######## block 1 ########
Fig. 1: block 1, wiring by layer
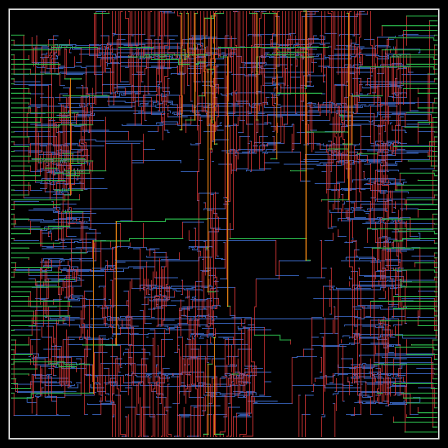

**src/rtl/cpu_op_arbiter.sv**
```systemverilog
// ---------------------------------------------------------------------------
// cpu_op_arbiter
//   Arbitrates two requesters onto one shared cpu_main ALU datapath. One
//   operation is in flight at a time. The state machine steps through
//   IDLE -> ISSUE -> WAIT -> RESP. Any stall in WAIT is bounded by a timeout
//   that completes the operation with an error.
//
// Parameters
//   TIMEOUT_CYCLES  maximum number of WAIT cycles before an error completion
//                   (legal range >= 2)
//
// Ports
//   clk, rst                    clock, synchronous active-high reset
//   reqN_valid / reqN_ready     requester handshake; ready is combinational
//                               and can only be high during an IDLE grant
//   reqN_opcode, reqN_a/b       requester operation and operands
//   rsp_valid / rsp_ready       response handshake
//   rsp_id, rsp_result,
//   rsp_error                   index of the requester, result, timeout flag
//   cpu_opcode, cpu_a/b         registered operation driven to cpu_main
//   cpu_result, cpu_done        completion returned by cpu_main
//   busy                        high in every state except IDLE
// ---------------------------------------------------------------------------
module cpu_op_arbiter #(
  parameter int TIMEOUT_CYCLES = 16
) (
  input  logic        clk,
  input  logic        rst,
  input  logic        req0_valid,
  output logic        req0_ready,
  input  logic [7:0]  req0_opcode,
  input  logic [31:0] req0_a,
  input  logic [31:0] req0_b,
  input  logic        req1_valid,
  output logic        req1_ready,
  input  logic [7:0]  req1_opcode,
  input  logic [31:0] req1_a,
  input  logic [31:0] req1_b,
  output logic        rsp_valid,
  input  logic        rsp_ready,
  output logic        rsp_id,
  output logic [31:0] rsp_result,
  output logic        rsp_error,
  output logic [7:0]  cpu_opcode,
  output logic [31:0] cpu_a,
  output logic [31:0] cpu_b,
  input  logic [31:0] cpu_result,
  input  logic        cpu_done,
  output logic        busy
);

  localparam int TW = $clog2(TIMEOUT_CYCLES) + 1;
  // The timer holds (WAIT cycles already spent - 1), so this value marks the
  // last WAIT cycle that is allowed.
  localparam logic [TW-1:0] TIMER_LAST = TW'(TIMEOUT_CYCLES - 1);

  typedef enum logic [1:0] {
    IDLE  = 2'd0,
    ISSUE = 2'd1,
    WAIT  = 2'd2,
    RESP  = 2'd3
  } state_t;

  state_t        state;
  logic [TW-1:0] timer;
  logic          last_grant;
  logic          cur_id;
  logic          grant;
  logic          grant_id;

  // Round-robin grant decision. It is visible only in IDLE and never while rst is high.
  always_comb begin
    grant = (state == IDLE) && !rst && (req0_valid || req1_valid);
    if (req0_valid && req1_valid) begin
      grant_id = ~last_grant;
    end else begin
      grant_id = req1_valid;
    end
    req0_ready = grant && (grant_id == 1'b0);
    req1_ready = grant && (grant_id == 1'b1);
  end

  assign busy = (state != IDLE);

  // Main sequencer: captures the operation, tracks completion or timeout, and holds the response.
  always_ff @(posedge clk) begin
    if (rst) begin
      state      <= IDLE;
      timer      <= '0;
      last_grant <= 1'b1;
      cur_id     <= 1'b0;
      rsp_valid  <= 1'b0;
      rsp_id     <= 1'b0;
      rsp_result <= 32'd0;
      rsp_error  <= 1'b0;
      cpu_opcode <= 8'd0;
      cpu_a      <= 32'd0;
      cpu_b      <= 32'd0;
    end else begin
      case (state)
        IDLE: begin
          if (grant) begin
            cpu_opcode <= grant_id ? req1_opcode : req0_opcode;
            cpu_a      <= grant_id ? req1_a : req0_a;
            cpu_b      <= grant_id ? req1_b : req0_b;
            cur_id     <= grant_id;
            last_grant <= grant_id;
            state      <= ISSUE;
          end
        end
        ISSUE: begin
          timer <= '0;
          state <= WAIT;
        end
        WAIT: begin
          // Completion is checked before timeout, so done wins a tie on the last cycle.
          if (cpu_done) begin
            rsp_result <= cpu_result;
            rsp_error  <= 1'b0;
            rsp_id     <= cur_id;
            rsp_valid  <= 1'b1;
            state      <= RESP;
          end else if (timer == TIMER_LAST) begin
            rsp_result <= 32'd0;
            rsp_error  <= 1'b1;
            rsp_id     <= cur_id;
            rsp_valid  <= 1'b1;
            state      <= RESP;
          end else begin
            timer <= timer + {{(TW-1){1'b0}}, 1'b1};
          end
        end
        RESP: begin
          if (rsp_ready) begin
            rsp_valid <= 1'b0;
            state     <= IDLE;
          end
        end
        default: begin
          state     <= IDLE;
          rsp_valid <= 1'b0;
        end
      endcase
    end
  end

endmodule
```
**config.mk**
```make
export PLATFORM = sky130hd
export DESIGN_NAME = cpu_op_arbiter
export DESIGN_NICKNAME = d
export VERILOG_FILES = /design/src/rtl/cpu_op_arbiter.sv
export SDC_FILE = /design/constraint.sdc
export NUM_CORES = 1
export LEC_CHECK = 0
export ABC_CLOCK_PERIOD_IN_PS = 2500
export CAP_MARGIN = 20
export CORE_MARGIN = 5
export CORE_UTILIZATION = 36
export CTS_CLUSTER_SIZE = 40
export DETAILED_ROUTE_END_ITERATION = 10
export GPL_ROUTABILITY_DRIVEN = 0
export PLACE_DENSITY = 0.88
export SYNTH_ARGS = -nofsm -noshare
export SYNTH_HDL_FRONTEND = slang
export SYNTH_SLANG_ARGS = --single-unit
export TNS_END_PERCENT = 30
```
**constraint.sdc**
```tcl
create_clock -name clk -period 2.5 [get_ports clk]
set_input_delay 0.75 -clock clk [delete_from_list [all_inputs] [get_ports clk]]
set_output_delay 0.75 -clock clk [all_outputs]
set_load 0.02 [all_outputs]
```
######## block 2 ########
## src/rtl/flipflop_pkg.sv

```systemverilog
// Shared mode encodings for the flip-flop bank and its per-bit cell.
package flipflop_pkg;

    localparam logic [1:0] MODE_JK = 2'b00;
    localparam logic [1:0] MODE_SR = 2'b01;
    localparam logic [1:0] MODE_D  = 2'b10;
    localparam logic [1:0] MODE_T  = 2'b11;

endpackage : flipflop_pkg

```

## src/rtl/ff_cell.sv

```systemverilog
// Single-bit next-state function for one flip-flop of the bank.
// Purely combinational; the state register lives in the parent.
module ff_cell
    import flipflop_pkg::*;
(
    input  logic [1:0] mode,
    input  logic       j,
    input  logic       k,
    input  logic       q,
    output logic       q_nxt,
    output logic       illegal
);

    // Next state per mode; SR with S=R=1 holds the bit and flags it.
    always_comb begin
        q_nxt   = q;
        illegal = 1'b0;
        unique case (mode)
            MODE_JK: begin
                unique case ({j, k})
                    2'b00: q_nxt = q;
                    2'b01: q_nxt = 1'b0;
                    2'b10: q_nxt = 1'b1;
                    2'b11: q_nxt = ~q;
                endcase
            end
            MODE_SR: begin
                unique case ({j, k})
                    2'b00: q_nxt = q;
                    2'b01: q_nxt = 1'b0;
                    2'b10: q_nxt = 1'b1;
                    2'b11: begin
                        q_nxt   = q;
                        illegal = 1'b1;
                    end
                endcase
            end
            MODE_D:  q_nxt = j;
            MODE_T:  q_nxt = q ^ j;
        endcase
    end

endmodule : ff_cell

```

## src/rtl/jk_ff_bank.sv

```systemverilog
// Bank of WIDTH flip-flops sharing one runtime mode (JK/SR/D/T), with
// parallel load, clock enable, sticky SR-illegal flag, registered change
// mask and a saturating change-event counter.
module jk_ff_bank
    import flipflop_pkg::*;
#(
    parameter int               WIDTH   = 4,
    parameter logic [WIDTH-1:0] RST_VAL = '0,
    parameter int               CNT_W   = 8
) (
    input  logic             clk,
    input  logic             rst_n,
    input  logic             en,
    input  logic [1:0]       mode,
    input  logic [WIDTH-1:0] j,
    input  logic [WIDTH-1:0] k,
    input  logic             load,
    input  logic [WIDTH-1:0] load_val,
    input  logic             clr_err,
    output logic [WIDTH-1:0] q,
    output logic [WIDTH-1:0] qn,
    output logic             sr_err,
    output logic [WIDTH-1:0] chg,
    output logic [CNT_W-1:0] chg_cnt
);

    logic [WIDTH-1:0] r_q;
    logic [WIDTH-1:0] r_chg;
    logic [CNT_W-1:0] r_cnt;
    logic             r_err;

    logic [WIDTH-1:0] w_cell_nxt;
    logic [WIDTH-1:0] w_cell_ill;
    logic [WIDTH-1:0] w_q_nxt;
    logic [WIDTH-1:0] w_diff;
    logic             w_err_set;
    logic             w_cnt_sat;

    // One next-state cell per bit; mode is shared across the bank.
    for (genvar g = 0; g < WIDTH; g++) begin : g_cell
        ff_cell u_cell (
            .mode    (mode),
            .j       (j[g]),
            .k       (k[g]),
            .q       (r_q[g]),
            .q_nxt   (w_cell_nxt[g]),
            .illegal (w_cell_ill[g])
        );
    end

    // Load beats enable; enable gates the mode-based update.
    always_comb begin
        w_q_nxt = r_q;
        if (load)
            w_q_nxt = load_val;
        else if (en)
            w_q_nxt = w_cell_nxt;
    end

    assign w_diff    = w_q_nxt ^ r_q;
    // Illegal SR input only counts when the mode update actually applies.
    assign w_err_set = en && !load && (|w_cell_ill);
    assign w_cnt_sat = &r_cnt;

    // State register and registered change mask.
    always_ff @(posedge clk or negedge rst_n) begin
        if (!rst_n) begin
            r_q   <= RST_VAL;
            r_chg <= '0;
        end else begin
            r_q   <= w_q_nxt;
            r_chg <= w_diff;
        end
    end

    // Change-event counter; sticks at all-ones instead of wrapping.
    always_ff @(posedge clk or negedge rst_n) begin
        if (!rst_n)
            r_cnt <= '0;
        else if ((|w_diff) && !w_cnt_sat)
            r_cnt <= r_cnt + CNT_W'(1);
    end

    // Sticky SR error; a set in the same cycle as a clear wins.
    always_ff @(posedge clk or negedge rst_n) begin
        if (!rst_n)
            r_err <= 1'b0;
        else if (w_err_set)
            r_err <= 1'b1;
        else if (clr_err)
            r_err <= 1'b0;
    end

    assign q       = r_q;
    assign qn      = ~r_q;
    assign chg     = r_chg;
    assign chg_cnt = r_cnt;
    assign sr_err  = r_err;

endmodule : jk_ff_bank
```

## config.mk

```make
export PLATFORM = sky130hd
export DESIGN_NAME = jk_ff_bank
export DESIGN_NICKNAME = d
export VERILOG_FILES = /design/src/rtl/flipflop_pkg.sv /design/src/rtl/ff_cell.sv /design/src/rtl/jk_ff_bank.sv
export SDC_FILE = /design/constraint.sdc
export NUM_CORES = 1
export LEC_CHECK = 0
export ABC_AREA = 1
export ABC_CLOCK_PERIOD_IN_PS = 2340
export CORE_ASPECT_RATIO = 0.75
export CORE_MARGIN = 3
export CORE_UTILIZATION = 45
export CTS_CLUSTER_SIZE = 30
export DETAILED_ROUTE_END_ITERATION = 8
export GPL_ROUTABILITY_DRIVEN = 0
export HOLD_SLACK_MARGIN = 0.15
export PLACE_DENSITY = 0.74
export SYNTH_ARGS = -nofsm -noshare
export SYNTH_HDL_FRONTEND = slang
export SYNTH_SLANG_ARGS = --single-unit
```

## constraint.sdc

```tcl
create_clock -name clk -period 2.34 [get_ports clk]
set_clock_uncertainty 0.2 [all_clocks]
set_input_delay 0.234 -clock clk [delete_from_list [all_inputs] [get_ports clk]]
set_output_delay 0.234 -clock clk [all_outputs]
set_load 0.05 [all_outputs]
```

######## block 3 ########
$ cat config.mk
export PLATFORM = sky130hd
export DESIGN_NAME = multicycle_control_unit
export DESIGN_NICKNAME = d
export VERILOG_FILES = /design/src/rtl/multicycle_control_unit.sv
export SDC_FILE = /design/constraint.sdc
export NUM_CORES = 1
export LEC_CHECK = 0
export CORE_MARGIN = 1
export CORE_UTILIZATION = 43
export DETAILED_ROUTE_END_ITERATION = 16
export PLACE_DENSITY = 0.8
export SETUP_SLACK_MARGIN = 0.05
export SYNTH_ARGS = -nofsm -noshare
export SYNTH_HDL_FRONTEND = slang
export SYNTH_SLANG_ARGS = --single-unit
$ cat constraint.sdc
create_clock -name clk -period 1.93 [get_ports clk]
set_clock_uncertainty 0.15 [all_clocks]
set_input_delay 0.2895 -clock clk [delete_from_list [all_inputs] [get_ports clk]]
set_output_delay 0.2895 -clock clk [all_outputs]
set_load 0.005 [all_outputs]
$ cat src/rtl/multicycle_control_unit.sv
// Main control FSM for the multicycle MIPS datapath: sequences fetch/decode/
// execute/memory/write-back and decodes every datapath control from the state.
module multicycle_control_unit (
  input  logic       clk,
  input  logic       reset,
  input  logic [5:0] opcode_i,
  input  logic       mem_ready_i,
  output logic [2:0] alu_op_o,
  output logic       pc_write_o,
  output logic       pc_write_cond_o,
  output logic       i_or_d_o,
  output logic       mem_read_o,
  output logic       mem_write_o,
  output logic       ir_write_o,
  output logic       mem_to_reg_o,
  output logic       reg_write_o,
  output logic       reg_dst_o,
  output logic       alu_src_a_o,
  output logic [1:0] alu_src_b_o,
  output logic [1:0] pc_source_o,
  output logic [3:0] state_o,
  output logic       instr_retired_o,
  output logic       illegal_o
);

  typedef enum logic [3:0] {
    S_FETCH     = 4'd0,
    S_DECODE    = 4'd1,
    S_MEM_ADDR  = 4'd2,
    S_MEM_READ  = 4'd3,
    S_MEM_WB    = 4'd4,
    S_MEM_WRITE = 4'd5,
    S_EXEC_R    = 4'd6,
    S_ALU_WB_R  = 4'd7,
    S_EXEC_I    = 4'd8,
    S_ALU_WB_I  = 4'd9,
    S_BRANCH    = 4'd10,
    S_JUMP      = 4'd11,
    S_TRAP      = 4'd12
  } state_t;

  localparam logic [5:0] OP_RTYPE = 6'h00;
  localparam logic [5:0] OP_J     = 6'h02;
  localparam logic [5:0] OP_BEQ   = 6'h04;
  localparam logic [5:0] OP_ADDI  = 6'h08;
  localparam logic [5:0] OP_ORI   = 6'h0D;
  localparam logic [5:0] OP_LUI   = 6'h0F;
  localparam logic [5:0] OP_LW    = 6'h23;
  localparam logic [5:0] OP_SW    = 6'h2B;

  localparam logic [2:0] ALU_ADD  = 3'b100;
  localparam logic [2:0] ALU_OR   = 3'b101;
  localparam logic [2:0] ALU_LUI  = 3'b110;
  localparam logic [2:0] ALU_FUNC = 3'b111;
  localparam logic [2:0] ALU_SUB  = 3'b001;

  state_t state, state_nxt;
  logic   illegal_q;
  // lw/sw direction is captured in DECODE so MEM_ADDR never looks at opcode_i
  logic   is_store_q;

  always_ff @(posedge clk) begin
    if (reset) begin
      state      <= S_FETCH;
      illegal_q  <= 1'b0;
      is_store_q <= 1'b0;
    end else begin
      state <= state_nxt;
      if (state_nxt == S_TRAP) illegal_q <= 1'b1;
      if (state == S_DECODE) is_store_q <= (opcode_i == OP_SW);
    end
  end

  always_comb begin
    state_nxt       = state;
    alu_op_o        = ALU_ADD;
    pc_write_o      = 1'b0;
    pc_write_cond_o = 1'b0;
    i_or_d_o        = 1'b0;
    mem_read_o      = 1'b0;
    mem_write_o     = 1'b0;
    ir_write_o      = 1'b0;
    mem_to_reg_o    = 1'b0;
    reg_write_o     = 1'b0;
    reg_dst_o       = 1'b0;
    alu_src_a_o     = 1'b0;
    alu_src_b_o     = 2'b00;
    pc_source_o     = 2'b00;
    instr_retired_o = 1'b0;

    case (state)
      S_FETCH: begin
        mem_read_o  = 1'b1;
        alu_src_b_o = 2'b01;
        ir_write_o  = mem_ready_i;
        pc_write_o  = mem_ready_i;
        if (mem_ready_i) state_nxt = S_DECODE;
      end
      S_DECODE: begin
        alu_src_b_o = 2'b11;
        case (opcode_i)
          OP_LW, OP_SW:           state_nxt = S_MEM_ADDR;
          OP_RTYPE:               state_nxt = S_EXEC_R;
          OP_ADDI, OP_ORI, OP_LUI: state_nxt = S_EXEC_I;
          OP_BEQ:                 state_nxt = S_BRANCH;
          OP_J:                   state_nxt = S_JUMP;
          default:                state_nxt = S_TRAP;
        endcase
      end
      S_MEM_ADDR: begin
        alu_src_a_o = 1'b1;
        alu_src_b_o = 2'b10;
        state_nxt   = is_store_q ? S_MEM_WRITE : S_MEM_READ;
      end
      S_MEM_READ: begin
        mem_read_o = 1'b1;
        i_or_d_o   = 1'b1;
        if (mem_ready_i) state_nxt = S_MEM_WB;
      end
      S_MEM_WB: begin
        reg_write_o     = 1'b1;
        mem_to_reg_o    = 1'b1;
        instr_retired_o = 1'b1;
        state_nxt       = S_FETCH;
      end
      S_MEM_WRITE: begin
        mem_write_o = 1'b1;
        i_or_d_o    = 1'b1;
        if (mem_ready_i) begin
          instr_retired_o = 1'b1;
          state_nxt       = S_FETCH;
        end
      end
      S_EXEC_R: begin
        alu_src_a_o = 1'b1;
        alu_op_o    = ALU_FUNC;
        state_nxt   = S_ALU_WB_R;
      end
      S_ALU_WB_R: begin
        reg_write_o     = 1'b1;
        reg_dst_o       = 1'b1;
        instr_retired_o = 1'b1;
        state_nxt       = S_FETCH;
      end
      S_EXEC_I: begin
        alu_src_a_o = 1'b1;
        alu_src_b_o = 2'b10;
        case (opcode_i)
          OP_ORI:  alu_op_o = ALU_OR;
          OP_LUI:  alu_op_o = ALU_LUI;
          default: alu_op_o = ALU_ADD;
        endcase
        state_nxt = S_ALU_WB_I;
      end
      S_ALU_WB_I: begin
        reg_write_o     = 1'b1;
        instr_retired_o = 1'b1;
        state_nxt       = S_FETCH;
      end
      S_BRANCH: begin
        alu_src_a_o     = 1'b1;
        alu_op_o        = ALU_SUB;
        pc_write_cond_o = 1'b1;
        pc_source_o     = 2'b01;
        instr_retired_o = 1'b1;
        state_nxt       = S_FETCH;
      end
      S_JUMP: begin
        pc_write_o      = 1'b1;
        pc_source_o     = 2'b10;
        instr_retired_o = 1'b1;
        state_nxt       = S_FETCH;
      end
      S_TRAP:  state_nxt = S_TRAP;
      default: state_nxt = S_FETCH;
    endcase
  end

  assign state_o   = state;
  assign illegal_o = illegal_q;

endmodule
Fig. 2: block 2, PDN straps and rails
Bar = 20 um. Pins as bars on the die edge.
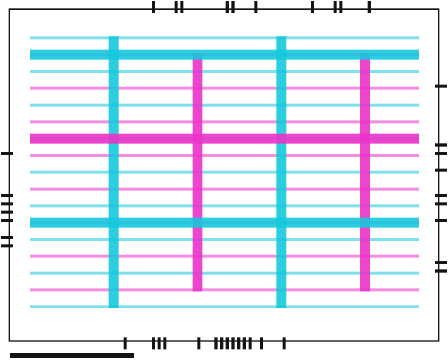
legend:
  VSS:
    colour: cyan
  VDD:
    colour: magenta
met1 rails: 17
signal pins: 40
met5 straps: 3
met4 straps: 4

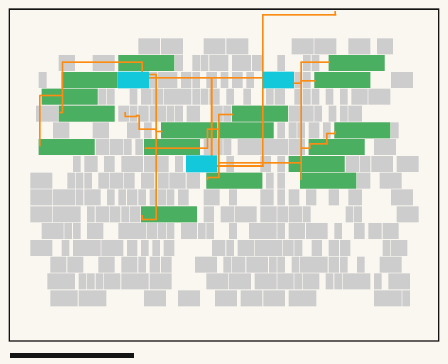
Fig. 3. Routed clock nets over the placement (block 2).
Bar = 20 um.
legend:
  flip-flops:
    colour: green
    count: 17
  clock wires:
    colour: orange
    length: 241 um
  cells driving clock nets:
    colour: cyan
    count: 3
routed clock nets: 4
part of the power in the clock network: 14.7%
power drawn by the clock network: 0.000223 W

==> metrics.sh, block 2 <==
CTS_NUM_SINKS=17
GR-USAGE-ALL-LAYERS_PCT=20.9
SEQUENTIALPOWERSHARE_PCT=29.9
MUX_AREA_SHARE_PCT=0
FIRSTDRTPASSITERS=4
SYNTH.AREA.TOP_CELLS='dfrtp_1, nand2_1, ha_1'
R2R_END='chg_cnt[0]$_DFFE_PN0P_'
AVERAGE_SIZE_OF_A_MAPPED_CELL_UM2=6.94
TOP_LAYER='met4'
MAX-VDD-IR-DROP_mV=0.658
POWER.SEQUENTIAL.TOTAL_W=0.000455
CTS_BUFFERS=3
POST_SYNTH_FA_HA_MAJ_AREA_FRACTION_PCT=12.0
LAYOUTNONFILLERINSTCOUNT=294
TOTAL_POWER_W=0.00152
CRIT_PATH_START='j[3]'
FINALNETCOUNT=291
TIMING.CRITICAL_PATH.CELLS='clkdlybuf4s50_1 -> inv_1 -> ha_1 -> nand2_1 -> nand2_1 -> nand3b_1 -> nand3_1 -> nand2_1 -> nand2_1 -> nand2_1 -> nand2_1 -> nand2_1 -> nor2_4 -> nand2_4 -> buf_4 -> nand3_1 -> nand2_1'
LARGEST_REGISTER_FFS=8
SYNTH.NET_COUNT=227
STATUS='finished, final reports clean'
BOUNDARYPINS=40
DRT.ANTENNA.VIOLATING_NETS=0
## block 2: cell usage after synthesis, drive strengths merged
cell type	number
inv	34
nand3b	2
ha	13
nor2	10
dfrtp	17
nor4	1
a21oi	8
xnor2	2
buf	5
o21ai	4
xor2	2
nand3	26
o22ai	1
nand2	66
or2	4
## block 2: layout make-up
cell class | instances | area (um^2)
Tap cell | 36 | 45.0
Clock inverter | 1 | 5.00
Fill cell | 225 | 729
Inverter | 34 | 128
Clock buffer | 3 | 41.3
Timing Repair Buffer | 64 | 591
Sequential cell | 17 | 425
Multi-Input combinational cell | 139 | 778
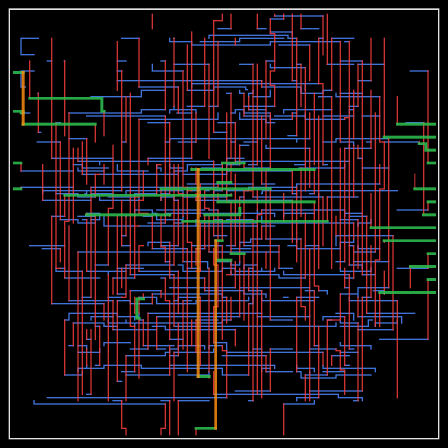
Fig. 4. Wiring by layer (block 3).
legend:
  met3:
    colour: green
    wire_length: 152 um
  met2:
    colour: red
    wire_length: 1470 um
  met1:
    colour: blue
    wire_length: 1240 um
  met4:
    colour: orange
    wire_length: 46.9 um

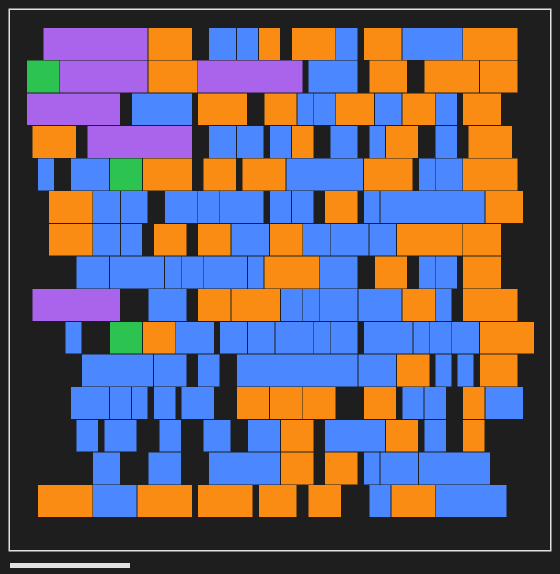
Fig. 5. Cell classes on the final placement (block 3).
Bar = 10 um.
legend:
  all other logic:
    colour: blue
    cells: 93
    share_of_their_area: 50%
  cells driving clock nets:
    colour: green
    cells: 3
    share_of_their_area: 1.6%
  other buffers and delay cells:
    colour: orange
    cells: 59
    share_of_their_area: 39%
  flops:
    colour: purple
    cells: 6
    share_of_their_area: 9.6%
area of the placeable core: 1730 um^2
post-route standard cell area excluding fillers: 1420 um^2

==> metrics.sh, block 3 <==
CTS_TREE='yes'
WL_MET1_MM=1.24
SYNTH_DOMINANT_CELL_COUNT='nor2_1'
HOLD_VIOL_FINAL=0
CRITICAL_PATH_DEPTH=6
OVERALL_VIA_COUNT_FROM_DETAIL_ROUTE=1056
H_TREE_LEVEL_COUNT=1
OPENROAD.WARNINGS=28
BOUNDARYPINS=32
MOST-COMMON-LAYOUT-CELLS='buf_4, a21oi_1, dlygate4sd2_1'
POST_SYNTH_XOR_AREA_FRACTION_PCT=3.31
SYNTH_CELL_TYPE_COUNT=42
PATH_CLK_SLEW_NS=0.05
GLOBAL_ROUTE.USAGE.MET3_PCT=3.20
WORST-R2R-SETUP-SLACK_NS=0.18
CLK_LAT_WORST_SKEW_NS=0.25
WL_PER_CELL_UM=15.6
GR-USAGE-ALL-LAYERS_PCT=28.0
INITIAL_DRC_COUNT=29
MAX-CLOCK-PATH-BUFFERS=2
SYNTH.AREA.TOP_CELLS='dfxtp_1, nand2b_1, a21oi_1'
CP_COMMON_CELL='buf_4'
STATUS='finished, final reports clean'
DP.CELLS=177
ANTENNA_FOUND_INITIAL=0
NUM_ANTENNA_CELLS=0
YS_SEQ_ELEMENTS=6
R2R_END='state_o[1]$_SDFF_PP0_'
TOP_LAYER='met4'
CRITPATHCAPTURE='instr_retired_o'
CPLARGESTDELAYFAMILY='buffers and inverters'
START_KIND='flop'
ROW_COUNT=15
SYNTH.NET_COUNT=118
VIAS_PER_CELL=5.68
LAYOUTNONFILLERINSTCOUNT=186
GRT_UTIL_MET1_PCT=38.9
block 3: cell type report:
type	count	area (um^2)	share of cell area, %
multi-input combinational	89	678	47.9
sequential	6	133	9.36
inverter	4	15.0	1.06
tap	25	31.3	2.21
timing repair buffer	59	537	37.9
clock buffer	3	22.5	1.59
block 3: power groups by stage:
stage / sequential [W] / clock (W) / combinational [W]
after global placement: 0.000153 / 0 / 0.000431
after CTS: 0.000159 / 0.000120 / 0.000445
after detailed placement: 0.000155 / 0 / 0.000443
final: 0.000164 / 0.000115 / 0.000492
after floorplan: 0.000153 / 0 / 0.000223
after global routing: 0.000165 / 0.000124 / 0.000530
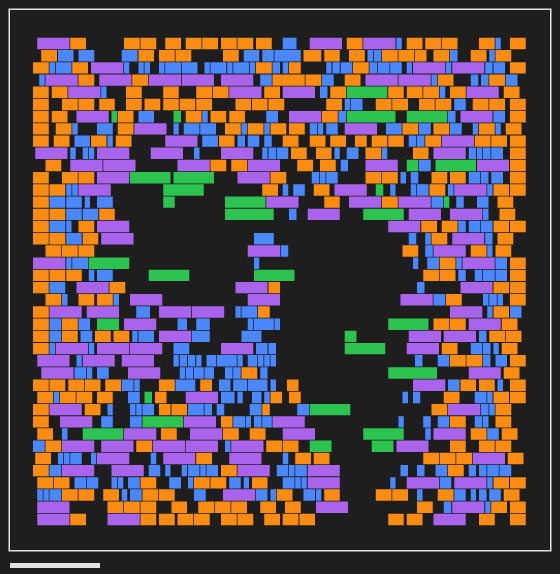
Fig. 6. Cell classes on the final placement (block 1).
Bar = 20 um.
legend:
  clock drivers and dummy loads:
    colour: green
    cells: 31
    share_of_their_area: 7.7%
  other buffers and delay cells:
    colour: orange
    cells: 302
    share_of_their_area: 39%
  flops:
    colour: purple
    cells: 116
    share_of_their_area: 30%
  all other logic:
    colour: blue
    cells: 312
    share_of_their_area: 24%

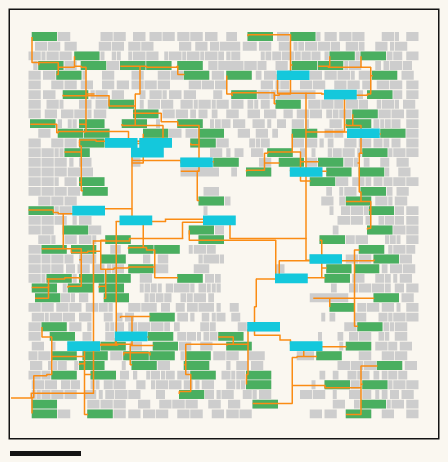
Fig. 7. Routed clock nets over the placement (block 1).
Bar = 20 um.
legend:
  cells driving clock nets:
    colour: cyan
    count: 17
  clock wires:
    colour: orange
    length: 1430 um
  flip-flops:
    colour: green
    count: 116
routed clock nets: 18
Layout Skew: 0.00622 ns
clk latency of the worst-skew pair: 0.40 ns
part of the power in the clock network: 35.2%
power drawn by the clock network: 0.00243 W

Notes on Fig. 1 above:
legend:
  met1:
    colour: blue
    wire_length: 6010 um
  met2:
    colour: red
    wire_length: 8250 um
  met4:
    colour: orange
    wire_length: 668 um
  met3:
    colour: green
    wire_length: 1630 um
GRT Overall Usage: 21.9%
average routed wire per standard cell: 18.2 um
Detailed Route WL: 16.6 mm

==> metrics.sh, block 1 <==
SYNTH-ASYNC-RESET-RATIO_PCT=0
INITIAL_DRC_COUNT=424
YS_SEQ_ELEMENTS=116
SEQUENTIALPOWERSHARE_PCT=33.1
STATUS='finished, final reports clean'
HOLD_DEPTH=2
GRT-BUSIEST-LAYER='met2'
MAXCAPVIOLCOUNT=0
AVERAGE_SIZE_OF_A_MAPPED_CELL_UM2=9.27
AREA.SEQUENTIAL_UM2=2320
CRITICAL_PATH.SLOWEST_CELL='clkdlybuf4s50_1'
HOLD_VIOL_FINAL=0
SYNTH_TO_LAYOUT_AREA_GROWTH_PCT=81.7
CRIT_PATH_START='req0_valid'
MIN_PATH_TYPE='flop to flop'
## block 1: power by group through the flow
stage               Combinational, W  Sequential [W]  Clock (W)
floorplan                   0.000868         0.00259          0
global placement             0.00215         0.00230          0
detailed placement           0.00220         0.00232          0
CTS                          0.00220         0.00229    0.00249
global route                 0.00235         0.00232    0.00259
finish                       0.00219         0.00229    0.00243
## block 1: sequential cells by signal, indices dropped and copies added, names as in the netlist
register    cells
rsp_valid       1
cur_id          1
rsp_result     32
state           2
cpu_opcode      8
rsp_id          1
rsp_error       1
cpu_b          32
timer           5
cpu_a          32
last_grant      1

==> notes/layouts.md <==
Pictures saved along the way, in no particular order.

Routing congestion.
picture 1
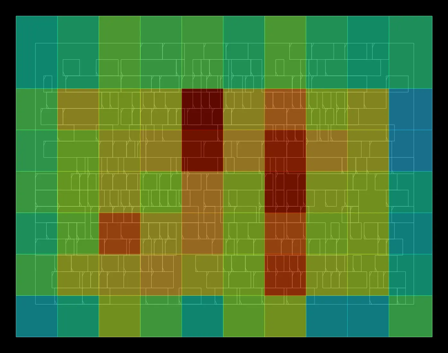
picture 2
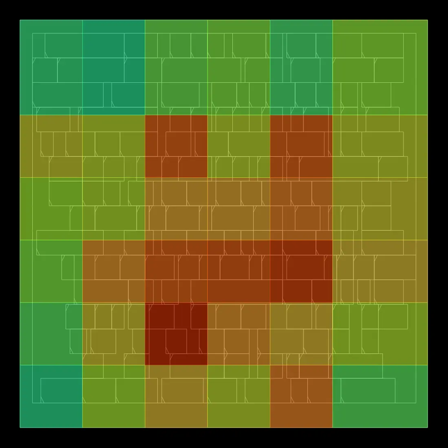
picture 3
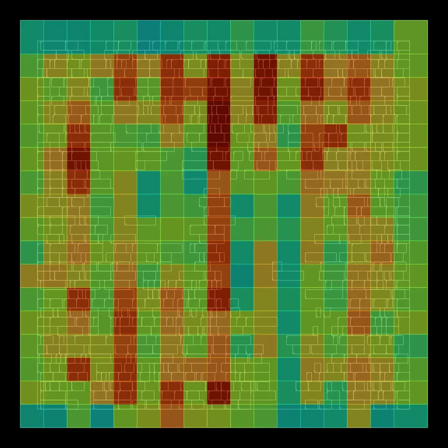
The one with the most wire per cell is picture 3.
The one with the highest track usage is picture 2.
picture 2 -> block 3
picture 1 -> block 2
picture 3 -> block 1


######## block 4 ########
Fig. 8: block 4, routing congestion
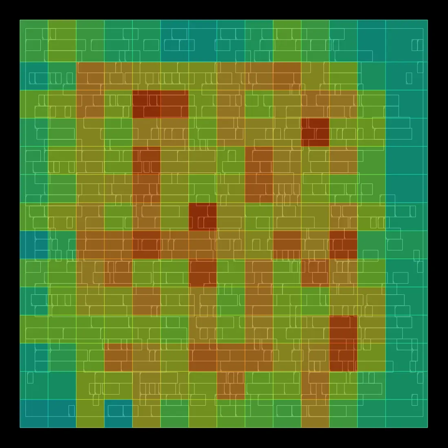

==> config.mk <==
export PLATFORM = sky130hd
export DESIGN_NAME = apb_gpio_slave_flat
export DESIGN_NICKNAME = d
export VERILOG_FILES = /design/src/rtl/apb_gpio_pkg.sv /design/src/rtl/apb_gpio_slave_if.sv /design/src/rtl/gpio_sync_edge.sv /design/src/rtl/apb_gpio_slave.sv /design/src/flat_wrapper.sv
export SDC_FILE = /design/constraint.sdc
export NUM_CORES = 1
export LEC_CHECK = 0
export CAP_MARGIN = 10
export CORE_UTILIZATION = 47
export CTS_CLUSTER_DIAMETER = 150
export DETAILED_ROUTE_END_ITERATION = 8
export MAX_ROUTING_LAYER = met4
export PLACE_DENSITY_LB_ADDON = 0.1
export SYNTH_ARGS = -nofsm -noshare
export SYNTH_HDL_FRONTEND = slang
export SYNTH_SLANG_ARGS = --single-unit
==> constraint.sdc <==
create_clock -name pCLK -period 4.29 [get_ports pCLK]
set_input_delay 0.429 -clock pCLK [delete_from_list [all_inputs] [get_ports pCLK]]
set_output_delay 0.429 -clock pCLK [all_outputs]
set_load 0.02 [all_outputs]
==> src/rtl/apb_gpio_pkg.sv <==
`default_nettype none
//------------------------------------------------------------------------------
// Module   : apb_gpio_pkg
// Brief    : Shared types and register offsets for the APB GPIO completer.
// Revision : 1.0 - initial release
//------------------------------------------------------------------------------
package apb_gpio_pkg;

    // Bus-side transfer state
    typedef enum logic [1:0] {
        IDLE = 2'd0,
        WAIT = 2'd1,
        DONE = 2'd2
    } gpio_state_t;

    // Word offsets decoded from pADDR[3:2]
    localparam logic [1:0] GPIO_LED_OFS  = 2'd0;
    localparam logic [1:0] GPIO_SW_OFS   = 2'd1;
    localparam logic [1:0] GPIO_EDGE_OFS = 2'd2;
    localparam logic [1:0] GPIO_RSV_OFS  = 2'd3;

endpackage
`default_nettype wire

==> src/rtl/apb_gpio_slave_if.sv <==
`default_nettype none
//------------------------------------------------------------------------------
// Module   : apb_gpio_slave_if
// Brief    : APB bus bundle between a requester and the GPIO completer.
// Revision : 1.0 - initial release
//------------------------------------------------------------------------------
interface apb_gpio_slave_if #(
    parameter int AW = 32,
    parameter int DW = 32
);
    logic [AW-1:0] pADDR;
    logic          pSELx;
    logic          pENABLE;
    logic          pWRITE;
    logic [DW-1:0] pWDATA;
    logic [DW-1:0] pRDATA;
    logic          pREADY;
    logic          pSLVERR;

    modport master (
        output pADDR, pSELx, pENABLE, pWRITE, pWDATA,
        input  pRDATA, pREADY, pSLVERR
    );

    modport slave (
        input  pADDR, pSELx, pENABLE, pWRITE, pWDATA,
        output pRDATA, pREADY, pSLVERR
    );
endinterface
`default_nettype wire

==> src/rtl/gpio_sync_edge.sv <==
`default_nettype none
//------------------------------------------------------------------------------
// Module   : gpio_sync_edge
// Brief    : Two-flop synchronizer for asynchronous switches followed by a
//            rising-edge detector on the synchronized value.
// Revision : 1.0 - initial release
//------------------------------------------------------------------------------
module gpio_sync_edge #(
    parameter int N = 16
) (
    input  wire          clk,
    input  wire          rst,
    input  wire  [N-1:0] i_async,
    output logic [N-1:0] o_sync,
    output logic [N-1:0] o_edge
);
    logic [N-1:0] r_meta;
    logic [N-1:0] r_sync;
    logic [N-1:0] r_sync_d;

    // Synchronizer chain plus one delayed copy for edge comparison
    always_ff @(posedge clk or posedge rst) begin
        if (rst) begin
            r_meta   <= '0;
            r_sync   <= '0;
            r_sync_d <= '0;
        end else begin
            r_meta   <= i_async;
            r_sync   <= r_meta;
            r_sync_d <= r_sync;
        end
    end

    assign o_sync = r_sync;
    assign o_edge = r_sync & ~r_sync_d;
endmodule
`default_nettype wire

==> src/rtl/apb_gpio_slave.sv <==
`default_nettype none
//------------------------------------------------------------------------------
// Module   : apb_gpio_slave
// Brief    : APB completer exposing LEDs (RW), switches (RO) and sticky
//            switch rising-edge flags (RW1C) with programmable wait states.
//            Optional macro APB_GPIO_PSLVERR_EN enables the error response
//            for reserved-offset accesses and writes to the switch register.
// Revision : 1.0 - initial release
//------------------------------------------------------------------------------
module apb_gpio_slave #(
    parameter int DW          = 32,
    parameter int AW          = 32,
    parameter int N_GPIO      = 16,
    parameter int WAIT_CYCLES = 0
) (
    input  wire               pCLK,
    input  wire               pRESET,
    apb_gpio_slave_if.slave   bus,
    input  wire  [N_GPIO-1:0] switch,
    output logic [N_GPIO-1:0] led
);
    import apb_gpio_pkg::*;

    localparam int c_WAIT_INIT = (WAIT_CYCLES > 0) ? WAIT_CYCLES - 1 : 0;

    gpio_state_t       r_state, w_state_nxt;
    logic [3:0]        r_cnt, w_cnt_nxt;
    logic [1:0]        r_addr;
    logic              r_write;
    logic [N_GPIO-1:0] r_wdata;
    logic [N_GPIO-1:0] r_led, r_edge;
    logic [N_GPIO-1:0] w_sync, w_edge_pulse, w_clr;
    logic              w_setup, w_load, w_commit, w_enter_done;
    logic [1:0]        w_ofs;
    logic [DW-1:0]     w_rd_val, r_prdata;
    logic              r_pready;
    logic [AW+DW-1:0]  w_unused_bits;

    // Only pADDR[3:2] and the low N_GPIO write bits carry meaning here
    assign w_unused_bits = {bus.pADDR, bus.pWDATA};

    gpio_sync_edge #(.N(N_GPIO)) u_sync_edge (
        .clk     (pCLK),
        .rst     (pRESET),
        .i_async (switch),
        .o_sync  (w_sync),
        .o_edge  (w_edge_pulse)
    );

    assign w_setup = bus.pSELx & ~bus.pENABLE;

    // Next-state, wait counter and transfer control decode
    always_comb begin
        w_state_nxt = r_state;
        w_cnt_nxt   = r_cnt;
        w_load      = 1'b0;
        w_commit    = 1'b0;
        case (r_state)
            IDLE: begin
                if (w_setup) begin
                    w_load = 1'b1;
                    if (WAIT_CYCLES == 0) begin
                        w_state_nxt = DONE;
                    end else begin
                        w_state_nxt = WAIT;
                        w_cnt_nxt   = 4'(c_WAIT_INIT);
                    end
                end
            end
            WAIT: begin
                if (!bus.pSELx) begin
                    w_state_nxt = IDLE;
                end else if (r_cnt == 4'd0) begin
                    w_state_nxt = DONE;
                end else begin
                    w_cnt_nxt = r_cnt - 4'd1;
                end
            end
            DONE: begin
                w_state_nxt = IDLE;
                w_commit    = bus.pSELx & bus.pENABLE & r_write;
            end
            default: w_state_nxt = IDLE;
        endcase
    end

    // The offset is still on the bus in IDLE (zero-wait entry into DONE)
    assign w_ofs        = (r_state == IDLE) ? bus.pADDR[3:2] : r_addr;
    assign w_enter_done = (w_state_nxt == DONE);

    // Register read mux; unimplemented bits read zero
    always_comb begin
        w_rd_val = '0;
        case (w_ofs)
            GPIO_LED_OFS:  w_rd_val[N_GPIO-1:0] = r_led;
            GPIO_SW_OFS:   w_rd_val[N_GPIO-1:0] = w_sync;
            GPIO_EDGE_OFS: w_rd_val[N_GPIO-1:0] = r_edge;
            default:       w_rd_val = '0;
        endcase
    end

    // FSM state and wait counter
    always_ff @(posedge pCLK or posedge pRESET) begin
        if (pRESET) begin
            r_state <= IDLE;
            r_cnt   <= 4'd0;
        end else begin
            r_state <= w_state_nxt;
            r_cnt   <= w_cnt_nxt;
        end
    end

    // Capture the request during its setup phase
    always_ff @(posedge pCLK or posedge pRESET) begin
        if (pRESET) begin
            r_addr  <= 2'd0;
            r_write <= 1'b0;
            r_wdata <= '0;
        end else if (w_load) begin
            r_addr  <= bus.pADDR[3:2];
            r_write <= bus.pWRITE;
            r_wdata <= bus.pWDATA[N_GPIO-1:0];
        end
    end

    // Registered response: ready pulse, read data held until the next DONE
    always_ff @(posedge pCLK or posedge pRESET) begin
        if (pRESET) begin
            r_pready <= 1'b0;
            r_prdata <= '0;
        end else begin
            r_pready <= w_enter_done;
            if (w_enter_done) begin
                r_prdata <= w_rd_val;
            end
        end
    end

    assign w_clr = (w_commit && r_addr == GPIO_EDGE_OFS) ? r_wdata : '0;

    // LED and edge-flag state; a new edge beats a same-cycle clear
    always_ff @(posedge pCLK or posedge pRESET) begin
        if (pRESET) begin
            r_led  <= '0;
            r_edge <= '0;
        end else begin
            if (w_commit && r_addr == GPIO_LED_OFS) begin
                r_led <= r_wdata;
            end
            r_edge <= (r_edge & ~w_clr) | w_edge_pulse;
        end
    end

`ifdef APB_GPIO_PSLVERR_EN
    logic w_wr_sel;
    logic w_err;
    logic r_pslverr;

    assign w_wr_sel = (r_state == IDLE) ? bus.pWRITE : r_write;
    assign w_err    = (w_ofs == GPIO_RSV_OFS) | (w_wr_sel & (w_ofs == GPIO_SW_OFS));

    // Error flag accompanies the ready pulse
    always_ff @(posedge pCLK or posedge pRESET) begin
        if (pRESET) begin
            r_pslverr <= 1'b0;
        end else begin
            r_pslverr <= w_enter_done & w_err;
        end
    end

    assign bus.pSLVERR = r_pslverr;
`else
    assign bus.pSLVERR = 1'b0;
`endif

    assign bus.pREADY = r_pready;
    assign bus.pRDATA = r_prdata;
    assign led        = r_led;
endmodule
`default_nettype wire

==> src/flat_wrapper.sv <==
// flat-port wrapper written by rule: the top's interface ports become plain ports
module apb_gpio_slave_flat import apb_gpio_pkg::*;
#(
    parameter int DW          = 32,
    parameter int AW          = 32,
    parameter int N_GPIO      = 16,
    parameter int WAIT_CYCLES = 0
)
  (pCLK, pRESET, switch, led, bus_pADDR, bus_pSELx, bus_pENABLE, bus_pWRITE, bus_pWDATA, bus_pRDATA, bus_pREADY, bus_pSLVERR);
  apb_gpio_slave_if #(.AW(AW), .DW(DW)) bus_i ();
  input  wire pCLK;
  input  wire pRESET;
  input  wire  [N_GPIO-1:0] switch;
  output logic [N_GPIO-1:0] led;
  input wire logic [$bits(bus_i.pADDR)-1:0] bus_pADDR;
  input wire logic [$bits(bus_i.pSELx)-1:0] bus_pSELx;
  input wire logic [$bits(bus_i.pENABLE)-1:0] bus_pENABLE;
  input wire logic [$bits(bus_i.pWRITE)-1:0] bus_pWRITE;
  input wire logic [$bits(bus_i.pWDATA)-1:0] bus_pWDATA;
  output wire logic [$bits(bus_i.pRDATA)-1:0] bus_pRDATA;
  output wire logic [$bits(bus_i.pREADY)-1:0] bus_pREADY;
  output wire logic [$bits(bus_i.pSLVERR)-1:0] bus_pSLVERR;
  assign bus_i.pADDR = bus_pADDR;
  assign bus_i.pSELx = bus_pSELx;
  assign bus_i.pENABLE = bus_pENABLE;
  assign bus_i.pWRITE = bus_pWRITE;
  assign bus_i.pWDATA = bus_pWDATA;
  assign bus_pRDATA = bus_i.pRDATA;
  assign bus_pREADY = bus_i.pREADY;
  assign bus_pSLVERR = bus_i.pSLVERR;
  apb_gpio_slave #(.DW(DW), .AW(AW), .N_GPIO(N_GPIO), .WAIT_CYCLES(WAIT_CYCLES)) u_core (.pCLK(pCLK), .pRESET(pRESET), .bus(bus_i), .switch(switch), .led(led));
endmodule
######## block 5 ########
===== src/rtl/stack_param.sv =====
// rtl/stack_param.sv - parameterised LIFO stack with registered overflow/underflow pulses and sticky error
// Defining STACK_PARAM_ERR_CNT_EN adds a saturating 8-bit err_count output.
module stack_param #(
  parameter int DATA_WIDTH = 8,
  parameter int DEPTH      = 4
) (
  input  logic                      clk,
  input  logic                      rst,
  input  logic                      push,
  input  logic                      pop,
  input  logic                      err_clr,
  input  logic [DATA_WIDTH-1:0]     write_data,
  output logic [DATA_WIDTH-1:0]     read_data,
  output logic [$clog2(DEPTH):0]    count,
  output logic                      empty,
  output logic                      full,
  output logic                      overflow,
  output logic                      underflow,
  output logic                      error
`ifdef STACK_PARAM_ERR_CNT_EN
  ,
  output logic [7:0]                err_count
`endif
);

  localparam int PTR_WIDTH = $clog2(DEPTH);
  localparam logic [PTR_WIDTH:0]   FULL_CNT = (PTR_WIDTH+1)'(DEPTH);
  localparam logic [PTR_WIDTH:0]   CNT_ONE  = (PTR_WIDTH+1)'(1);
  localparam logic [PTR_WIDTH-1:0] IDX_ONE  = PTR_WIDTH'(1);

  logic [DATA_WIDTH-1:0] mem [DEPTH];
  logic [PTR_WIDTH-1:0]  wr_idx;
  logic [PTR_WIDTH-1:0]  top_idx;
  logic                  do_push;
  logic                  do_pop;
  logic                  do_replace;
  logic                  ovf_evt;
  logic                  unf_evt;
  logic                  err_evt;

  assign empty   = (count == '0);
  assign full    = (count == FULL_CNT);
  assign wr_idx  = count[PTR_WIDTH-1:0];
  // When full the low bits wrap to zero, so subtracting one still lands on the top slot.
  assign top_idx = wr_idx - IDX_ONE;

  assign do_replace = push && pop && !empty;
  // Push+pop on an empty stack falls through here as a plain push.
  assign do_push    = push && !full && !do_replace;
  assign do_pop     = pop && !push && !empty;
  assign ovf_evt    = push && !pop && full;
  assign unf_evt    = pop && empty;
  assign err_evt    = ovf_evt || unf_evt;

  always_ff @(posedge clk) begin
    if (!rst) begin
      if (do_replace) begin
        mem[top_idx] <= write_data;
      end else if (do_push) begin
        mem[wr_idx] <= write_data;
      end
    end
  end

  always_ff @(posedge clk or posedge rst) begin
    if (rst) begin
      count     <= '0;
      read_data <= '0;
      overflow  <= 1'b0;
      underflow <= 1'b0;
      error     <= 1'b0;
    end else begin
      if (do_push) begin
        count <= count + CNT_ONE;
      end else if (do_pop) begin
        count <= count - CNT_ONE;
      end
      if (do_pop || do_replace) begin
        read_data <= mem[top_idx];
      end
      overflow  <= ovf_evt;
      underflow <= unf_evt;
      error     <= err_evt || (error && !err_clr);
    end
  end

`ifdef STACK_PARAM_ERR_CNT_EN
  always_ff @(posedge clk or posedge rst) begin
    if (rst) begin
      err_count <= '0;
    end else if (err_evt) begin
      if (err_clr) begin
        err_count <= 8'd1;
      end else if (err_count != 8'hFF) begin
        err_count <= err_count + 8'd1;
      end
    end else if (err_clr) begin
      err_count <= '0;
    end
  end
`endif

endmodule


===== config.mk =====
export PLATFORM = sky130hd
export DESIGN_NAME = stack_param
export DESIGN_NICKNAME = d
export VERILOG_FILES = /design/src/rtl/stack_param.sv
export SDC_FILE = /design/constraint.sdc
export NUM_CORES = 1
export LEC_CHECK = 0
export CORE_MARGIN = 4
export CORE_UTILIZATION = 46
export DETAILED_ROUTE_END_ITERATION = 12
export PLACE_DENSITY = 0.76
export SLEW_MARGIN = 15
export SYNTH_ARGS = -nofsm -noshare
export SYNTH_HDL_FRONTEND = slang
export SYNTH_SLANG_ARGS = --single-unit

===== constraint.sdc =====
create_clock -name clk -period 2.98 [get_ports clk]
set_clock_uncertainty 0.05 [all_clocks]
set_input_delay 0.596 -clock clk [delete_from_list [all_inputs] [get_ports clk]]
set_output_delay 0.596 -clock clk [all_outputs]
set_load 0.005 [all_outputs]

Fig. 9: block 4, PDN straps and rails
Bar = 20 um. Pins as bars on the die edge.
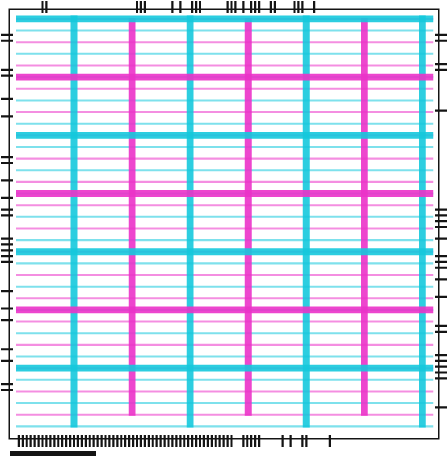
legend:
  VDD:
    colour: magenta
  VSS:
    colour: cyan
met5 straps: 7
signal pins: 135
rows: 35
met1 rails: 36
y dimension of the die: 100 um
Worst VDD drop: 0.241 mV
die x size: 100 um
area of the placeable core: 9280 um^2

About Fig. 8:
GRT Overall Usage: 20.9%
Most Used Layer, Global Route: met2
post-layout util: 63.1%
GRT met1 Usage: 28.0%
fraction of met3 tracks used by global routing: 4.94%

==> metrics.sh, block 4 <==
BOUNDARYPINS=135
PATH_CLK_SLEW_NS=0.06
WORSTREG2REGSTART='u_core.r_cnt[0]$_DFFE_PP0P_'
ANTENNA_FOUND_INITIAL=0
FIRST_GLOBAL_VIAS=2923
CP.ARRIVAL_NS=2.77
YOSYS-TOP-CELLS-COUNT='dfrtp_1, nand2_1, buf_4, inv_1, nand3_1'
HOLD_START='u_core.u_sync_edge.r_meta[5]$_DFF_PP0_'
OPENROAD.WARNINGS=72
FP.DIEAREA_UM2=10000
COMB_CELL_POWER_W=0.000398
LOGIC_AREA_UM2=1240
ROUTED-WL-MET2_MM=4.42
SYNTH-EDFF-COUNT=0
SEQUENTIALPOWERSHARE_PCT=43.4
TOTAL_LEAKAGE_POWER_nW=2.73
SYNTH_CELL_TYPE_COUNT=35
POST_CTS_BUFFERS=0
POWER.INTERNAL_W=0.00224
NATURE_OF_THE_CRITICAL_PATH_ENDPOINT='flop'
SEQUENTIAL_CELL_COUNT=122
SW_FRAC_OF_TOTAL_PCT=27.2
CPLARGESTDELAYFAMILY='AND-OR/OR-AND gates'
LAYOUT.CLOCK_BUFFERS=17
DP_HPWL_MM=5.50
STATUS='finished, final reports clean'
MAX-CLOCK-PATH-BUFFERS=2
MUX_AREA_SHARE_PCT=3.99
WL_MET1_MM=4.20
POWER_DENSITY_nW_PER_UM2=525
WL_PER_CELL_UM=15.7
R2R_END='u_core.bus.pRDATA[9]$_DFFE_PP0N_'
WORST-SETUP-PATH-TYPE='flop to flop'
GLOBAL_ROUTE.OVERFLOW_TOTAL=0
BUFFER_AREA_SHARE_PCT=13.0
WORST_SLEW_MARGIN_REL_PCT=35.1
CRITICAL_PATH_DEPTH=6
POSTCTSHOLDBUFS=0
WORST-R2R-SETUP-SLACK_NS=1.94
MAXCAPVIOLCOUNT=0
MIN_DELAY_WORST_ENDPOINT='u_core.u_sync_edge.o_sync[5]$_DFF_PP0_'
DRT.ANTENNA.VIOLATING_NETS=0
PWR-SHARE-CLK_PCT=43.6
YOSYS_CELLS=360
block 4: placed cells by master (no fill, tap or decap), drive strengths merged:
cell type / n
clkinv: 4
or4: 1
inv: 27
bufinv: 1
dfrtp: 122
nor2: 4
and4: 1
conb: 17
a22o: 16
nand2b: 3
ha: 1
mux2: 16
clkdlybuf4s50: 71
nor3b: 2
clkinvlp: 2
nand4b: 1
or3: 1
buf: 7
a21oi: 1
xnor2: 3
o21ai: 18
o31ai: 1
nor4bb: 1
or4b: 2
nor3: 2
and2: 1
nand2: 78
a222oi: 16
nand3: 17
clkbuf: 17
a221o: 1
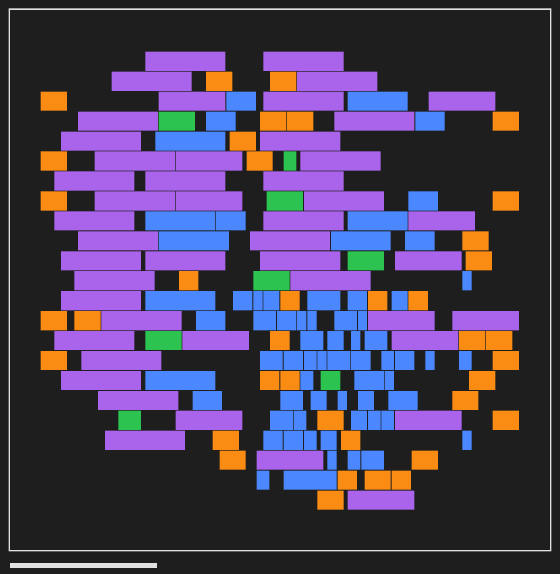
Fig. 10. Cell classes on the final placement (block 5).
Bar = 20 um.
legend:
  flops:
    colour: purple
    cells: 46
    share_of_their_area: 55%
  other buffers and delay cells:
    colour: orange
    cells: 38
    share_of_their_area: 15%
  all other logic:
    colour: blue
    cells: 66
    share_of_their_area: 26%
  clock drivers and dummy loads:
    colour: green
    cells: 8
    share_of_their_area: 3.8%
flip-flop and latch share of the layout cell area: 53.7%
area of the placeable core: 4090 um^2
post-route standard cell area excluding fillers: 2440 um^2
cell row count: 23

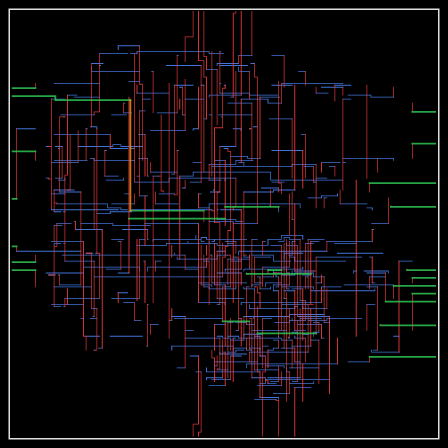
Fig. 11. Wiring by layer (block 5).
legend:
  met4:
    colour: orange
    wire_length: 19.0 um
  met1:
    colour: blue
    wire_length: 1320 um
  met3:
    colour: green
    wire_length: 180 um
  met2:
    colour: red
    wire_length: 1860 um

==> metrics.sh, block 5 <==
STATUS='finished, final reports clean'
SYNTH-ASYNC-RESET-RATIO_PCT=30.4
NETLIST_AREA_UM2=1980
GRT_FIRST_PASS_WIRELENGTH_MM=5.35
P_SWITCHING_W=0.000691
GR-USAGE-ALL-LAYERS_PCT=13.4
TIMING.CRITICAL_PATH.CELLS='inv_1 -> ha_1 -> nand2b_1 -> inv_1 -> clkdlybuf4s50_1'
CP.ARRIVAL_NS=2.01
MET3_LENGTH_UM=180
SETUP_VIOL=0
DP_HPWL_MM=2.41
SYN_INST=119
MOSTFREQUENTLAYOUTCELL='edfxtp_1'
OPENROAD.WARNINGS=26
LAYOUT.CLOCK_BUFFERS=5
GLOBAL_ROUTE.OVERFLOW_TOTAL=0
[block 5: worst max path at each step]
stage	start	endpoint	cells past startpoint
global route	count[1]$_DFFE_PP0P_	empty	5
CTS	count[1]$_DFFE_PP0P_	full	5
global placement	pop	mem[2][2]$_DFFE_PP_	6
floorplan	count[0]$_DFFE_PP0P_	count[2]$_DFFE_PP0P_	12
finish	count[1]$_DFFE_PP0P_	empty	5
detailed placement	count[1]$_DFFE_PP0P_	count[2]$_DFFE_PP0P_	9

## Gallery

Routed clock nets over the placement.
Bar = 20 um.
panel A
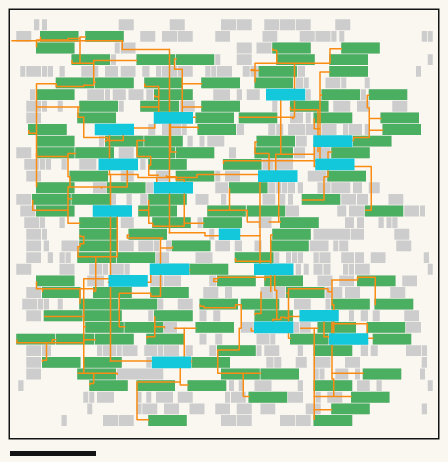
panel B
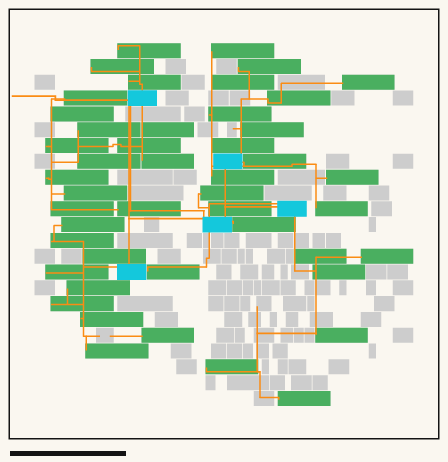
| from | picture |
|---|---|
| block 4 | panel A |
| block 5 | panel B |
The one with the largest die is panel A.

Key to panel B:
legend:
  flip-flops:
    colour: green
    count: 46
  cells driving clock nets:
    colour: cyan
    count: 5
  clock wires:
    colour: orange
    length: 500 um
routed clock nets: 6


######## block 6 ########
## src/rtl/star_box_painter.sv

```systemverilog
// Draws the one-pixel outline of a bounding box into the 60x60 image RAM.
// Writes go top row, bottom row, left column, right column; each perimeter pixel is written exactly once.
module star_box_painter #(
  parameter int xSz          = 6,
  parameter int ySz          = 6,
  parameter int addrSz       = 12,
  parameter int colSz        = 3,
  parameter int x_resolution = 60,
  parameter int y_resolution = 60
) (
  input  logic              clk,
  input  logic              resetn,
  input  logic              start,
  input  logic [xSz-1:0]    xLeft,
  input  logic [xSz-1:0]    xRight,
  input  logic [ySz-1:0]    yTop,
  input  logic [ySz-1:0]    yBottom,
  input  logic [colSz-1:0]  colour,
  output logic [addrSz-1:0] address,
  output logic [colSz-1:0]  data,
  output logic              wren,
  output logic              busy,
  output logic              done,
  output logic              err
);

  typedef enum logic [2:0] {IDLE, TOP, BOTTOM, LEFT, RIGHT, DONE} state_t;

  localparam logic [xSz-1:0] X_LIM = xSz'(x_resolution);
  localparam logic [ySz-1:0] Y_LIM = ySz'(y_resolution);

  state_t             state, state_n;
  logic [xSz-1:0]     x, x_n, xl, xr;
  logic [ySz-1:0]     y, y_n, yt, yb;
  logic [ySz-1:0]     span, yb_m1;
  logic [colSz-1:0]   col;
  logic               bad, invalid, accept;
  logic [addrSz-1:0]  yw;

  assign accept  = (state == IDLE) && start;
  assign invalid = (xLeft > xRight) || (yTop > yBottom) ||
                   (xRight >= X_LIM) || (yBottom >= Y_LIM);
  assign span    = yb - yt;
  assign yb_m1   = yb - 1'b1;

  always_ff @(posedge clk or negedge resetn) begin
    if (!resetn) begin
      state <= IDLE;
      x     <= '0;
      y     <= '0;
      xl    <= '0;
      xr    <= '0;
      yt    <= '0;
      yb    <= '0;
      col   <= '0;
      bad   <= 1'b0;
    end else begin
      state <= state_n;
      x     <= x_n;
      y     <= y_n;
      if (accept) begin
        xl  <= xLeft;
        xr  <= xRight;
        yt  <= yTop;
        yb  <= yBottom;
        col <= colour;
        bad <= invalid;
      end
    end
  end

  // Empty edges (H==1, H<=2, W==1) are skipped inside the same transition.
  always_comb begin
    state_n = state;
    x_n     = x;
    y_n     = y;
    case (state)
      IDLE: if (start) begin
        if (invalid) state_n = DONE;
        else begin
          state_n = TOP;
          x_n     = xLeft;
          y_n     = yTop;
        end
      end
      TOP: begin
        if (x == xr) begin
          if (yt == yb) state_n = DONE;
          else begin
            state_n = BOTTOM;
            x_n     = xl;
            y_n     = yb;
          end
        end else x_n = x + 1'b1;
      end
      BOTTOM: begin
        if (x == xr) begin
          if (span < ySz'(2)) state_n = DONE;
          else begin
            state_n = LEFT;
            x_n     = xl;
            y_n     = yt + 1'b1;
          end
        end else x_n = x + 1'b1;
      end
      LEFT: begin
        if (y == yb_m1) begin
          if (xl == xr) state_n = DONE;
          else begin
            state_n = RIGHT;
            x_n     = xr;
            y_n     = yt + 1'b1;
          end
        end else y_n = y + 1'b1;
      end
      RIGHT: begin
        if (y == yb_m1) state_n = DONE;
        else y_n = y + 1'b1;
      end
      DONE:    state_n = IDLE;
      default: state_n = IDLE;
    endcase
  end

  // Outputs decode straight from state so reset drops wren without waiting for a clock.
  assign wren    = (state == TOP) || (state == BOTTOM) || (state == LEFT) || (state == RIGHT);
  assign busy    = wren;
  assign done    = (state == DONE);
  assign err     = done && bad;
  assign data    = col;
  assign yw      = addrSz'(y);
  assign address = (yw << 5) + (yw << 4) + (yw << 3) + (yw << 2) + addrSz'(x);

endmodule

```

## config.mk

```make
export PLATFORM = sky130hd
export DESIGN_NAME = star_box_painter
export DESIGN_NICKNAME = d
export VERILOG_FILES = /design/src/rtl/star_box_painter.sv
export SDC_FILE = /design/constraint.sdc
export NUM_CORES = 1
export LEC_CHECK = 0
export CAP_MARGIN = 20
export CORE_MARGIN = 2
export CORE_UTILIZATION = 53
export CTS_BUF_LIST = sky130_fd_sc_hd__clkbuf_4 sky130_fd_sc_hd__clkbuf_8
export CTS_CLUSTER_DIAMETER = 150
export DETAILED_ROUTE_END_ITERATION = 12
export PLACE_DENSITY_LB_ADDON = 0.25
export SYNTH_ARGS = -nofsm -noshare
export SYNTH_HDL_FRONTEND = slang
export SYNTH_SLANG_ARGS = --single-unit
```

## constraint.sdc

```tcl
create_clock -name clk -period 4.1 [get_ports clk]
set_input_delay 0.82 -clock clk [delete_from_list [all_inputs] [get_ports clk]]
set_output_delay 0.82 -clock clk [all_outputs]
set_load 0.05 [all_outputs]
```

######## block 7 ########
===== src/rtl/vram_pkg.sv =====
// ----------------------------------------------------------------------------
// vram_pkg
//   Shared definitions for the video RAM write path: default RAM geometry
//   (kept here so the RAM instance and the arbiter cannot drift apart) and
//   the encoding of the fill engine's state machine.
// ----------------------------------------------------------------------------
package vram_pkg;

    localparam int VRAM_DATA_WIDTH   = 8;
    localparam int VRAM_ADDR_WIDTH   = 8;
    localparam int VRAM_CPU_BUF_LOG2 = 2;

    typedef enum logic {
        ST_IDLE = 1'b0,
        ST_FILL = 1'b1
    } fill_state_e;

endpackage


===== src/rtl/vram_cpu_fifo.sv =====
// ----------------------------------------------------------------------------
// vram_cpu_fifo
//   Small synchronous FIFO that buffers CPU bus-snoop writes until the
//   arbiter can issue them. Depth is 2**DEPTH_LOG2.
//
// Ports
//   i_clk     in   1             clock
//   i_rst_n   in   1             asynchronous active-low reset (empties FIFO)
//   i_push    in   1             write i_data (ignored when full unless i_pop)
//   i_pop     in   1             discard the head entry (ignored when empty)
//   i_data    in   WIDTH         entry to push
//   o_head    out  WIDTH         oldest entry
//   o_full    out  1             registered: FIFO holds DEPTH entries
//   o_empty   out  1             registered: FIFO holds no entries
//   o_count   out  DEPTH_LOG2+1  registered occupancy
// ----------------------------------------------------------------------------
module vram_cpu_fifo #(
    parameter int WIDTH      = 16,
    parameter int DEPTH_LOG2 = 2
) (
    input  logic                  i_clk,
    input  logic                  i_rst_n,
    input  logic                  i_push,
    input  logic                  i_pop,
    input  logic [WIDTH-1:0]      i_data,
    output logic [WIDTH-1:0]      o_head,
    output logic                  o_full,
    output logic                  o_empty,
    output logic [DEPTH_LOG2:0]   o_count
);

    localparam int DEPTH = 1 << DEPTH_LOG2;
    localparam logic [DEPTH_LOG2:0] FULL_COUNT = (DEPTH_LOG2 + 1)'(DEPTH);

    logic [WIDTH-1:0]      r_mem [DEPTH];
    logic [DEPTH_LOG2-1:0] r_wr_ptr;
    logic [DEPTH_LOG2-1:0] r_rd_ptr;
    logic [DEPTH_LOG2:0]   r_count;
    logic                  r_full;
    logic                  r_empty;

    logic                  w_do_push;
    logic                  w_do_pop;
    logic [DEPTH_LOG2:0]   w_count_next;

    // A push into a full FIFO is only accepted when the head leaves in the
    // same cycle; the freed slot is the one the write pointer points at.
    assign w_do_push = i_push && (!r_full || i_pop);
    assign w_do_pop  = i_pop && !r_empty;

    always_comb begin
        w_count_next = r_count;
        case ({w_do_push, w_do_pop})
            2'b10:   w_count_next = r_count + 1'b1;
            2'b01:   w_count_next = r_count - 1'b1;
            default: w_count_next = r_count;
        endcase
    end

    // Storage carries no reset; only pointers and occupancy define validity.
    always_ff @(posedge i_clk) begin
        if (w_do_push) begin
            r_mem[r_wr_ptr] <= i_data;
        end
    end

    always_ff @(posedge i_clk or negedge i_rst_n) begin
        if (!i_rst_n) begin
            r_wr_ptr <= '0;
            r_rd_ptr <= '0;
            r_count  <= '0;
            r_full   <= 1'b0;
            r_empty  <= 1'b1;
        end else begin
            if (w_do_push) r_wr_ptr <= r_wr_ptr + 1'b1;
            if (w_do_pop)  r_rd_ptr <= r_rd_ptr + 1'b1;
            r_count <= w_count_next;
            r_full  <= (w_count_next == FULL_COUNT);
            r_empty <= (w_count_next == '0);
        end
    end

    assign o_head  = r_mem[r_rd_ptr];
    assign o_full  = r_full;
    assign o_empty = r_empty;
    assign o_count = r_count;

endmodule


===== src/rtl/vram_write_arbiter.sv =====
// ----------------------------------------------------------------------------
// vram_write_arbiter
//   Owns the write port of the dual-clock video RAM. Merges CPU snoop writes
//   (buffered, no backpressure), host loader writes (valid/ready) and a fill
//   engine that writes one value to every RAM word. Priority per issue slot:
//   buffered CPU > host > fill. RAM write signals come straight from flops.
//
// Ports
//   i_clk            in   1    write clock (RAM write clock)
//   i_rst_n          in   1    asynchronous active-low reset
//   i_cpu_we         in   1    one-cycle CPU write strobe
//   i_cpu_addr       in   AW   CPU write address
//   i_cpu_data       in   DW   CPU write data
//   i_host_valid     in   1    host write request
//   o_host_ready     out  1    host accepted when valid && ready
//   i_host_addr      in   AW   host write address
//   i_host_data      in   DW   host write data
//   i_fill_start     in   1    pulse: start a full-RAM fill
//   i_fill_value     in   DW   fill word, latched when a fill starts
//   o_fill_busy      out  1    fill in progress
//   o_fill_done      out  1    pulse alongside the final fill write
//   o_cpu_overflow   out  1    sticky: a CPU write was dropped
//   o_ram_data       out  DW   RAM data input
//   o_ram_write_addr out  AW   RAM write address
//   o_ram_we         out  1    RAM write enable
// ----------------------------------------------------------------------------
module vram_write_arbiter
    import vram_pkg::*;
#(
    parameter int DATA_WIDTH   = VRAM_DATA_WIDTH,
    parameter int ADDR_WIDTH   = VRAM_ADDR_WIDTH,
    parameter int CPU_BUF_LOG2 = VRAM_CPU_BUF_LOG2
) (
    input  logic                  i_clk,
    input  logic                  i_rst_n,
    input  logic                  i_cpu_we,
    input  logic [ADDR_WIDTH-1:0] i_cpu_addr,
    input  logic [DATA_WIDTH-1:0] i_cpu_data,
    input  logic                  i_host_valid,
    output logic                  o_host_ready,
    input  logic [ADDR_WIDTH-1:0] i_host_addr,
    input  logic [DATA_WIDTH-1:0] i_host_data,
    input  logic                  i_fill_start,
    input  logic [DATA_WIDTH-1:0] i_fill_value,
    output logic                  o_fill_busy,
    output logic                  o_fill_done,
    output logic                  o_cpu_overflow,
    output logic [DATA_WIDTH-1:0] o_ram_data,
    output logic [ADDR_WIDTH-1:0] o_ram_write_addr,
    output logic                  o_ram_we
);

    localparam int EW = ADDR_WIDTH + DATA_WIDTH;

    logic [EW-1:0]           w_head;
    logic                    w_full;
    logic                    w_empty;
    logic [CPU_BUF_LOG2:0]   w_count;

    logic                    w_pop;
    logic                    w_host_win;
    logic                    w_fill_win;
    logic                    w_fill_last;

    fill_state_e             r_state;
    fill_state_e             w_state_next;
    logic [ADDR_WIDTH:0]     r_fill_cnt;
    logic [ADDR_WIDTH:0]     w_fill_cnt_next;
    logic [DATA_WIDTH-1:0]   r_fill_value;
    logic [DATA_WIDTH-1:0]   w_fill_value_next;

    logic [DATA_WIDTH-1:0]   r_ram_data;
    logic [ADDR_WIDTH-1:0]   r_ram_addr;
    logic                    r_ram_we;
    logic                    r_fill_done;
    logic                    r_overflow;

    vram_cpu_fifo #(
        .WIDTH      (EW),
        .DEPTH_LOG2 (CPU_BUF_LOG2)
    ) u_cpu_fifo (
        .i_clk   (i_clk),
        .i_rst_n (i_rst_n),
        .i_push  (i_cpu_we),
        .i_pop   (w_pop),
        .i_data  ({i_cpu_addr, i_cpu_data}),
        .o_head  (w_head),
        .o_full  (w_full),
        .o_empty (w_empty),
        .o_count (w_count)
    );

    // Issue slot arbitration. Everything feeding the decision except the
    // host request is registered, so host_ready never sees cpu_we or
    // host_valid combinationally. The top bit of the fill counter marks
    // "all words written" and blocks a further fill write.
    assign w_pop       = !w_empty;
    assign w_host_win  = w_empty && i_host_valid;
    assign w_fill_win  = w_empty && !i_host_valid && (r_state == ST_FILL)
                         && !r_fill_cnt[ADDR_WIDTH];
    assign w_fill_last = (r_fill_cnt[ADDR_WIDTH-1:0] == {ADDR_WIDTH{1'b1}});

    assign o_host_ready = (w_count == '0);

    // Fill FSM next state: start latches the value and clears the counter;
    // the counter only advances on cycles the fill actually writes; the
    // cycle after the last write returns to idle. Starts while filling are
    // ignored.
    always_comb begin
        w_state_next      = r_state;
        w_fill_cnt_next   = r_fill_cnt;
        w_fill_value_next = r_fill_value;
        case (r_state)
            ST_IDLE: begin
                if (i_fill_start) begin
                    w_state_next      = ST_FILL;
                    w_fill_cnt_next   = '0;
                    w_fill_value_next = i_fill_value;
                end
            end
            ST_FILL: begin
                if (w_fill_win) begin
                    w_fill_cnt_next = r_fill_cnt + 1'b1;
                end else if (r_fill_cnt[ADDR_WIDTH]) begin
                    w_state_next = ST_IDLE;
                end
            end
            default: w_state_next = ST_IDLE;
        endcase
    end

    always_ff @(posedge i_clk or negedge i_rst_n) begin
        if (!i_rst_n) begin
            r_state      <= ST_IDLE;
            r_fill_cnt   <= '0;
            r_fill_value <= '0;
        end else begin
            r_state      <= w_state_next;
            r_fill_cnt   <= w_fill_cnt_next;
            r_fill_value <= w_fill_value_next;
        end
    end

    // RAM port registers. Address and data hold their last value on idle
    // cycles. Overflow can only occur if a push meets a full buffer that is
    // not being drained in the same cycle.
    always_ff @(posedge i_clk or negedge i_rst_n) begin
        if (!i_rst_n) begin
            r_ram_data  <= '0;
            r_ram_addr  <= '0;
            r_ram_we    <= 1'b0;
            r_fill_done <= 1'b0;
            r_overflow  <= 1'b0;
        end else begin
            r_ram_we    <= w_pop || w_host_win || w_fill_win;
            r_fill_done <= w_fill_win && w_fill_last;
            if (w_pop) begin
                r_ram_addr <= w_head[EW-1:DATA_WIDTH];
                r_ram_data <= w_head[DATA_WIDTH-1:0];
            end else if (w_host_win) begin
                r_ram_addr <= i_host_addr;
                r_ram_data <= i_host_data;
            end else if (w_fill_win) begin
                r_ram_addr <= r_fill_cnt[ADDR_WIDTH-1:0];
                r_ram_data <= r_fill_value;
            end
            if (i_cpu_we && w_full && !w_pop) begin
                r_overflow <= 1'b1;
            end
        end
    end

    assign o_ram_we         = r_ram_we;
    assign o_ram_data       = r_ram_data;
    assign o_ram_write_addr = r_ram_addr;
    assign o_fill_done      = r_fill_done;
    assign o_fill_busy      = (r_state == ST_FILL);
    assign o_cpu_overflow   = r_overflow;

endmodule


===== config.mk =====
export PLATFORM = sky130hd
export DESIGN_NAME = vram_write_arbiter
export DESIGN_NICKNAME = d
export VERILOG_FILES = /design/src/rtl/vram_pkg.sv /design/src/rtl/vram_cpu_fifo.sv /design/src/rtl/vram_write_arbiter.sv
export SDC_FILE = /design/constraint.sdc
export NUM_CORES = 1
export LEC_CHECK = 0
export ABC_CLOCK_PERIOD_IN_PS = 2150
export CAP_MARGIN = 0
export CORE_ASPECT_RATIO = 1.25
export CORE_MARGIN = 3
export CORE_UTILIZATION = 34
export CTS_BUF_LIST = sky130_fd_sc_hd__clkbuf_16
export CTS_CLUSTER_DIAMETER = 40
export DETAILED_ROUTE_END_ITERATION = 6
export PLACE_DENSITY = 0.6
export SLEW_MARGIN = 30
export SYNTH_ARGS = -nofsm -noshare
export SYNTH_HDL_FRONTEND = slang
export SYNTH_SLANG_ARGS = --single-unit

===== constraint.sdc =====
create_clock -name i_clk -period 2.15 [get_ports i_clk]
set_clock_uncertainty 0.1 [all_clocks]
set_input_delay 0.43 -clock i_clk [delete_from_list [all_inputs] [get_ports i_clk]]
set_output_delay 0.43 -clock i_clk [all_outputs]
set_load 0.01 [all_outputs]

Fig. 12: block 7, wiring by layer
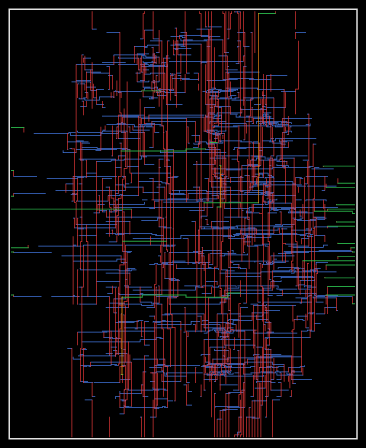
legend:
  met2:
    colour: red
    wire_length: 5080 um
  met1:
    colour: blue
    wire_length: 3890 um
  met3:
    colour: green
    wire_length: 295 um
  met4:
    colour: orange
    wire_length: 97.2 um
overall via count from detail_route: 2706
Detailed Route WL: 9.36 mm

==> metrics.sh, block 7 <==
DPL_WORST_SLACK_NS=-0.347
POST_SYNTH_XOR_AREA_FRACTION_PCT=0.961
COMB_AREA_SHARE_PCT=23.7
GR-USAGE-ALL-LAYERS_PCT=13.4
BOUNDARYPINS=66
SYNTH_LARGEST_TYPE_AREA_FRACTION_PCT=42.2
STATUS='finished, final reports clean'
LAYOUT.CLOCK_BUFFERS=9
MET3_LENGTH_UM=295
POSTCTSRESIZEDCELLS=1
FIRST_GLOBAL_VIAS=2759
POST_CTS_BUFFERS=0
REG2REGPATHDEPTH=8
DRC=0
BUFFERS=87
YS_SEQ_SHARE_PCT=67.5
CRIT_PATH_MAX_INCR_DELAY_NS=0.48
SYNTH-MAIN-FF-CELL='edfxtp_1'
SYNTH-EDFF-COUNT=64
GRT-BUSIEST-LAYER='met2'
SLEW_VIOLATIONS=0
[block 7: layout by cell type, fill, tap and decap left out, types with 2 or more instances in the layout]
master,count
o211ai_1,16
mux2i_1,17
nand2_1,47
nor2b_1,2
inv_6,2
buf_4,15
nand2b_1,2
o31ai_1,2
a21oi_1,5
inv_2,2
or4_1,2
dfrtp_1,45
ha_1,5
or3_1,2
o21a_1,2
edfxtp_1,64
o21ai_0,5
nand3_1,20
mux4_2,16
clkdlybuf4s50_1,64
buf_12,6
nor3_1,3
and2_1,4
xnor2_1,4
inv_1,9
clkbuf_16,9
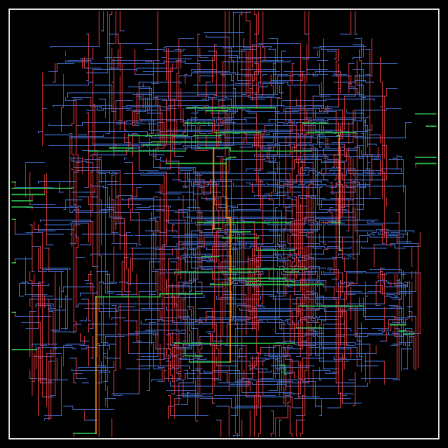
Fig. 13. Wiring by layer (block 6).
legend:
  met1:
    colour: blue
    wire_length: 5040 um
  met4:
    colour: orange
    wire_length: 117 um
  met2:
    colour: red
    wire_length: 5340 um
  met3:
    colour: green
    wire_length: 444 um

==> metrics.sh, block 6 <==
NATURE_OF_THE_CRITICAL_PATH_ENDPOINT='output pin'
POSTCTSHOLDBUFS=0
HOLD_VIOL_FINAL=0
MUX_AREA_SHARE_PCT=9.48
FLIP_FLOP_AND_LATCH_SHARE_OF_THE_LAYOUT_CELL_AREA_PCT=20.2
GLOBAL_ROUTE.OVERFLOW_TOTAL=0
SETUP_VIOL=4
CRIT_PATH_MAX_INCR_DELAY_NS=0.55
SETUP_WS_NS=-0.562
COMPOUND_AREA_SHARE_PCT=20.1
STATUS='finished with violations'
AVERAGE_SIZE_OF_A_MAPPED_CELL_UM2=9.42
SYNTH.AREA.TOP_CELLS='dfrtp_1, ha_1, fa_1'
VIOLATIONS='setup timing'
CLOCKROOTBUFFER='clkbuf_8'
SYNTH_CELL_TYPE_COUNT=67
==> block 6: layer usage <==
| metal | vias up | GRT usage, % |
|---|---|---|
| met1 | 1816 | 36.4 |
| met4 | 0 | 4.95 |
| met2 | 92 | 43.7 |
| li1 | 1768 | - |
| met3 | 10 | 2.41 |
| met5 | - | 0 |
==> block 6: repair_timing <==
item | CTS | global route
gates resized | 11 | 7
setup buffers | 2 | 2
pin swaps | 10 | 10
endpoints found under the setup margin | 5 | 6
==> block 6: flip-flops by register name, summed over array words and instances, names as in the netlist <==
register / count
bad: 1
data: 3
state: 3
x: 6
xl: 6
xr: 6
y: 6
yb: 6
yt: 6

## Gallery

Routed clock nets over the placement.
Bar = 20 um.
Plate I
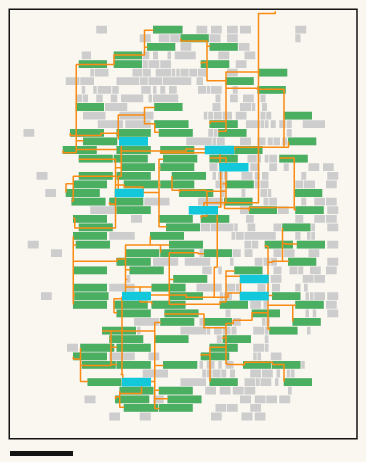
Plate II
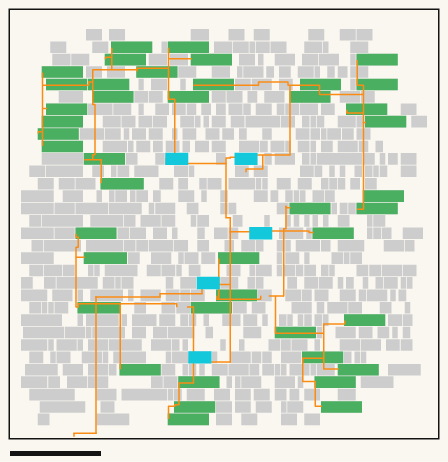
| from | picture |
|---|---|
| block 7 | Plate I |
| block 6 | Plate II |
- most sequential cells: Plate I
- largest die: Plate I


######## block 8 ########
$ cat config.mk
export PLATFORM = sky130hd
export DESIGN_NAME = pipeline_stage_reg
export DESIGN_NICKNAME = d
export VERILOG_FILES = /design/src/rtl/pipeline_stage_reg.sv
export SDC_FILE = /design/constraint.sdc
export NUM_CORES = 1
export LEC_CHECK = 0
export CAP_MARGIN = 20
export CORE_UTILIZATION = 34
export CTS_CLUSTER_DIAMETER = 80
export CTS_CLUSTER_SIZE = 8
export DETAILED_ROUTE_END_ITERATION = 10
export SLEW_MARGIN = 10
export SYNTH_ARGS = -nofsm -noshare
export SYNTH_HDL_FRONTEND = slang
export SYNTH_SLANG_ARGS = --single-unit
$ cat constraint.sdc
create_clock -name CLK -period 20 [get_ports CLK]
set_input_delay 4 -clock CLK [delete_from_list [all_inputs] [get_ports CLK]]
set_output_delay 4 -clock CLK [all_outputs]
set_load 0.05 [all_outputs]
$ cat src/rtl/pipeline_stage_reg.sv
// Parametrised inter-stage pipeline register with a valid/ready handshake,
// an optional skid entry, flush with bubble insertion and saturating stall/flush counters.
module pipeline_stage_reg #(
    parameter int CTRL_W    = 16,
    parameter int DATA_W    = 160,
    parameter int SKID_EN   = 1,
    parameter int ZERO_DATA = 0,
    parameter int CNT_W     = 16
) (
    input  logic              CLK,
    input  logic              CLR,
    input  logic              FLUSH,
    input  logic              valid_in,
    output logic              ready_out,
    input  logic [CTRL_W-1:0] ctrl_in,
    input  logic [DATA_W-1:0] data_in,
    output logic              valid_out,
    input  logic              ready_in,
    output logic [CTRL_W-1:0] ctrl_out,
    output logic [DATA_W-1:0] data_out,
    output logic [CNT_W-1:0]  stall_cnt,
    output logic [CNT_W-1:0]  flush_cnt
);

    typedef enum logic [1:0] {
        ST_EMPTY = 2'd0,
        ST_FULL  = 2'd1,
        ST_SKID  = 2'd2
    } state_e;

    state_e            state_q, state_d;
    logic              rdy_q, rdy_d;
    logic [CTRL_W-1:0] main_ctrl_q, main_ctrl_d;
    logic [CTRL_W-1:0] skid_ctrl_q, skid_ctrl_d;
    logic [DATA_W-1:0] main_data_q, main_data_d;
    logic [DATA_W-1:0] skid_data_q, skid_data_d;
    logic [CNT_W-1:0]  stall_cnt_q, stall_cnt_d;
    logic [CNT_W-1:0]  flush_cnt_q, flush_cnt_d;
    logic              accept, issue;

    assign accept = valid_in & ready_out;
    assign issue  = valid_out & ready_in;

    // NOTE: sequential state uses non-blocking assignments so every flop samples pre-edge values.
    always_ff @(posedge CLK) begin
        if (CLR) begin
            state_q     <= ST_EMPTY;
            rdy_q       <= 1'b1;
            main_ctrl_q <= '0;
            skid_ctrl_q <= '0;
            stall_cnt_q <= '0;
            flush_cnt_q <= '0;
        end else begin
            state_q     <= state_d;
            rdy_q       <= rdy_d;
            main_ctrl_q <= main_ctrl_d;
            skid_ctrl_q <= skid_ctrl_d;
            stall_cnt_q <= stall_cnt_d;
            flush_cnt_q <= flush_cnt_d;
        end
    end

    // NOTE: wide payload registers are not reset; the state says whether they hold anything.
    always_ff @(posedge CLK) begin
        if (CLR) begin
            if (ZERO_DATA != 0) main_data_q <= '0;
        end else begin
            main_data_q <= main_data_d;
            skid_data_q <= skid_data_d;
        end
    end

    // NOTE: every signal gets a default first so no path through this block infers a latch.
    always_comb begin
        state_d     = state_q;
        main_ctrl_d = main_ctrl_q;
        main_data_d = main_data_q;
        skid_ctrl_d = skid_ctrl_q;
        skid_data_d = skid_data_q;

        if (FLUSH) begin
            state_d     = ST_EMPTY;
            main_ctrl_d = '0;
            skid_ctrl_d = '0;
            if (ZERO_DATA != 0) begin
                main_data_d = '0;
                skid_data_d = '0;
            end
        end else begin
            case (state_q)
                ST_EMPTY: begin
                    if (accept) begin
                        main_ctrl_d = ctrl_in;
                        main_data_d = data_in;
                        state_d     = ST_FULL;
                    end
                end
                ST_FULL: begin
                    if (accept && issue) begin
                        main_ctrl_d = ctrl_in;
                        main_data_d = data_in;
                    end else if (accept && SKID_EN != 0) begin
                        skid_ctrl_d = ctrl_in;
                        skid_data_d = data_in;
                        state_d     = ST_SKID;
                    end else if (issue) begin
                        state_d = ST_EMPTY;
                    end
                end
                ST_SKID: begin
                    // The older skid entry always moves up before anything newer is taken.
                    if (issue) begin
                        main_ctrl_d = skid_ctrl_q;
                        main_data_d = skid_data_q;
                        state_d     = ST_FULL;
                    end
                end
                default: state_d = ST_EMPTY;
            endcase
        end

        rdy_d = (state_d != ST_SKID);

        stall_cnt_d = stall_cnt_q;
        if (valid_out && !ready_in && stall_cnt_q != '1)
            stall_cnt_d = stall_cnt_q + CNT_W'(1);

        flush_cnt_d = flush_cnt_q;
        if (FLUSH && state_q != ST_EMPTY && flush_cnt_q != '1)
            flush_cnt_d = flush_cnt_q + CNT_W'(1);
    end

    always_comb begin
        valid_out = (state_q != ST_EMPTY);
        ready_out = (SKID_EN != 0) ? rdy_q : (ready_in | ~valid_out);
        ctrl_out  = main_ctrl_q & {CTRL_W{valid_out}};
        data_out  = main_data_q;
        stall_cnt = stall_cnt_q;
        flush_cnt = flush_cnt_q;
    end

endmodule
######## block 9 ########
`config.mk`:
```
export PLATFORM = sky130hd
export DESIGN_NAME = status_register_unit
export DESIGN_NICKNAME = d
export VERILOG_FILES = /design/src/rtl/status_register_unit.sv
export SDC_FILE = /design/constraint.sdc
export NUM_CORES = 1
export LEC_CHECK = 0
export CAP_MARGIN = 20
export CORE_MARGIN = 3
export CORE_UTILIZATION = 35
export CTS_BUF_LIST = sky130_fd_sc_hd__clkbuf_8
export CTS_CLUSTER_DIAMETER = 100
export DETAILED_ROUTE_END_ITERATION = 6
export GPL_TIMING_DRIVEN = 0
export PLACE_DENSITY = 0.82
export SYNTH_ARGS = -nofsm -noshare
export SYNTH_HDL_FRONTEND = slang
export SYNTH_SLANG_ARGS = --single-unit
```
`constraint.sdc`:
```
create_clock -name clk -period 1.8 [get_ports clk]
set_input_delay 0.18 -clock clk [delete_from_list [all_inputs] [get_ports clk]]
set_output_delay 0.18 -clock clk [all_outputs]
set_load 0.05 [all_outputs]
```
`src/rtl/status_register_unit.sv`:
```
// 6502 processor status register P (NV-BDIZC) with a one-op-deep ALU flag writeback pipeline.
// Optional macro STATUS_CMOS_DCLR_EN: interrupt entry also clears D (65C02 behaviour).
module status_register_unit #(
    parameter logic [7:0] RESET_P = 8'h24
) (
    input  logic       clk,
    input  logic       rst,
    input  logic       alu_start,
    input  logic [3:0] alu_op,
    input  logic [7:0] alu_psr,
    input  logic       flag_cmd_valid,
    input  logic [2:0] flag_cmd,
    input  logic       bit_valid,
    input  logic [7:0] bit_mem,
    input  logic [7:0] bit_acc,
    input  logic       plp_valid,
    input  logic [7:0] plp_data,
    input  logic       irq_entry,
    input  logic       push_req,
    input  logic       push_brk,
    output logic [7:0] p_out,
    output logic       carry_out,
    output logic       decimal_out,
    output logic       irq_mask,
    output logic [7:0] push_data,
    output logic       push_valid,
    output logic       wb_pending
);

    logic [3:0] pend_op;
    logic [7:0] pend_mask;
    logic [7:0] p_next;

    // Flags each ALU op class may legitimately change (N=7, V=6, Z=1, C=0).
    function automatic logic [7:0] op_mask(input logic [3:0] op);
        case (op)
            4'b0000, 4'b0001:                            op_mask = 8'hC3;
            4'b0010, 4'b0011, 4'b0100, 4'b0110, 4'b0111: op_mask = 8'h82;
            4'b0101, 4'b1000, 4'b1001, 4'b1010, 4'b1011: op_mask = 8'h83;
            default:                                     op_mask = 8'h00;
        endcase
    endfunction

    assign pend_mask   = op_mask(pend_op);
    assign carry_out   = (wb_pending && pend_mask[0]) ? alu_psr[0] : p_out[0];
    assign decimal_out = p_out[3];

    // Writers applied lowest priority first so later ones override per flag.
    always_comb begin
        p_next = p_out;
        if (flag_cmd_valid) begin
            case (flag_cmd)
                3'b000:  p_next[0] = 1'b0;
                3'b001:  p_next[0] = 1'b1;
                3'b010:  p_next[2] = 1'b0;
                3'b011:  p_next[2] = 1'b1;
                3'b100:  p_next[3] = 1'b0;
                3'b101:  p_next[3] = 1'b1;
                3'b110:  p_next[6] = 1'b0;
                default: ;
            endcase
        end
        if (bit_valid) begin
            p_next[7] = bit_mem[7];
            p_next[6] = bit_mem[6];
            p_next[1] = ((bit_acc & bit_mem) == 8'h00);
        end
        if (wb_pending)
            p_next = (p_next & ~pend_mask) | (alu_psr & pend_mask);
        if (irq_entry) begin
            p_next[2] = 1'b1;
`ifdef STATUS_CMOS_DCLR_EN
            p_next[3] = 1'b0;
`else
`endif
        end
        if (plp_valid)
            p_next = plp_data;
        p_next[5] = 1'b1;
        p_next[4] = 1'b0;
    end

    always_ff @(posedge clk or posedge rst) begin
        if (rst) begin
            p_out      <= RESET_P;
            pend_op    <= 4'h0;
            wb_pending <= 1'b0;
            irq_mask   <= 1'b1;
            push_valid <= 1'b0;
            push_data  <= 8'h00;
        end else begin
            p_out      <= p_next;
            pend_op    <= alu_op;
            wb_pending <= alu_start;
            // Interrupt logic sees I one cycle late, except entry masks immediately.
            irq_mask   <= irq_entry | p_out[2];
            push_valid <= push_req;
            if (push_req)
                push_data <= {p_next[7:6], 1'b1, push_brk, p_next[3:0]};
        end
    end

endmodule

```
######## block 10 ########
<file path="config.mk">
export PLATFORM = sky130hd
export DESIGN_NAME = ksa_sub_pipe
export DESIGN_NICKNAME = d
export VERILOG_FILES = /design/src/rtl/ksa_sub_pipe.sv
export SDC_FILE = /design/constraint.sdc
export NUM_CORES = 1
export LEC_CHECK = 0
export ABC_CLOCK_PERIOD_IN_PS = 1300
export CAP_MARGIN = 0
export CORE_MARGIN = 2
export CORE_UTILIZATION = 48
export CTS_BUF_LIST = sky130_fd_sc_hd__clkbuf_16
export DETAILED_ROUTE_END_ITERATION = 7
export PLACE_DENSITY = 0.74
export SETUP_SLACK_MARGIN = 0.15
export SLEW_MARGIN = 20
export SYNTH_ARGS = -nofsm -noshare
export SYNTH_HDL_FRONTEND = slang
export SYNTH_SLANG_ARGS = --single-unit
export TNS_END_PERCENT = 10
</file>
<file path="constraint.sdc">
create_clock -name clk -period 1.3 [get_ports clk]
set_input_delay 0.26 -clock clk [delete_from_list [all_inputs] [get_ports clk]]
set_output_delay 0.26 -clock clk [all_outputs]
set_load 0.1 [all_outputs]
</file>
<file path="src/rtl/ksa_sub_pipe.sv">
// Pipelined Kogge-Stone subtractor: d = a - b - bin as a + ~b + ~bin, one prefix level per stage.
// Define KSA_SUB_OVF_EN to add the signed-overflow output v.
module ksa_sub_pipe #(
    parameter int unsigned WIDTH = 4,
    parameter int unsigned LOG2W = 2
) (
    input  logic             clk,
    input  logic             rst,
    input  logic             in_valid,
    output logic             in_ready,
    input  logic [WIDTH-1:0] a,
    input  logic [WIDTH-1:0] b,
    input  logic             bin,
    output logic             out_valid,
    input  logic             out_ready,
    output logic [WIDTH-1:0] d,
    output logic             bout,
    output logic [WIDTH-1:0] c
`ifdef KSA_SUB_OVF_EN
    ,
    output logic             v
`endif
);
    // Stage 0 plus one stage per prefix level
    localparam int NSTG = int'(LOG2W) + 1;

    logic                       adv;
    logic [NSTG-1:0]            vld_q;
    logic [NSTG-1:0]            cin_q;
    logic [NSTG-1:0][WIDTH-1:0] gen_q;
    logic [NSTG-1:0][WIDTH-1:0] prp_q;
    logic [NSTG-1:0][WIDTH-1:0] p0_q;
    logic [NSTG-1:0][WIDTH-1:0] gen_d;
    logic [NSTG-1:0][WIDTH-1:0] prp_d;
    logic [WIDTH-1:0]           carry;
    logic [WIDTH-1:0]           diff;

    // Single global stall: everything moves together or nothing moves
    assign adv      = ~out_valid | out_ready;
    assign in_ready = adv;

    assign gen_d[0] = a & ~b;
    assign prp_d[0] = a ^ ~b;

    // Prefix level k combines each bit with its partner 2^(k-1) positions lower
    for (genvar k = 1; k < NSTG; k++) begin : g_lvl
        localparam int DIST = 1 << (k - 1);
        for (genvar i = 0; i < int'(WIDTH); i++) begin : g_bit
            if (i >= DIST) begin : g_merge
                assign gen_d[k][i] = gen_q[k-1][i] | (prp_q[k-1][i] & gen_q[k-1][i-DIST]);
                assign prp_d[k][i] = prp_q[k-1][i] & prp_q[k-1][i-DIST];
            end else begin : g_pass
                assign gen_d[k][i] = gen_q[k-1][i];
                assign prp_d[k][i] = prp_q[k-1][i];
            end
        end
    end

    // Tree and side-band pipeline; p0 and cin ride along to the final stage
    always_ff @(posedge clk or posedge rst) begin
        if (rst) begin
            vld_q <= '0;
            cin_q <= '0;
            gen_q <= '0;
            prp_q <= '0;
            p0_q  <= '0;
        end else if (adv) begin
            vld_q <= {vld_q[NSTG-2:0], in_valid};
            cin_q <= {cin_q[NSTG-2:0], ~bin};
            gen_q <= gen_d;
            prp_q <= prp_d;
            p0_q  <= {p0_q[NSTG-2:0], a ^ ~b};
        end
    end

    // Group terms span bits 0..i, so the carry-in folds in through the group propagate
    assign carry = gen_q[NSTG-1] | (prp_q[NSTG-1] & {WIDTH{cin_q[NSTG-1]}});
    assign diff  = p0_q[NSTG-1] ^ {carry[WIDTH-2:0], cin_q[NSTG-1]};

    always_ff @(posedge clk or posedge rst) begin
        if (rst) begin
            out_valid <= 1'b0;
            d         <= '0;
            c         <= '0;
            bout      <= 1'b0;
        end else if (adv) begin
            out_valid <= vld_q[NSTG-1];
            d         <= diff;
            c         <= carry;
            bout      <= ~carry[WIDTH-1];
        end
    end

`ifdef KSA_SUB_OVF_EN
    logic [NSTG-1:0] amsb_q;
    logic [NSTG-1:0] bmsb_q;

    // Operand sign bits travel with the data for the overflow term
    always_ff @(posedge clk or posedge rst) begin
        if (rst) begin
            amsb_q <= '0;
            bmsb_q <= '0;
            v      <= 1'b0;
        end else if (adv) begin
            amsb_q <= {amsb_q[NSTG-2:0], a[WIDTH-1]};
            bmsb_q <= {bmsb_q[NSTG-2:0], b[WIDTH-1]};
            v      <= (amsb_q[NSTG-1] ^ bmsb_q[NSTG-1]) & (diff[WIDTH-1] ^ amsb_q[NSTG-1]);
        end
    end
`endif

endmodule

</file>
Fig. 14: block 10, PDN straps and rails
Bar = 20 um. Pins as bars on the die edge.
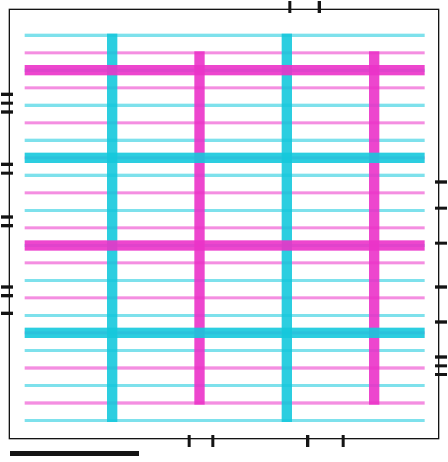
legend:
  VSS:
    colour: cyan
  VDD:
    colour: magenta
met4 straps: 4
rows: 22
y dimension of the die: 66.5 um
die x size: 66.5 um
Worst VDD drop: 1.32 mV
area of the placeable core: 3720 um^2

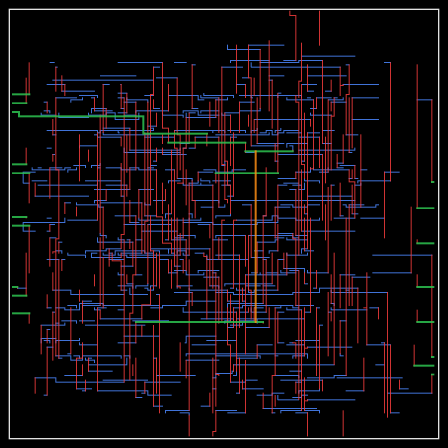
Fig. 15. Wiring by layer (block 10).
legend:
  met1:
    colour: blue
    wire_length: 1480 um
  met3:
    colour: green
    wire_length: 115 um
  met4:
    colour: orange
    wire_length: 26.5 um
  met2:
    colour: red
    wire_length: 1910 um

==> metrics.sh, block 10 <==
STATUS='finished with violations'
VIOLATIONS='setup timing'
POWER_DENSITY_nW_PER_UM2=2770
YS_CHIP_AREA_UM2=1870
SEQUENTIAL_CELL_COUNT=46
SYNTH.AREA.TOP_CELLS='dfrtp_1, nand2_1, a21oi_1'
BUFFERS=39
SYNTH_LARGEST_TYPE_AREA_FRACTION_PCT=61.4
SETUP_WS_NS=-0.0900
SETUP_VIOL=2
MOST-COMMON-LAYOUT-CELLS='nand2_1, dfrtp_1, nand2_2'
YS_SEQ_ELEMENTS=46
SYNTH-EDFF-COUNT=0
YOSYS-TOP-CELLS-COUNT='nand2_1, dfrtp_1, a21oi_1, nor2_1, buf_2'
GRT_START_MAX_NET_PINS=47
POSTPLACECELLAREA_UM2=2390
FINALCLOCKPERIODUSAGE_PCT=107
CRITICAL_PATH_DEPTH=3
VIAS_PER_CELL=4.82
DOMINANT-CELL-CLASS='registers'
MOSTFREQUENTLAYOUTCELL='nand2_1'
FP.DIEAREA_UM2=4420
SLEW_VIOLATIONS=0
WORST_SLEW_MARGIN_REL_PCT=80.8
YOSYS_CELLS=202
REG2REGPATHDEPTH=6
WL_MET1_MM=1.48
SIMPLE_GATE_SHARE_PCT=23.2
YOSYS-DOMINANT-COMB-FAMILY='simple AND/OR/NAND/NOR gates'
[block 10: sequential cells by signal (all words and copies together), names as in the netlist]
register and count:
p0_q 10, bout 1, gen_q 9, gen_d 3, d 4, prp_q 6
prp_d 2, c 4, out_valid 1, cin_q 3, vld_q 3
[block 10: tightest hold or removal path, delay by kind of cell]
kind,cells,cell delay [ns]
buf+inv,3,0.77
[block 10: what timing repair did]
item / in CTS / in global routing
setup buffers: 2 / 1
endpoints found under the setup margin: 37 / 55
pin swaps: 0 / 27
resized: 8 / 51
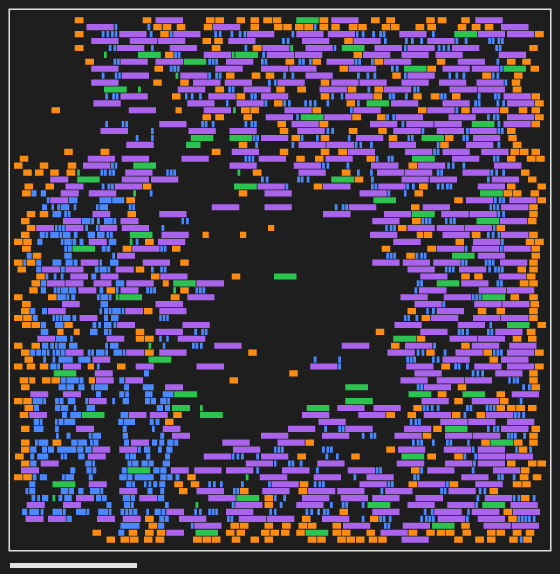
Fig. 16. Cell classes on the final placement (block 8).
Bar = 50 um.
legend:
  clock drivers and dummy loads:
    colour: green
    cells: 74
    share_of_their_area: 7.3%
  other buffers and delay cells:
    colour: orange
    cells: 401
    share_of_their_area: 20%
  all other logic:
    colour: blue
    cells: 780
    share_of_their_area: 19%
  flops:
    colour: purple
    cells: 387
    share_of_their_area: 54%
area of the placeable core: 43300 um^2
post-route standard cell area excluding fillers: 20900 um^2
post-layout util: 48.4%

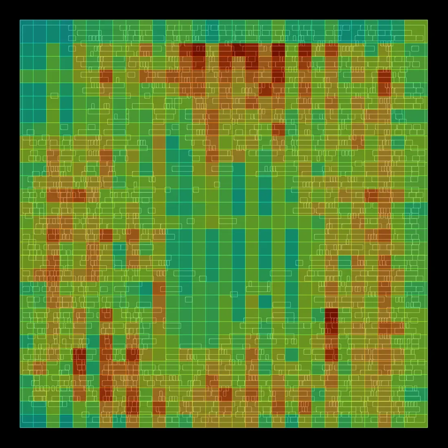
Fig. 17. Routing congestion (block 8).
fraction of met3 tracks used by global routing: 6.17%
met2 track utilization from global routing: 26.8%
Most Used Layer, Global Route: met2

==> metrics.sh, block 8 <==
PORT_BUFFERS=390
WL_MET1_MM=16.0
BUF_INV_ON_CP=2
FINALCLOCKPERIODUSAGE_PCT=38.2
ROUTED-WL-MET2_MM=18.0
SYNTH_TO_LAYOUT_AREA_GROWTH_PCT=39.5
FIRST_GLOBAL_VIAS=10400
ROW_COUNT=76
CRIT_PATH_START='ready_in'
STATUS='finished, final reports clean'
GRT_UTIL_MET1_PCT=21.1
BOUNDARYPINS=391
HOLD_START='skid_ctrl_q[10]$_SDFFE_PP0P_'
DP_HPWL_MM=25.3
SYNTH_DOMINANT_CELL_COUNT='nand2_1'
PERIOD_NEEDED_NS=7.65
MOSTFREQUENTLAYOUTCELL='nand2_1'
WORST-SETUP-PATH-TYPE='input port to flop'
VIAS_PER_CELL=4.67
MUX_AREA_SHARE_PCT=1.83
SYN_INST=1231
ANTENNA_FOUND_INITIAL=9
MIN_DELAY_WORST_ENDPOINT='main_ctrl_q[10]$_SDFFE_PP0P_'
YOSYS-TOP-CELLS-COUNT='nand2_1, edfxtp_1, dfxtp_1, nor2_1, nor2b_1'
LAYOUTNONFILLERINSTCOUNT=2232
SYNTHESIS_WARNINGS=0
CRIT_PATH_MAX_INCR_DELAY_NS=0.90
REG2REGPATHDEPTH=5
SIMPLE_GATE_SHARE_PCT=18.9
MOST-COMMON-LAYOUT-CELLS='nand2_1, clkdlybuf4s50_1, edfxtp_1'
H_TREE_LEVEL_COUNT=2
YS_SEQ_SHARE_PCT=73.0
block 8: final cells by class:
class	instances	area [um^2]
tap	585	732
clock buffer	71	1420
inverter	5	18.8
clock inverter	3	66.3
fill	3907	22300
sequential	387	11000
multi-input combinational	775	3750
antenna	5	12.5
timing repair buffer	401	3990
block 8: where the power goes:
part / leakage [nW] / total [W] / switching (W) / internal, W
clock: 0.716 / 0.000821 / 0.000323 / 0.000498
sequential: 3.46 / 0.000900 / 0.00000671 / 0.000894
combinational: 3.45 / 0.000153 / 0.0000895 / 0.0000632
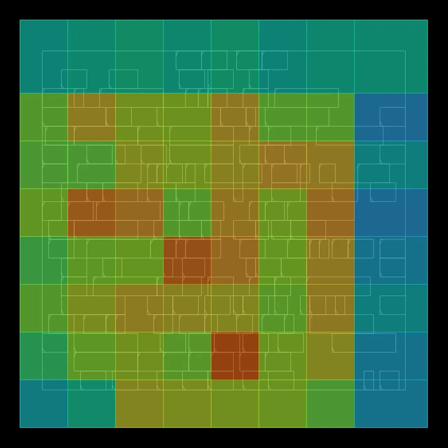
Fig. 18. Routing congestion (block 9).
post-layout util: 64.9%
met2 track utilization from global routing: 30.3%
average routed wire per standard cell: 14.3 um
fraction of met3 tracks used by global routing: 6.58%

==> metrics.sh, block 9 <==
WORST_SLEW_MARGIN_REL_PCT=49.7
VIAS_PER_CELL=4.87
CTS_NUM_SINKS=21
HOLD_VIOL_FINAL=0
POSTCTSHOLDBUFS=0
FINALWEIGHTEDCONGESTION=0.741
FINCLKSKEW_NS=0.000805
POST_SYNTH_XOR_AREA_FRACTION_PCT=0
ANTENNA_FOUND_INITIAL=0
NATURE_OF_THE_CRITICAL_PATH_ENDPOINT='output pin'
LOGIC_AREA_UM2=403
SYNTH_DOMINANT_CELL_COUNT='dfrtp_1'
COMB_CELLS=57
SYNTH_TO_LAYOUT_AREA_GROWTH_PCT=70.2
DP.CELLS=177
YS_CHIP_AREA_UM2=978
SYNTH-MAIN-FF-CELL='dfrtp_1'
CP.ARRIVAL_NS=1.56
CLOCKROOTBUFFER='clkbuf_8'
TIMING.CRITICAL_PATH.CELLS='clkdlybuf4s50_1'
SYNTH-ASYNC-RESET-RATIO_PCT=100
YOSYS_CELLS=88
MAX-CLOCK-PATH-BUFFERS=2
MIN_DELAY_WORST_ENDPOINT='p_out[7]$_DFF_PP0_'
DIE_X_UM=58.9
MAX-VDD-IR-DROP_mV=0.597
WORST-R2R-SETUP-SLACK_NS=0.26
INITIAL_DRC_COUNT=11
DIE-HEIGHT_UM=58.9
FINALNETCOUNT=201
CTS_BUFFERS=3
LAYOUTNONFILLERINSTCOUNT=182
WL_MET1_UM=982
FP_UTIL_PCT=38.1
ROUTED-WL-MET2_MM=1.41
FINALCLOCKPERIODUSAGE_PCT=96.9
GRT_UTIL_MET1_PCT=19.0
H_TREE_LEVEL_COUNT=1
CRIT_PATH_MAX_INCR_DELAY_NS=0.79
STATUS='finished, final reports clean'
NUM_ANTENNA_CELLS=0
SETUP_VIOL=0
block 9: cells in the final DEF, fill, tap and decap left out, types with 2 or more instances in the layout:
master / instances
nand3b_1: 3
dfstp_2: 2
conb_1: 2
clkbuf_8: 3
clkdlybuf4s50_1: 57
dfrtp_1: 19
mux2_2: 5
inv_1: 5
or2_2: 2
o2111ai_1: 2
nand2_1: 10
nor2_1: 4
o21ai_0: 2
o22a_1: 2
buf_4: 4
a31oi_1: 3
mux2i_1: 3
block 9: flip-flops by register name, indices dropped and copies added, names as in the netlist:
signal,flops
push_data,8
p_out,6
pend_op,4
irq_mask,1
push_valid,1
wb_pending,1

######## block 11 ########
Fig. 19: block 11, PDN straps and rails
Bar = 20 um. Pins as bars on the die edge.
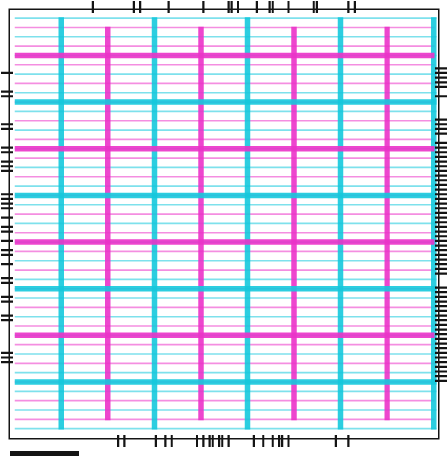

## config.mk

```make
export PLATFORM = sky130hd
export DESIGN_NAME = issue_dispatch
export DESIGN_NICKNAME = d
export VERILOG_FILES = /design/src/rtl/issue_dispatch.sv
export SDC_FILE = /design/constraint.sdc
export NUM_CORES = 1
export LEC_CHECK = 0
export ABC_AREA = 0
export CAP_MARGIN = 20
export CORE_MARGIN = 1
export CORE_UTILIZATION = 54
export CTS_CLUSTER_SIZE = 20
export DETAILED_ROUTE_END_ITERATION = 6
export HOLD_SLACK_MARGIN = 0.06
export PLACE_DENSITY = 0.8
export SYNTH_ARGS = -nofsm -noshare
export SYNTH_HDL_FRONTEND = slang
export SYNTH_SLANG_ARGS = --single-unit
```

## constraint.sdc

```tcl
create_clock -name clk -period 3.2 [get_ports clk]
set_input_delay 0.64 -clock clk [delete_from_list [all_inputs] [get_ports clk]]
set_output_delay 0.64 -clock clk [all_outputs]
set_load 0.005 [all_outputs]
```

## src/rtl/issue_dispatch.sv

```systemverilog
// Issue front end: buffers fetched instruction words, decodes them and issues
// one at a time to the reservation stations, retrying with backoff on full.
module issue_dispatch #(
   parameter int FIFO_DEPTH = 4,
   parameter int REG_W      = 6,
   parameter int WORD_W     = 32,
   parameter int BACKOFF    = 3
) (
   input  logic              clk,
   input  logic              rst,
   input  logic              fetch_valid,
   input  logic [31:0]       fetch_instr,
   output logic              fetch_ready,
   output logic [2:0]        unit,
   output logic [REG_W-1:0]  reg1,
   output logic [REG_W-1:0]  reg2,
   output logic [REG_W-1:0]  reg3,
   output logic              hasimm,
   output logic [WORD_W-1:0] imm,
   output logic              enable,
   input  logic              rs_ack,
   input  logic              rs_accept,
   output logic              halted,
   output logic [15:0]       issued_cnt,
   output logic [15:0]       stall_cnt
);

   localparam int AW = $clog2(FIFO_DEPTH);
   localparam int BW = (BACKOFF < 1) ? 1 : $clog2(BACKOFF + 1);

   typedef enum logic [2:0] {S_IDLE, S_ISSUE, S_WAIT, S_BACKOFF, S_HALTED} state_t;
   state_t r_state, w_next;

   logic [31:0]       r_mem [FIFO_DEPTH];
   logic [AW-1:0]     r_wptr, r_rptr;
   logic [AW:0]       r_count;
   logic [BW-1:0]     r_boff;
   logic [2:0]        r_unit;
   logic [REG_W-1:0]  r_reg1, r_reg2, r_reg3;
   logic              r_hasimm;
   logic [WORD_W-1:0] r_imm;
   logic [15:0]       r_issued, r_stall;

   logic [31:0] w_head;
   logic        w_empty, w_full, w_legal, w_push, w_pop, w_load;
   logic        w_accept, w_reject, w_enable, w_halted;

   assign w_head      = r_mem[r_rptr];
   assign w_empty     = (r_count == '0);
   assign w_full      = (r_count == (AW+1)'(FIFO_DEPTH));
   assign w_legal     = (w_head[31:30] != 2'b11);
   assign fetch_ready = !w_full && !w_halted;
   assign w_push      = fetch_valid && fetch_ready;

   always_ff @(posedge clk or posedge rst) begin
      if (rst) r_state <= S_IDLE;
      else     r_state <= w_next;
   end

   always_comb begin
      w_next = r_state;
      unique case (r_state)
         S_IDLE:    if (!w_empty && w_legal) w_next = S_ISSUE;
         S_ISSUE:   w_next = S_WAIT;
         S_WAIT: begin
            if (rs_ack && rs_accept)
               w_next = (r_unit == 3'b101) ? S_HALTED : S_IDLE;
            else if (rs_ack)
               w_next = (BACKOFF == 0) ? S_ISSUE : S_BACKOFF;
         end
         // counter holds the idle cycles still owed, so leave on its last one
         S_BACKOFF: if (r_boff <= BW'(1)) w_next = S_ISSUE;
         S_HALTED:  w_next = S_HALTED;
         default:   w_next = S_IDLE;
      endcase
   end

   always_comb begin
      w_enable = (r_state == S_ISSUE);
      w_halted = (r_state == S_HALTED);
      w_load   = (r_state == S_IDLE) && !w_empty && w_legal;
      w_accept = (r_state == S_WAIT) && rs_ack && rs_accept;
      w_reject = (r_state == S_WAIT) && rs_ack && !rs_accept;
      w_pop    = ((r_state == S_IDLE) && !w_empty && !w_legal) || w_accept;
   end

   always_ff @(posedge clk) begin
      if (w_push) r_mem[r_wptr] <= fetch_instr;
   end

   always_ff @(posedge clk or posedge rst) begin
      if (rst) begin
         r_wptr  <= '0;
         r_rptr  <= '0;
         r_count <= '0;
      end else if (w_halted) begin
         r_rptr  <= r_wptr;
         r_count <= '0;
      end else begin
         if (w_push) r_wptr <= r_wptr + 1'b1;
         if (w_pop)  r_rptr <= r_rptr + 1'b1;
         if (w_push && !w_pop)      r_count <= r_count + 1'b1;
         else if (!w_push && w_pop) r_count <= r_count - 1'b1;
      end
   end

   always_ff @(posedge clk or posedge rst) begin
      if (rst) begin
         r_unit   <= '0;
         r_reg1   <= '0;
         r_reg2   <= '0;
         r_reg3   <= '0;
         r_hasimm <= 1'b0;
         r_imm    <= '0;
      end else if (w_load) begin
         r_unit   <= w_head[31:29];
         r_hasimm <= w_head[28];
         r_reg1   <= REG_W'(w_head[27:22]);
         r_reg2   <= REG_W'(w_head[21:16]);
         r_reg3   <= REG_W'(w_head[15:10]);
         r_imm    <= WORD_W'($signed(w_head[15:0]));
      end
   end

   always_ff @(posedge clk or posedge rst) begin
      if (rst) begin
         r_issued <= '0;
         r_stall  <= '0;
         r_boff   <= '0;
      end else begin
         if (w_accept) r_issued <= r_issued + 1'b1;
         if (w_reject) begin
            r_stall <= r_stall + 1'b1;
            r_boff  <= BW'(BACKOFF);
         end else if (r_state == S_BACKOFF) begin
            r_boff  <= r_boff - 1'b1;
         end
      end
   end

   assign unit       = r_unit;
   assign reg1       = r_reg1;
   assign reg2       = r_reg2;
   assign reg3       = r_reg3;
   assign hasimm     = r_hasimm;
   assign imm        = r_imm;
   assign enable     = w_enable;
   assign halted     = w_halted;
   assign issued_cnt = r_issued;
   assign stall_cnt  = r_stall;

endmodule

```

######## block 12 ########
### src/rtl/fifo_pkg.sv
// ============================================================================
// fifo_pkg : shared constants and elaboration helpers for the FIFO family
// Revision : 1.0
// ============================================================================
`default_nettype none

package fifo_pkg;

  localparam int DEF_DW = 8;
  localparam int DEF_AW = 4;

  // Ceiling log2, usable in constant expressions.
  function automatic int clog2(input int value);
    int res;
    res = 0;
    while ((1 << res) < value) res++;
    return res;
  endfunction

  function automatic bit thresholds_ok(input int aw, input int af_lvl, input int ae_lvl);
    return (aw >= 1) &&
           (af_lvl >= 1) && (af_lvl <= (1 << aw)) &&
           (ae_lvl >= 0) && (ae_lvl <= (1 << aw) - 1);
  endfunction

endpackage

`default_nettype wire

### src/rtl/fifo_regfile.sv
// ============================================================================
// fifo_regfile : 2^AW x DW storage, synchronous write, asynchronous read
// Revision     : 1.0
// ============================================================================
`default_nettype none

module fifo_regfile
  import fifo_pkg::*;
#(
  parameter int DW = DEF_DW,
  parameter int AW = DEF_AW
) (
  input  logic          clk,
  input  logic          wr_en,
  input  logic [AW-1:0] wr_addr,
  input  logic [DW-1:0] wr_data,
  input  logic [AW-1:0] rd_addr,
  output logic [DW-1:0] rd_data
);

  localparam int DEPTH = 1 << AW;

  // Contents are never reset; the pointers alone define what is valid.
  logic [DW-1:0] mem [DEPTH];

  always_ff @(posedge clk) begin
    if (wr_en) mem[wr_addr] <= wr_data;
  end

  assign rd_data = mem[rd_addr];

endmodule

`default_nettype wire

### src/rtl/generic_fifo_sc_lvl.sv
// ============================================================================
// generic_fifo_sc_lvl : single-clock FIFO with level, thresholds, FWFT option
// Revision            : 1.0
// ============================================================================
`default_nettype none

module generic_fifo_sc_lvl
  import fifo_pkg::*;
#(
  parameter int DW     = DEF_DW,
  parameter int AW     = DEF_AW,
  parameter int AF_LVL = 12,
  parameter int AE_LVL = 4,
  parameter int FWFT   = 0
) (
  input  logic          clk,
  input  logic          rst,
  input  logic          clr,
  input  logic [DW-1:0] din,
  input  logic          we,
  input  logic          re,
  output logic [DW-1:0] dout,
  output logic          full,
  output logic          empty,
  output logic          almost_full,
  output logic          almost_empty,
  output logic [AW:0]   level,
  output logic          ovf,
  output logic          udf
);

  localparam logic [AW:0] AF_THR = (AW + 1)'(AF_LVL);
  localparam logic [AW:0] AE_THR = (AW + 1)'(AE_LVL);

  if (!thresholds_ok(AW, AF_LVL, AE_LVL) || (DW < 1)) begin : g_bad_params
    $error("generic_fifo_sc_lvl: illegal DW/AW/AF_LVL/AE_LVL combination");
  end

  logic [AW:0]   wp;
  logic [AW:0]   rp;
  logic          wr_en;
  logic          rd_en;
  logic [DW-1:0] rd_data;

  // One extra pointer bit disambiguates full from empty; level never
  // exceeds 2^AW, so its MSB alone marks full.
  assign level        = wp - rp;
  assign empty        = (wp == rp);
  assign full         = level[AW];
  assign almost_full  = (level >= AF_THR);
  assign almost_empty = (level <= AE_THR);

  assign wr_en = we & ~full  & ~clr;
  assign rd_en = re & ~empty & ~clr;

  always_ff @(posedge clk or negedge rst) begin
    if (!rst) begin
      wp  <= '0;
      rp  <= '0;
      ovf <= 1'b0;
      udf <= 1'b0;
    end else if (clr) begin
      wp  <= '0;
      rp  <= '0;
      ovf <= 1'b0;
      udf <= 1'b0;
    end else begin
      if (wr_en) wp <= wp + 1'b1;
      if (rd_en) rp <= rp + 1'b1;
      if (we && full)  ovf <= 1'b1;
      if (re && empty) udf <= 1'b1;
    end
  end

  fifo_regfile #(
    .DW (DW),
    .AW (AW)
  ) u_regfile (
    .clk     (clk),
    .wr_en   (wr_en),
    .wr_addr (wp[AW-1:0]),
    .wr_data (din),
    .rd_addr (rp[AW-1:0]),
    .rd_data (rd_data)
  );

  if (FWFT != 0) begin : g_fwft
    assign dout = rd_data;
  end else begin : g_std
    logic [DW-1:0] dout_q;

    always_ff @(posedge clk or negedge rst) begin
      if (!rst)       dout_q <= '0;
      else if (rd_en) dout_q <= rd_data;
    end

    assign dout = dout_q;
  end

endmodule

`default_nettype wire

### config.mk
export PLATFORM = sky130hd
export DESIGN_NAME = generic_fifo_sc_lvl
export DESIGN_NICKNAME = d
export VERILOG_FILES = /design/src/rtl/fifo_pkg.sv /design/src/rtl/fifo_regfile.sv /design/src/rtl/generic_fifo_sc_lvl.sv
export SDC_FILE = /design/constraint.sdc
export NUM_CORES = 1
export LEC_CHECK = 0
export ABC_AREA = 1
export CAP_MARGIN = 20
export CORE_ASPECT_RATIO = 0.7
export CORE_MARGIN = 3
export CORE_UTILIZATION = 56
export CTS_BUF_LIST = sky130_fd_sc_hd__clkbuf_4 sky130_fd_sc_hd__clkbuf_8
export DETAILED_ROUTE_END_ITERATION = 8
export PLACE_DENSITY_LB_ADDON = 0.15
export SYNTH_ARGS = -nofsm -noshare
export SYNTH_HDL_FRONTEND = slang
export SYNTH_SLANG_ARGS = --single-unit
### constraint.sdc
create_clock -name clk -period 4.5 [get_ports clk]
set_input_delay 0.45 -clock clk [delete_from_list [all_inputs] [get_ports clk]]
set_output_delay 0.45 -clock clk [all_outputs]
set_load 0.02 [all_outputs]
Fig. 20: block 11, routing congestion
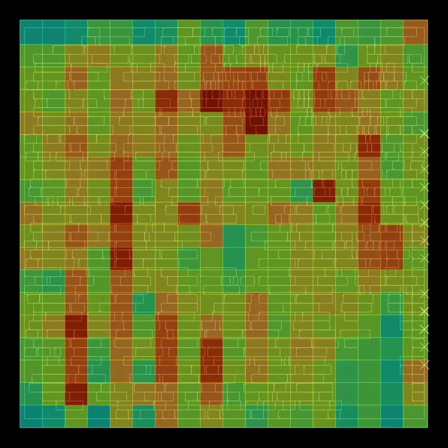
fraction of met3 tracks used by global routing: 4.85%
average routed wire per standard cell: 19.2 um
GRT met1 Usage: 25.8%
GRT Overall Usage: 20.6%
met2 track utilization from global routing: 35.1%

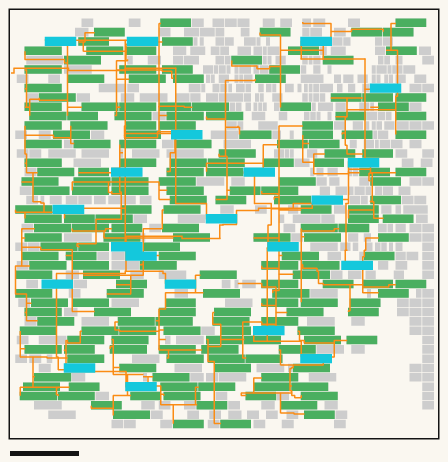
Fig. 21. Routed clock nets over the placement (block 11).
Bar = 20 um.
legend:
  cells driving clock nets:
    colour: cyan
    count: 21
  clock wires:
    colour: orange
    length: 2180 um
  flip-flops:
    colour: green
    count: 204
routed clock nets: 22
clk latency of the worst-skew pair: 0.49 ns
Layout Skew: 0.0101 ns

## Picture notes: Fig. 19
legend:
  VDD:
    colour: magenta
  VSS:
    colour: cyan
met1 rails: 45
met5 straps: 8
signal pins: 126
area of the placeable core: 14600 um^2
Worst VDD drop: 0.634 mV
y dimension of the die: 125 um

==> metrics.sh, block 11 <==
STATUS='finished with violations'
VIOLATIONS='DRC'
TIMING.CRITICAL_PATH.CELLS='or3b_2 -> inv_1 -> a31oi_1 -> clkdlybuf4s50_1'
LOGIC_AREA_UM2=2130
NATURE_OF_THE_CRITICAL_PATH_ENDPOINT='output pin'
INITIAL_DRC_COUNT=254
SYNTH.AREA.TOP_CELLS='edfxtp_1, dfrtp_1, mux4_2'
ROW_COUNT=44
MIN_DELAY_WORST_ENDPOINT='stall_cnt[15]$_DFFE_PP0P_'
P_SWITCHING_W=0.00259
OPENROAD.WARNINGS=29
CTS_BUFFERS=21
FP_UTIL_PCT=55.6
POWER.GROUP.TOP='registers'
DP.CELLS=753
DPL_WORST_SLACK_NS=0.359
MIN_PATH_TYPE='flop to flop'
SYNTHDOMINANTAREACELLTYPE='edfxtp_1'
NETLIST_AREA_UM2=8140
GRT-BUSIEST-LAYER='met2'
CRIT_PATH_START='r_state[0]$_DFFE_PP0P_'
SYNTH-EDFF-COUNT=128
SLEW_VIOLATIONS=0
SIMPLE_GATE_SHARE_PCT=5.95
DRC=31
WL_MET1_MM=6.05
MAX-CLOCK-PATH-BUFFERS=3
YOSYS-DOMINANT-COMB-FAMILY='multiplexers'
FINALSETUPTNS_NS=0
START_KIND='flop'
BUFFERS=136
COMPOUND_AREA_SHARE_PCT=1.48
WORST-SETUP-PATH-TYPE='flop to output pin'
POST_CTS_BUFFERS=0
PATH_CLK_SLEW_NS=0.06
POSTCTSHOLDBUFS=0
[block 11: cell usage after synthesis (6+ instances only)]
| cell type | number |
|---|---|
| nand3_1 | 17 |
| nor2_1 | 20 |
| edfxtp_1 | 128 |
| ha_1 | 7 |
| mux4_2 | 32 |
| mux2_2 | 33 |
| xor2_1 | 11 |
| inv_1 | 11 |
| a21oi_1 | 6 |
| dfrtp_1 | 76 |
| and3_1 | 12 |
| xnor2_1 | 22 |
| buf_4 | 23 |
| nand2_1 | 18 |
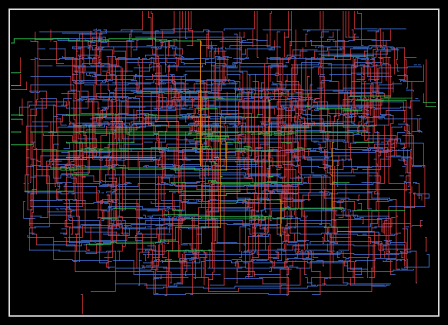
Fig. 22. Wiring by layer (block 12).
legend:
  met3:
    colour: green
    wire_length: 1280 um
  met2:
    colour: red
    wire_length: 6770 um
  met1:
    colour: blue
    wire_length: 7480 um
  met4:
    colour: orange
    wire_length: 141 um

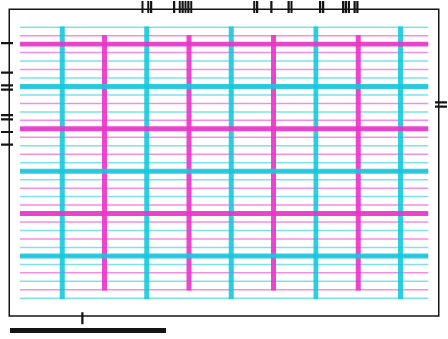
Fig. 23. PDN straps and rails (block 12).
Bar = 50 um. Pins as bars on the die edge.
legend:
  VSS:
    colour: cyan
  VDD:
    colour: magenta
met5 straps: 6
met4 straps: 9
signal pins: 32
y dimension of the die: 98.0 um
Worst VDD drop: 0.407 mV

==> metrics.sh, block 12 <==
AREA.SEQUENTIAL_UM2=4350
TAPCELL.INSERTED=153
CLOCK_TREE_AREA_FRACTION_PCT=5.79
CLK_LAT_WORST_SKEW_NS=0.44
WORST_SLEW_MARGIN_REL_PCT=31.7
SYNTH_LARGEST_TYPE_AREA_FRACTION_PCT=56.8
POWER.CLOCK.TOTAL_W=0.00114
SYNTH_TO_LAYOUT_AREA_GROWTH_PCT=13.9
P_SWITCHING_W=0.00143
ACHIEVABLE-FREQUENCY_MHz=278
REG2REGPATHDEPTH=8
BUFFERS=46
STATUS='finished, final reports clean'
AVERAGE_SIZE_OF_A_MAPPED_CELL_UM2=9.76
DOMINANT-CELL-CLASS='registers'
FINALWEIGHTEDCONGESTION=0.910
POSTCTSRESIZEDCELLS=0
SYNTHESIS_WARNINGS=0
GLOBAL_ROUTE.OVERFLOW_TOTAL=0
GRT_START_MAX_NET_PINS=68
POWER.INTERNAL_W=0.00271
LAYOUT.NON_CLOCK_INVERTERS=124
POST_SYNTH_FA_HA_MAJ_AREA_FRACTION_PCT=1.96
SLEW_VIOLATIONS=0
YOSYS-TOP-CELLS-COUNT='nand2_1, edfxtp_1, inv_1, nand3_1, dfrtp_1'
TIMING.CRITICAL_PATH.CELLS='inv_1 -> buf_4 -> ha_1 -> nand2_1 -> o21ai_0 -> xor2_1 -> nand2_1 -> a21oi_1 -> clkdlybuf4s50_1'
PORT_BUFFERS=31
BUFFER_AREA_SHARE_PCT=5.87
block 12: through the flow:
step                      total power (W)  hold WS [ns]  setup WS [ns]  cells
after floorplan                   0.00254         0.154           1.78    694
after global placement            0.00298         0.467           1.40    858
after detailed placement          0.00300         0.467           1.26    858
after CTS                         0.00412         0.491          0.897    890
after global routing              0.00437         0.257          0.582    896
final                             0.00414         0.272          0.906    896
block 12: state kept, by name, summed over array words and instances, names as in the netlist:
| name | flops |
|---|---|
| dout | 8 |
| ovf | 1 |
| rp | 5 |
| u_regfile.mem | 128 |
| udf | 1 |
| wp | 5 |


==> gallery <==
Cell classes on the final placement.
image #1
Bar = 50 um.
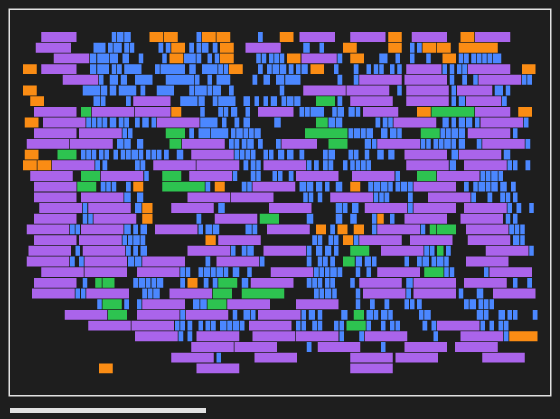
image #2
Bar = 20 um.
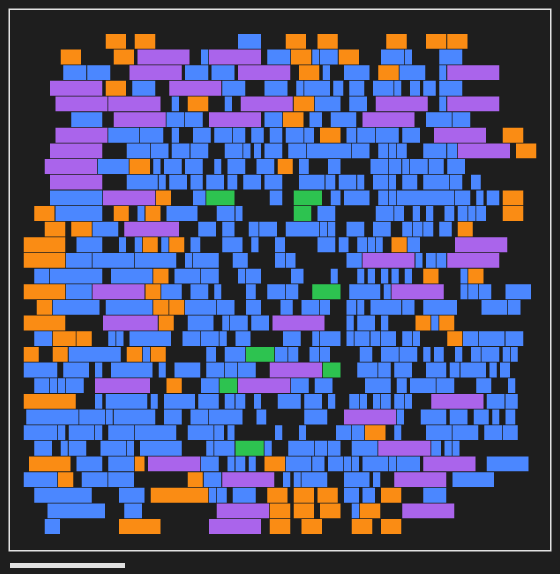
image #3
Bar = 20 um.
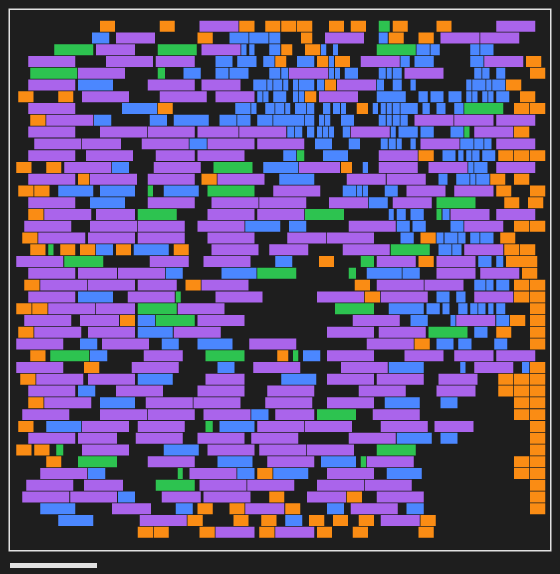
image #4
Bar = 20 um.
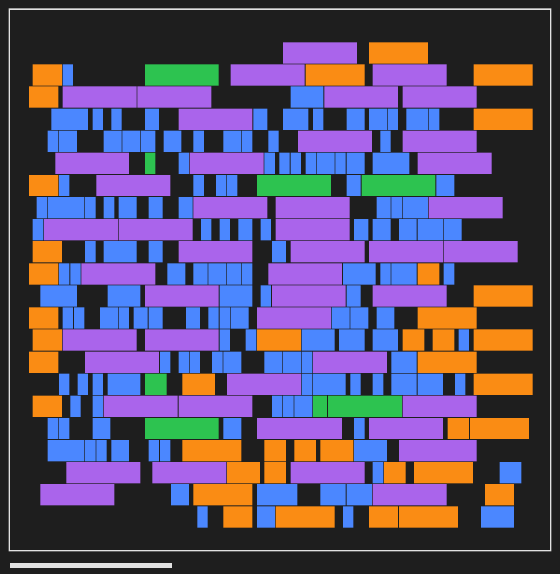
image #5
Bar = 20 um.
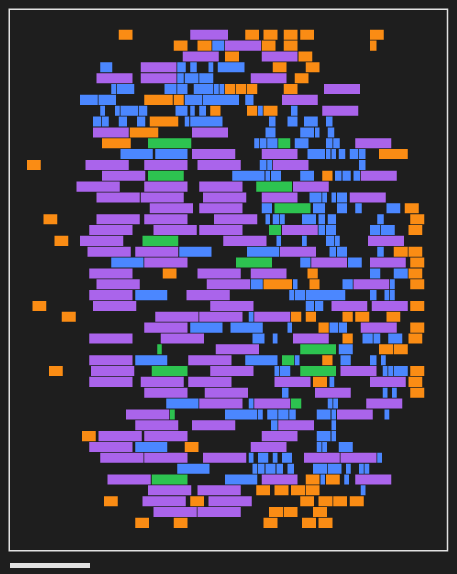
image #6
Bar = 20 um.
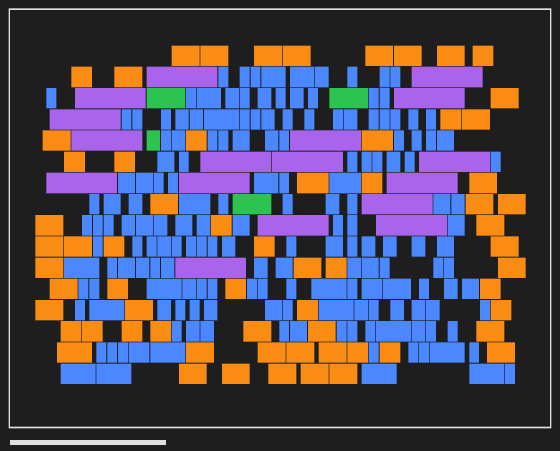
Block 7 is image #5.
Block 11 is image #3.
Block 2 is image #6.
Block 12 is image #1.
Block 6 is image #2.
Block 10 is image #4.
Of these, smallest die: image #6
Of these, fewest sequential cells: image #6

Key to image #4:
legend:
  flops:
    colour: purple
    cells: 46
    share_of_their_area: 43%
  clock drivers and dummy loads:
    colour: green
    cells: 8
    share_of_their_area: 5.3%
  other buffers and delay cells:
    colour: orange
    cells: 39
    share_of_their_area: 20%
  all other logic:
    colour: blue
    cells: 146
    share_of_their_area: 31%


==> notes/layouts.md <==
Pictures saved along the way, in no particular order.

Routing congestion.
(a)
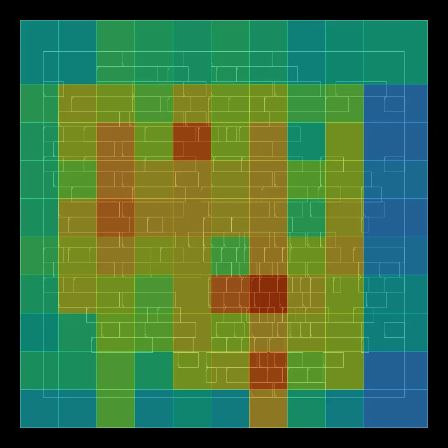
(b)
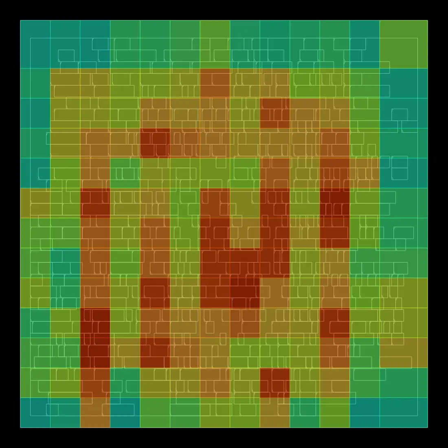
(c)
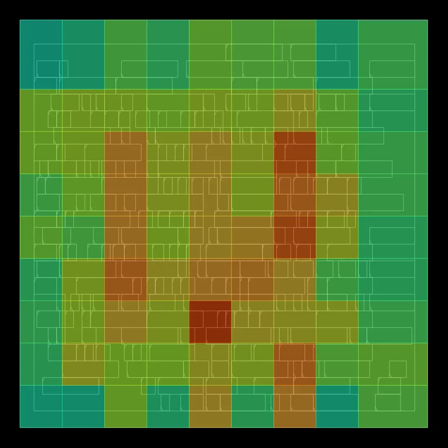
(d)
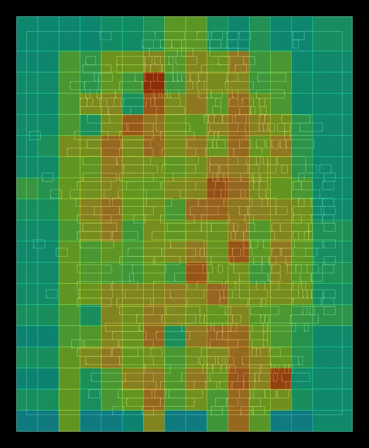
(e)
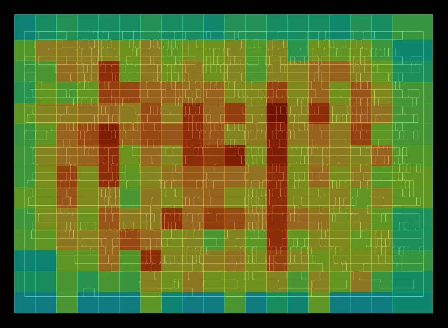
(e): block 12
(a): block 5
(d): block 7
(b): block 6
(c): block 10
The one with the least wire per cell is (c).
The one with the lowest utilization is (d).

Power figures rest on the tool's default switching activity, not on a simulated workload.
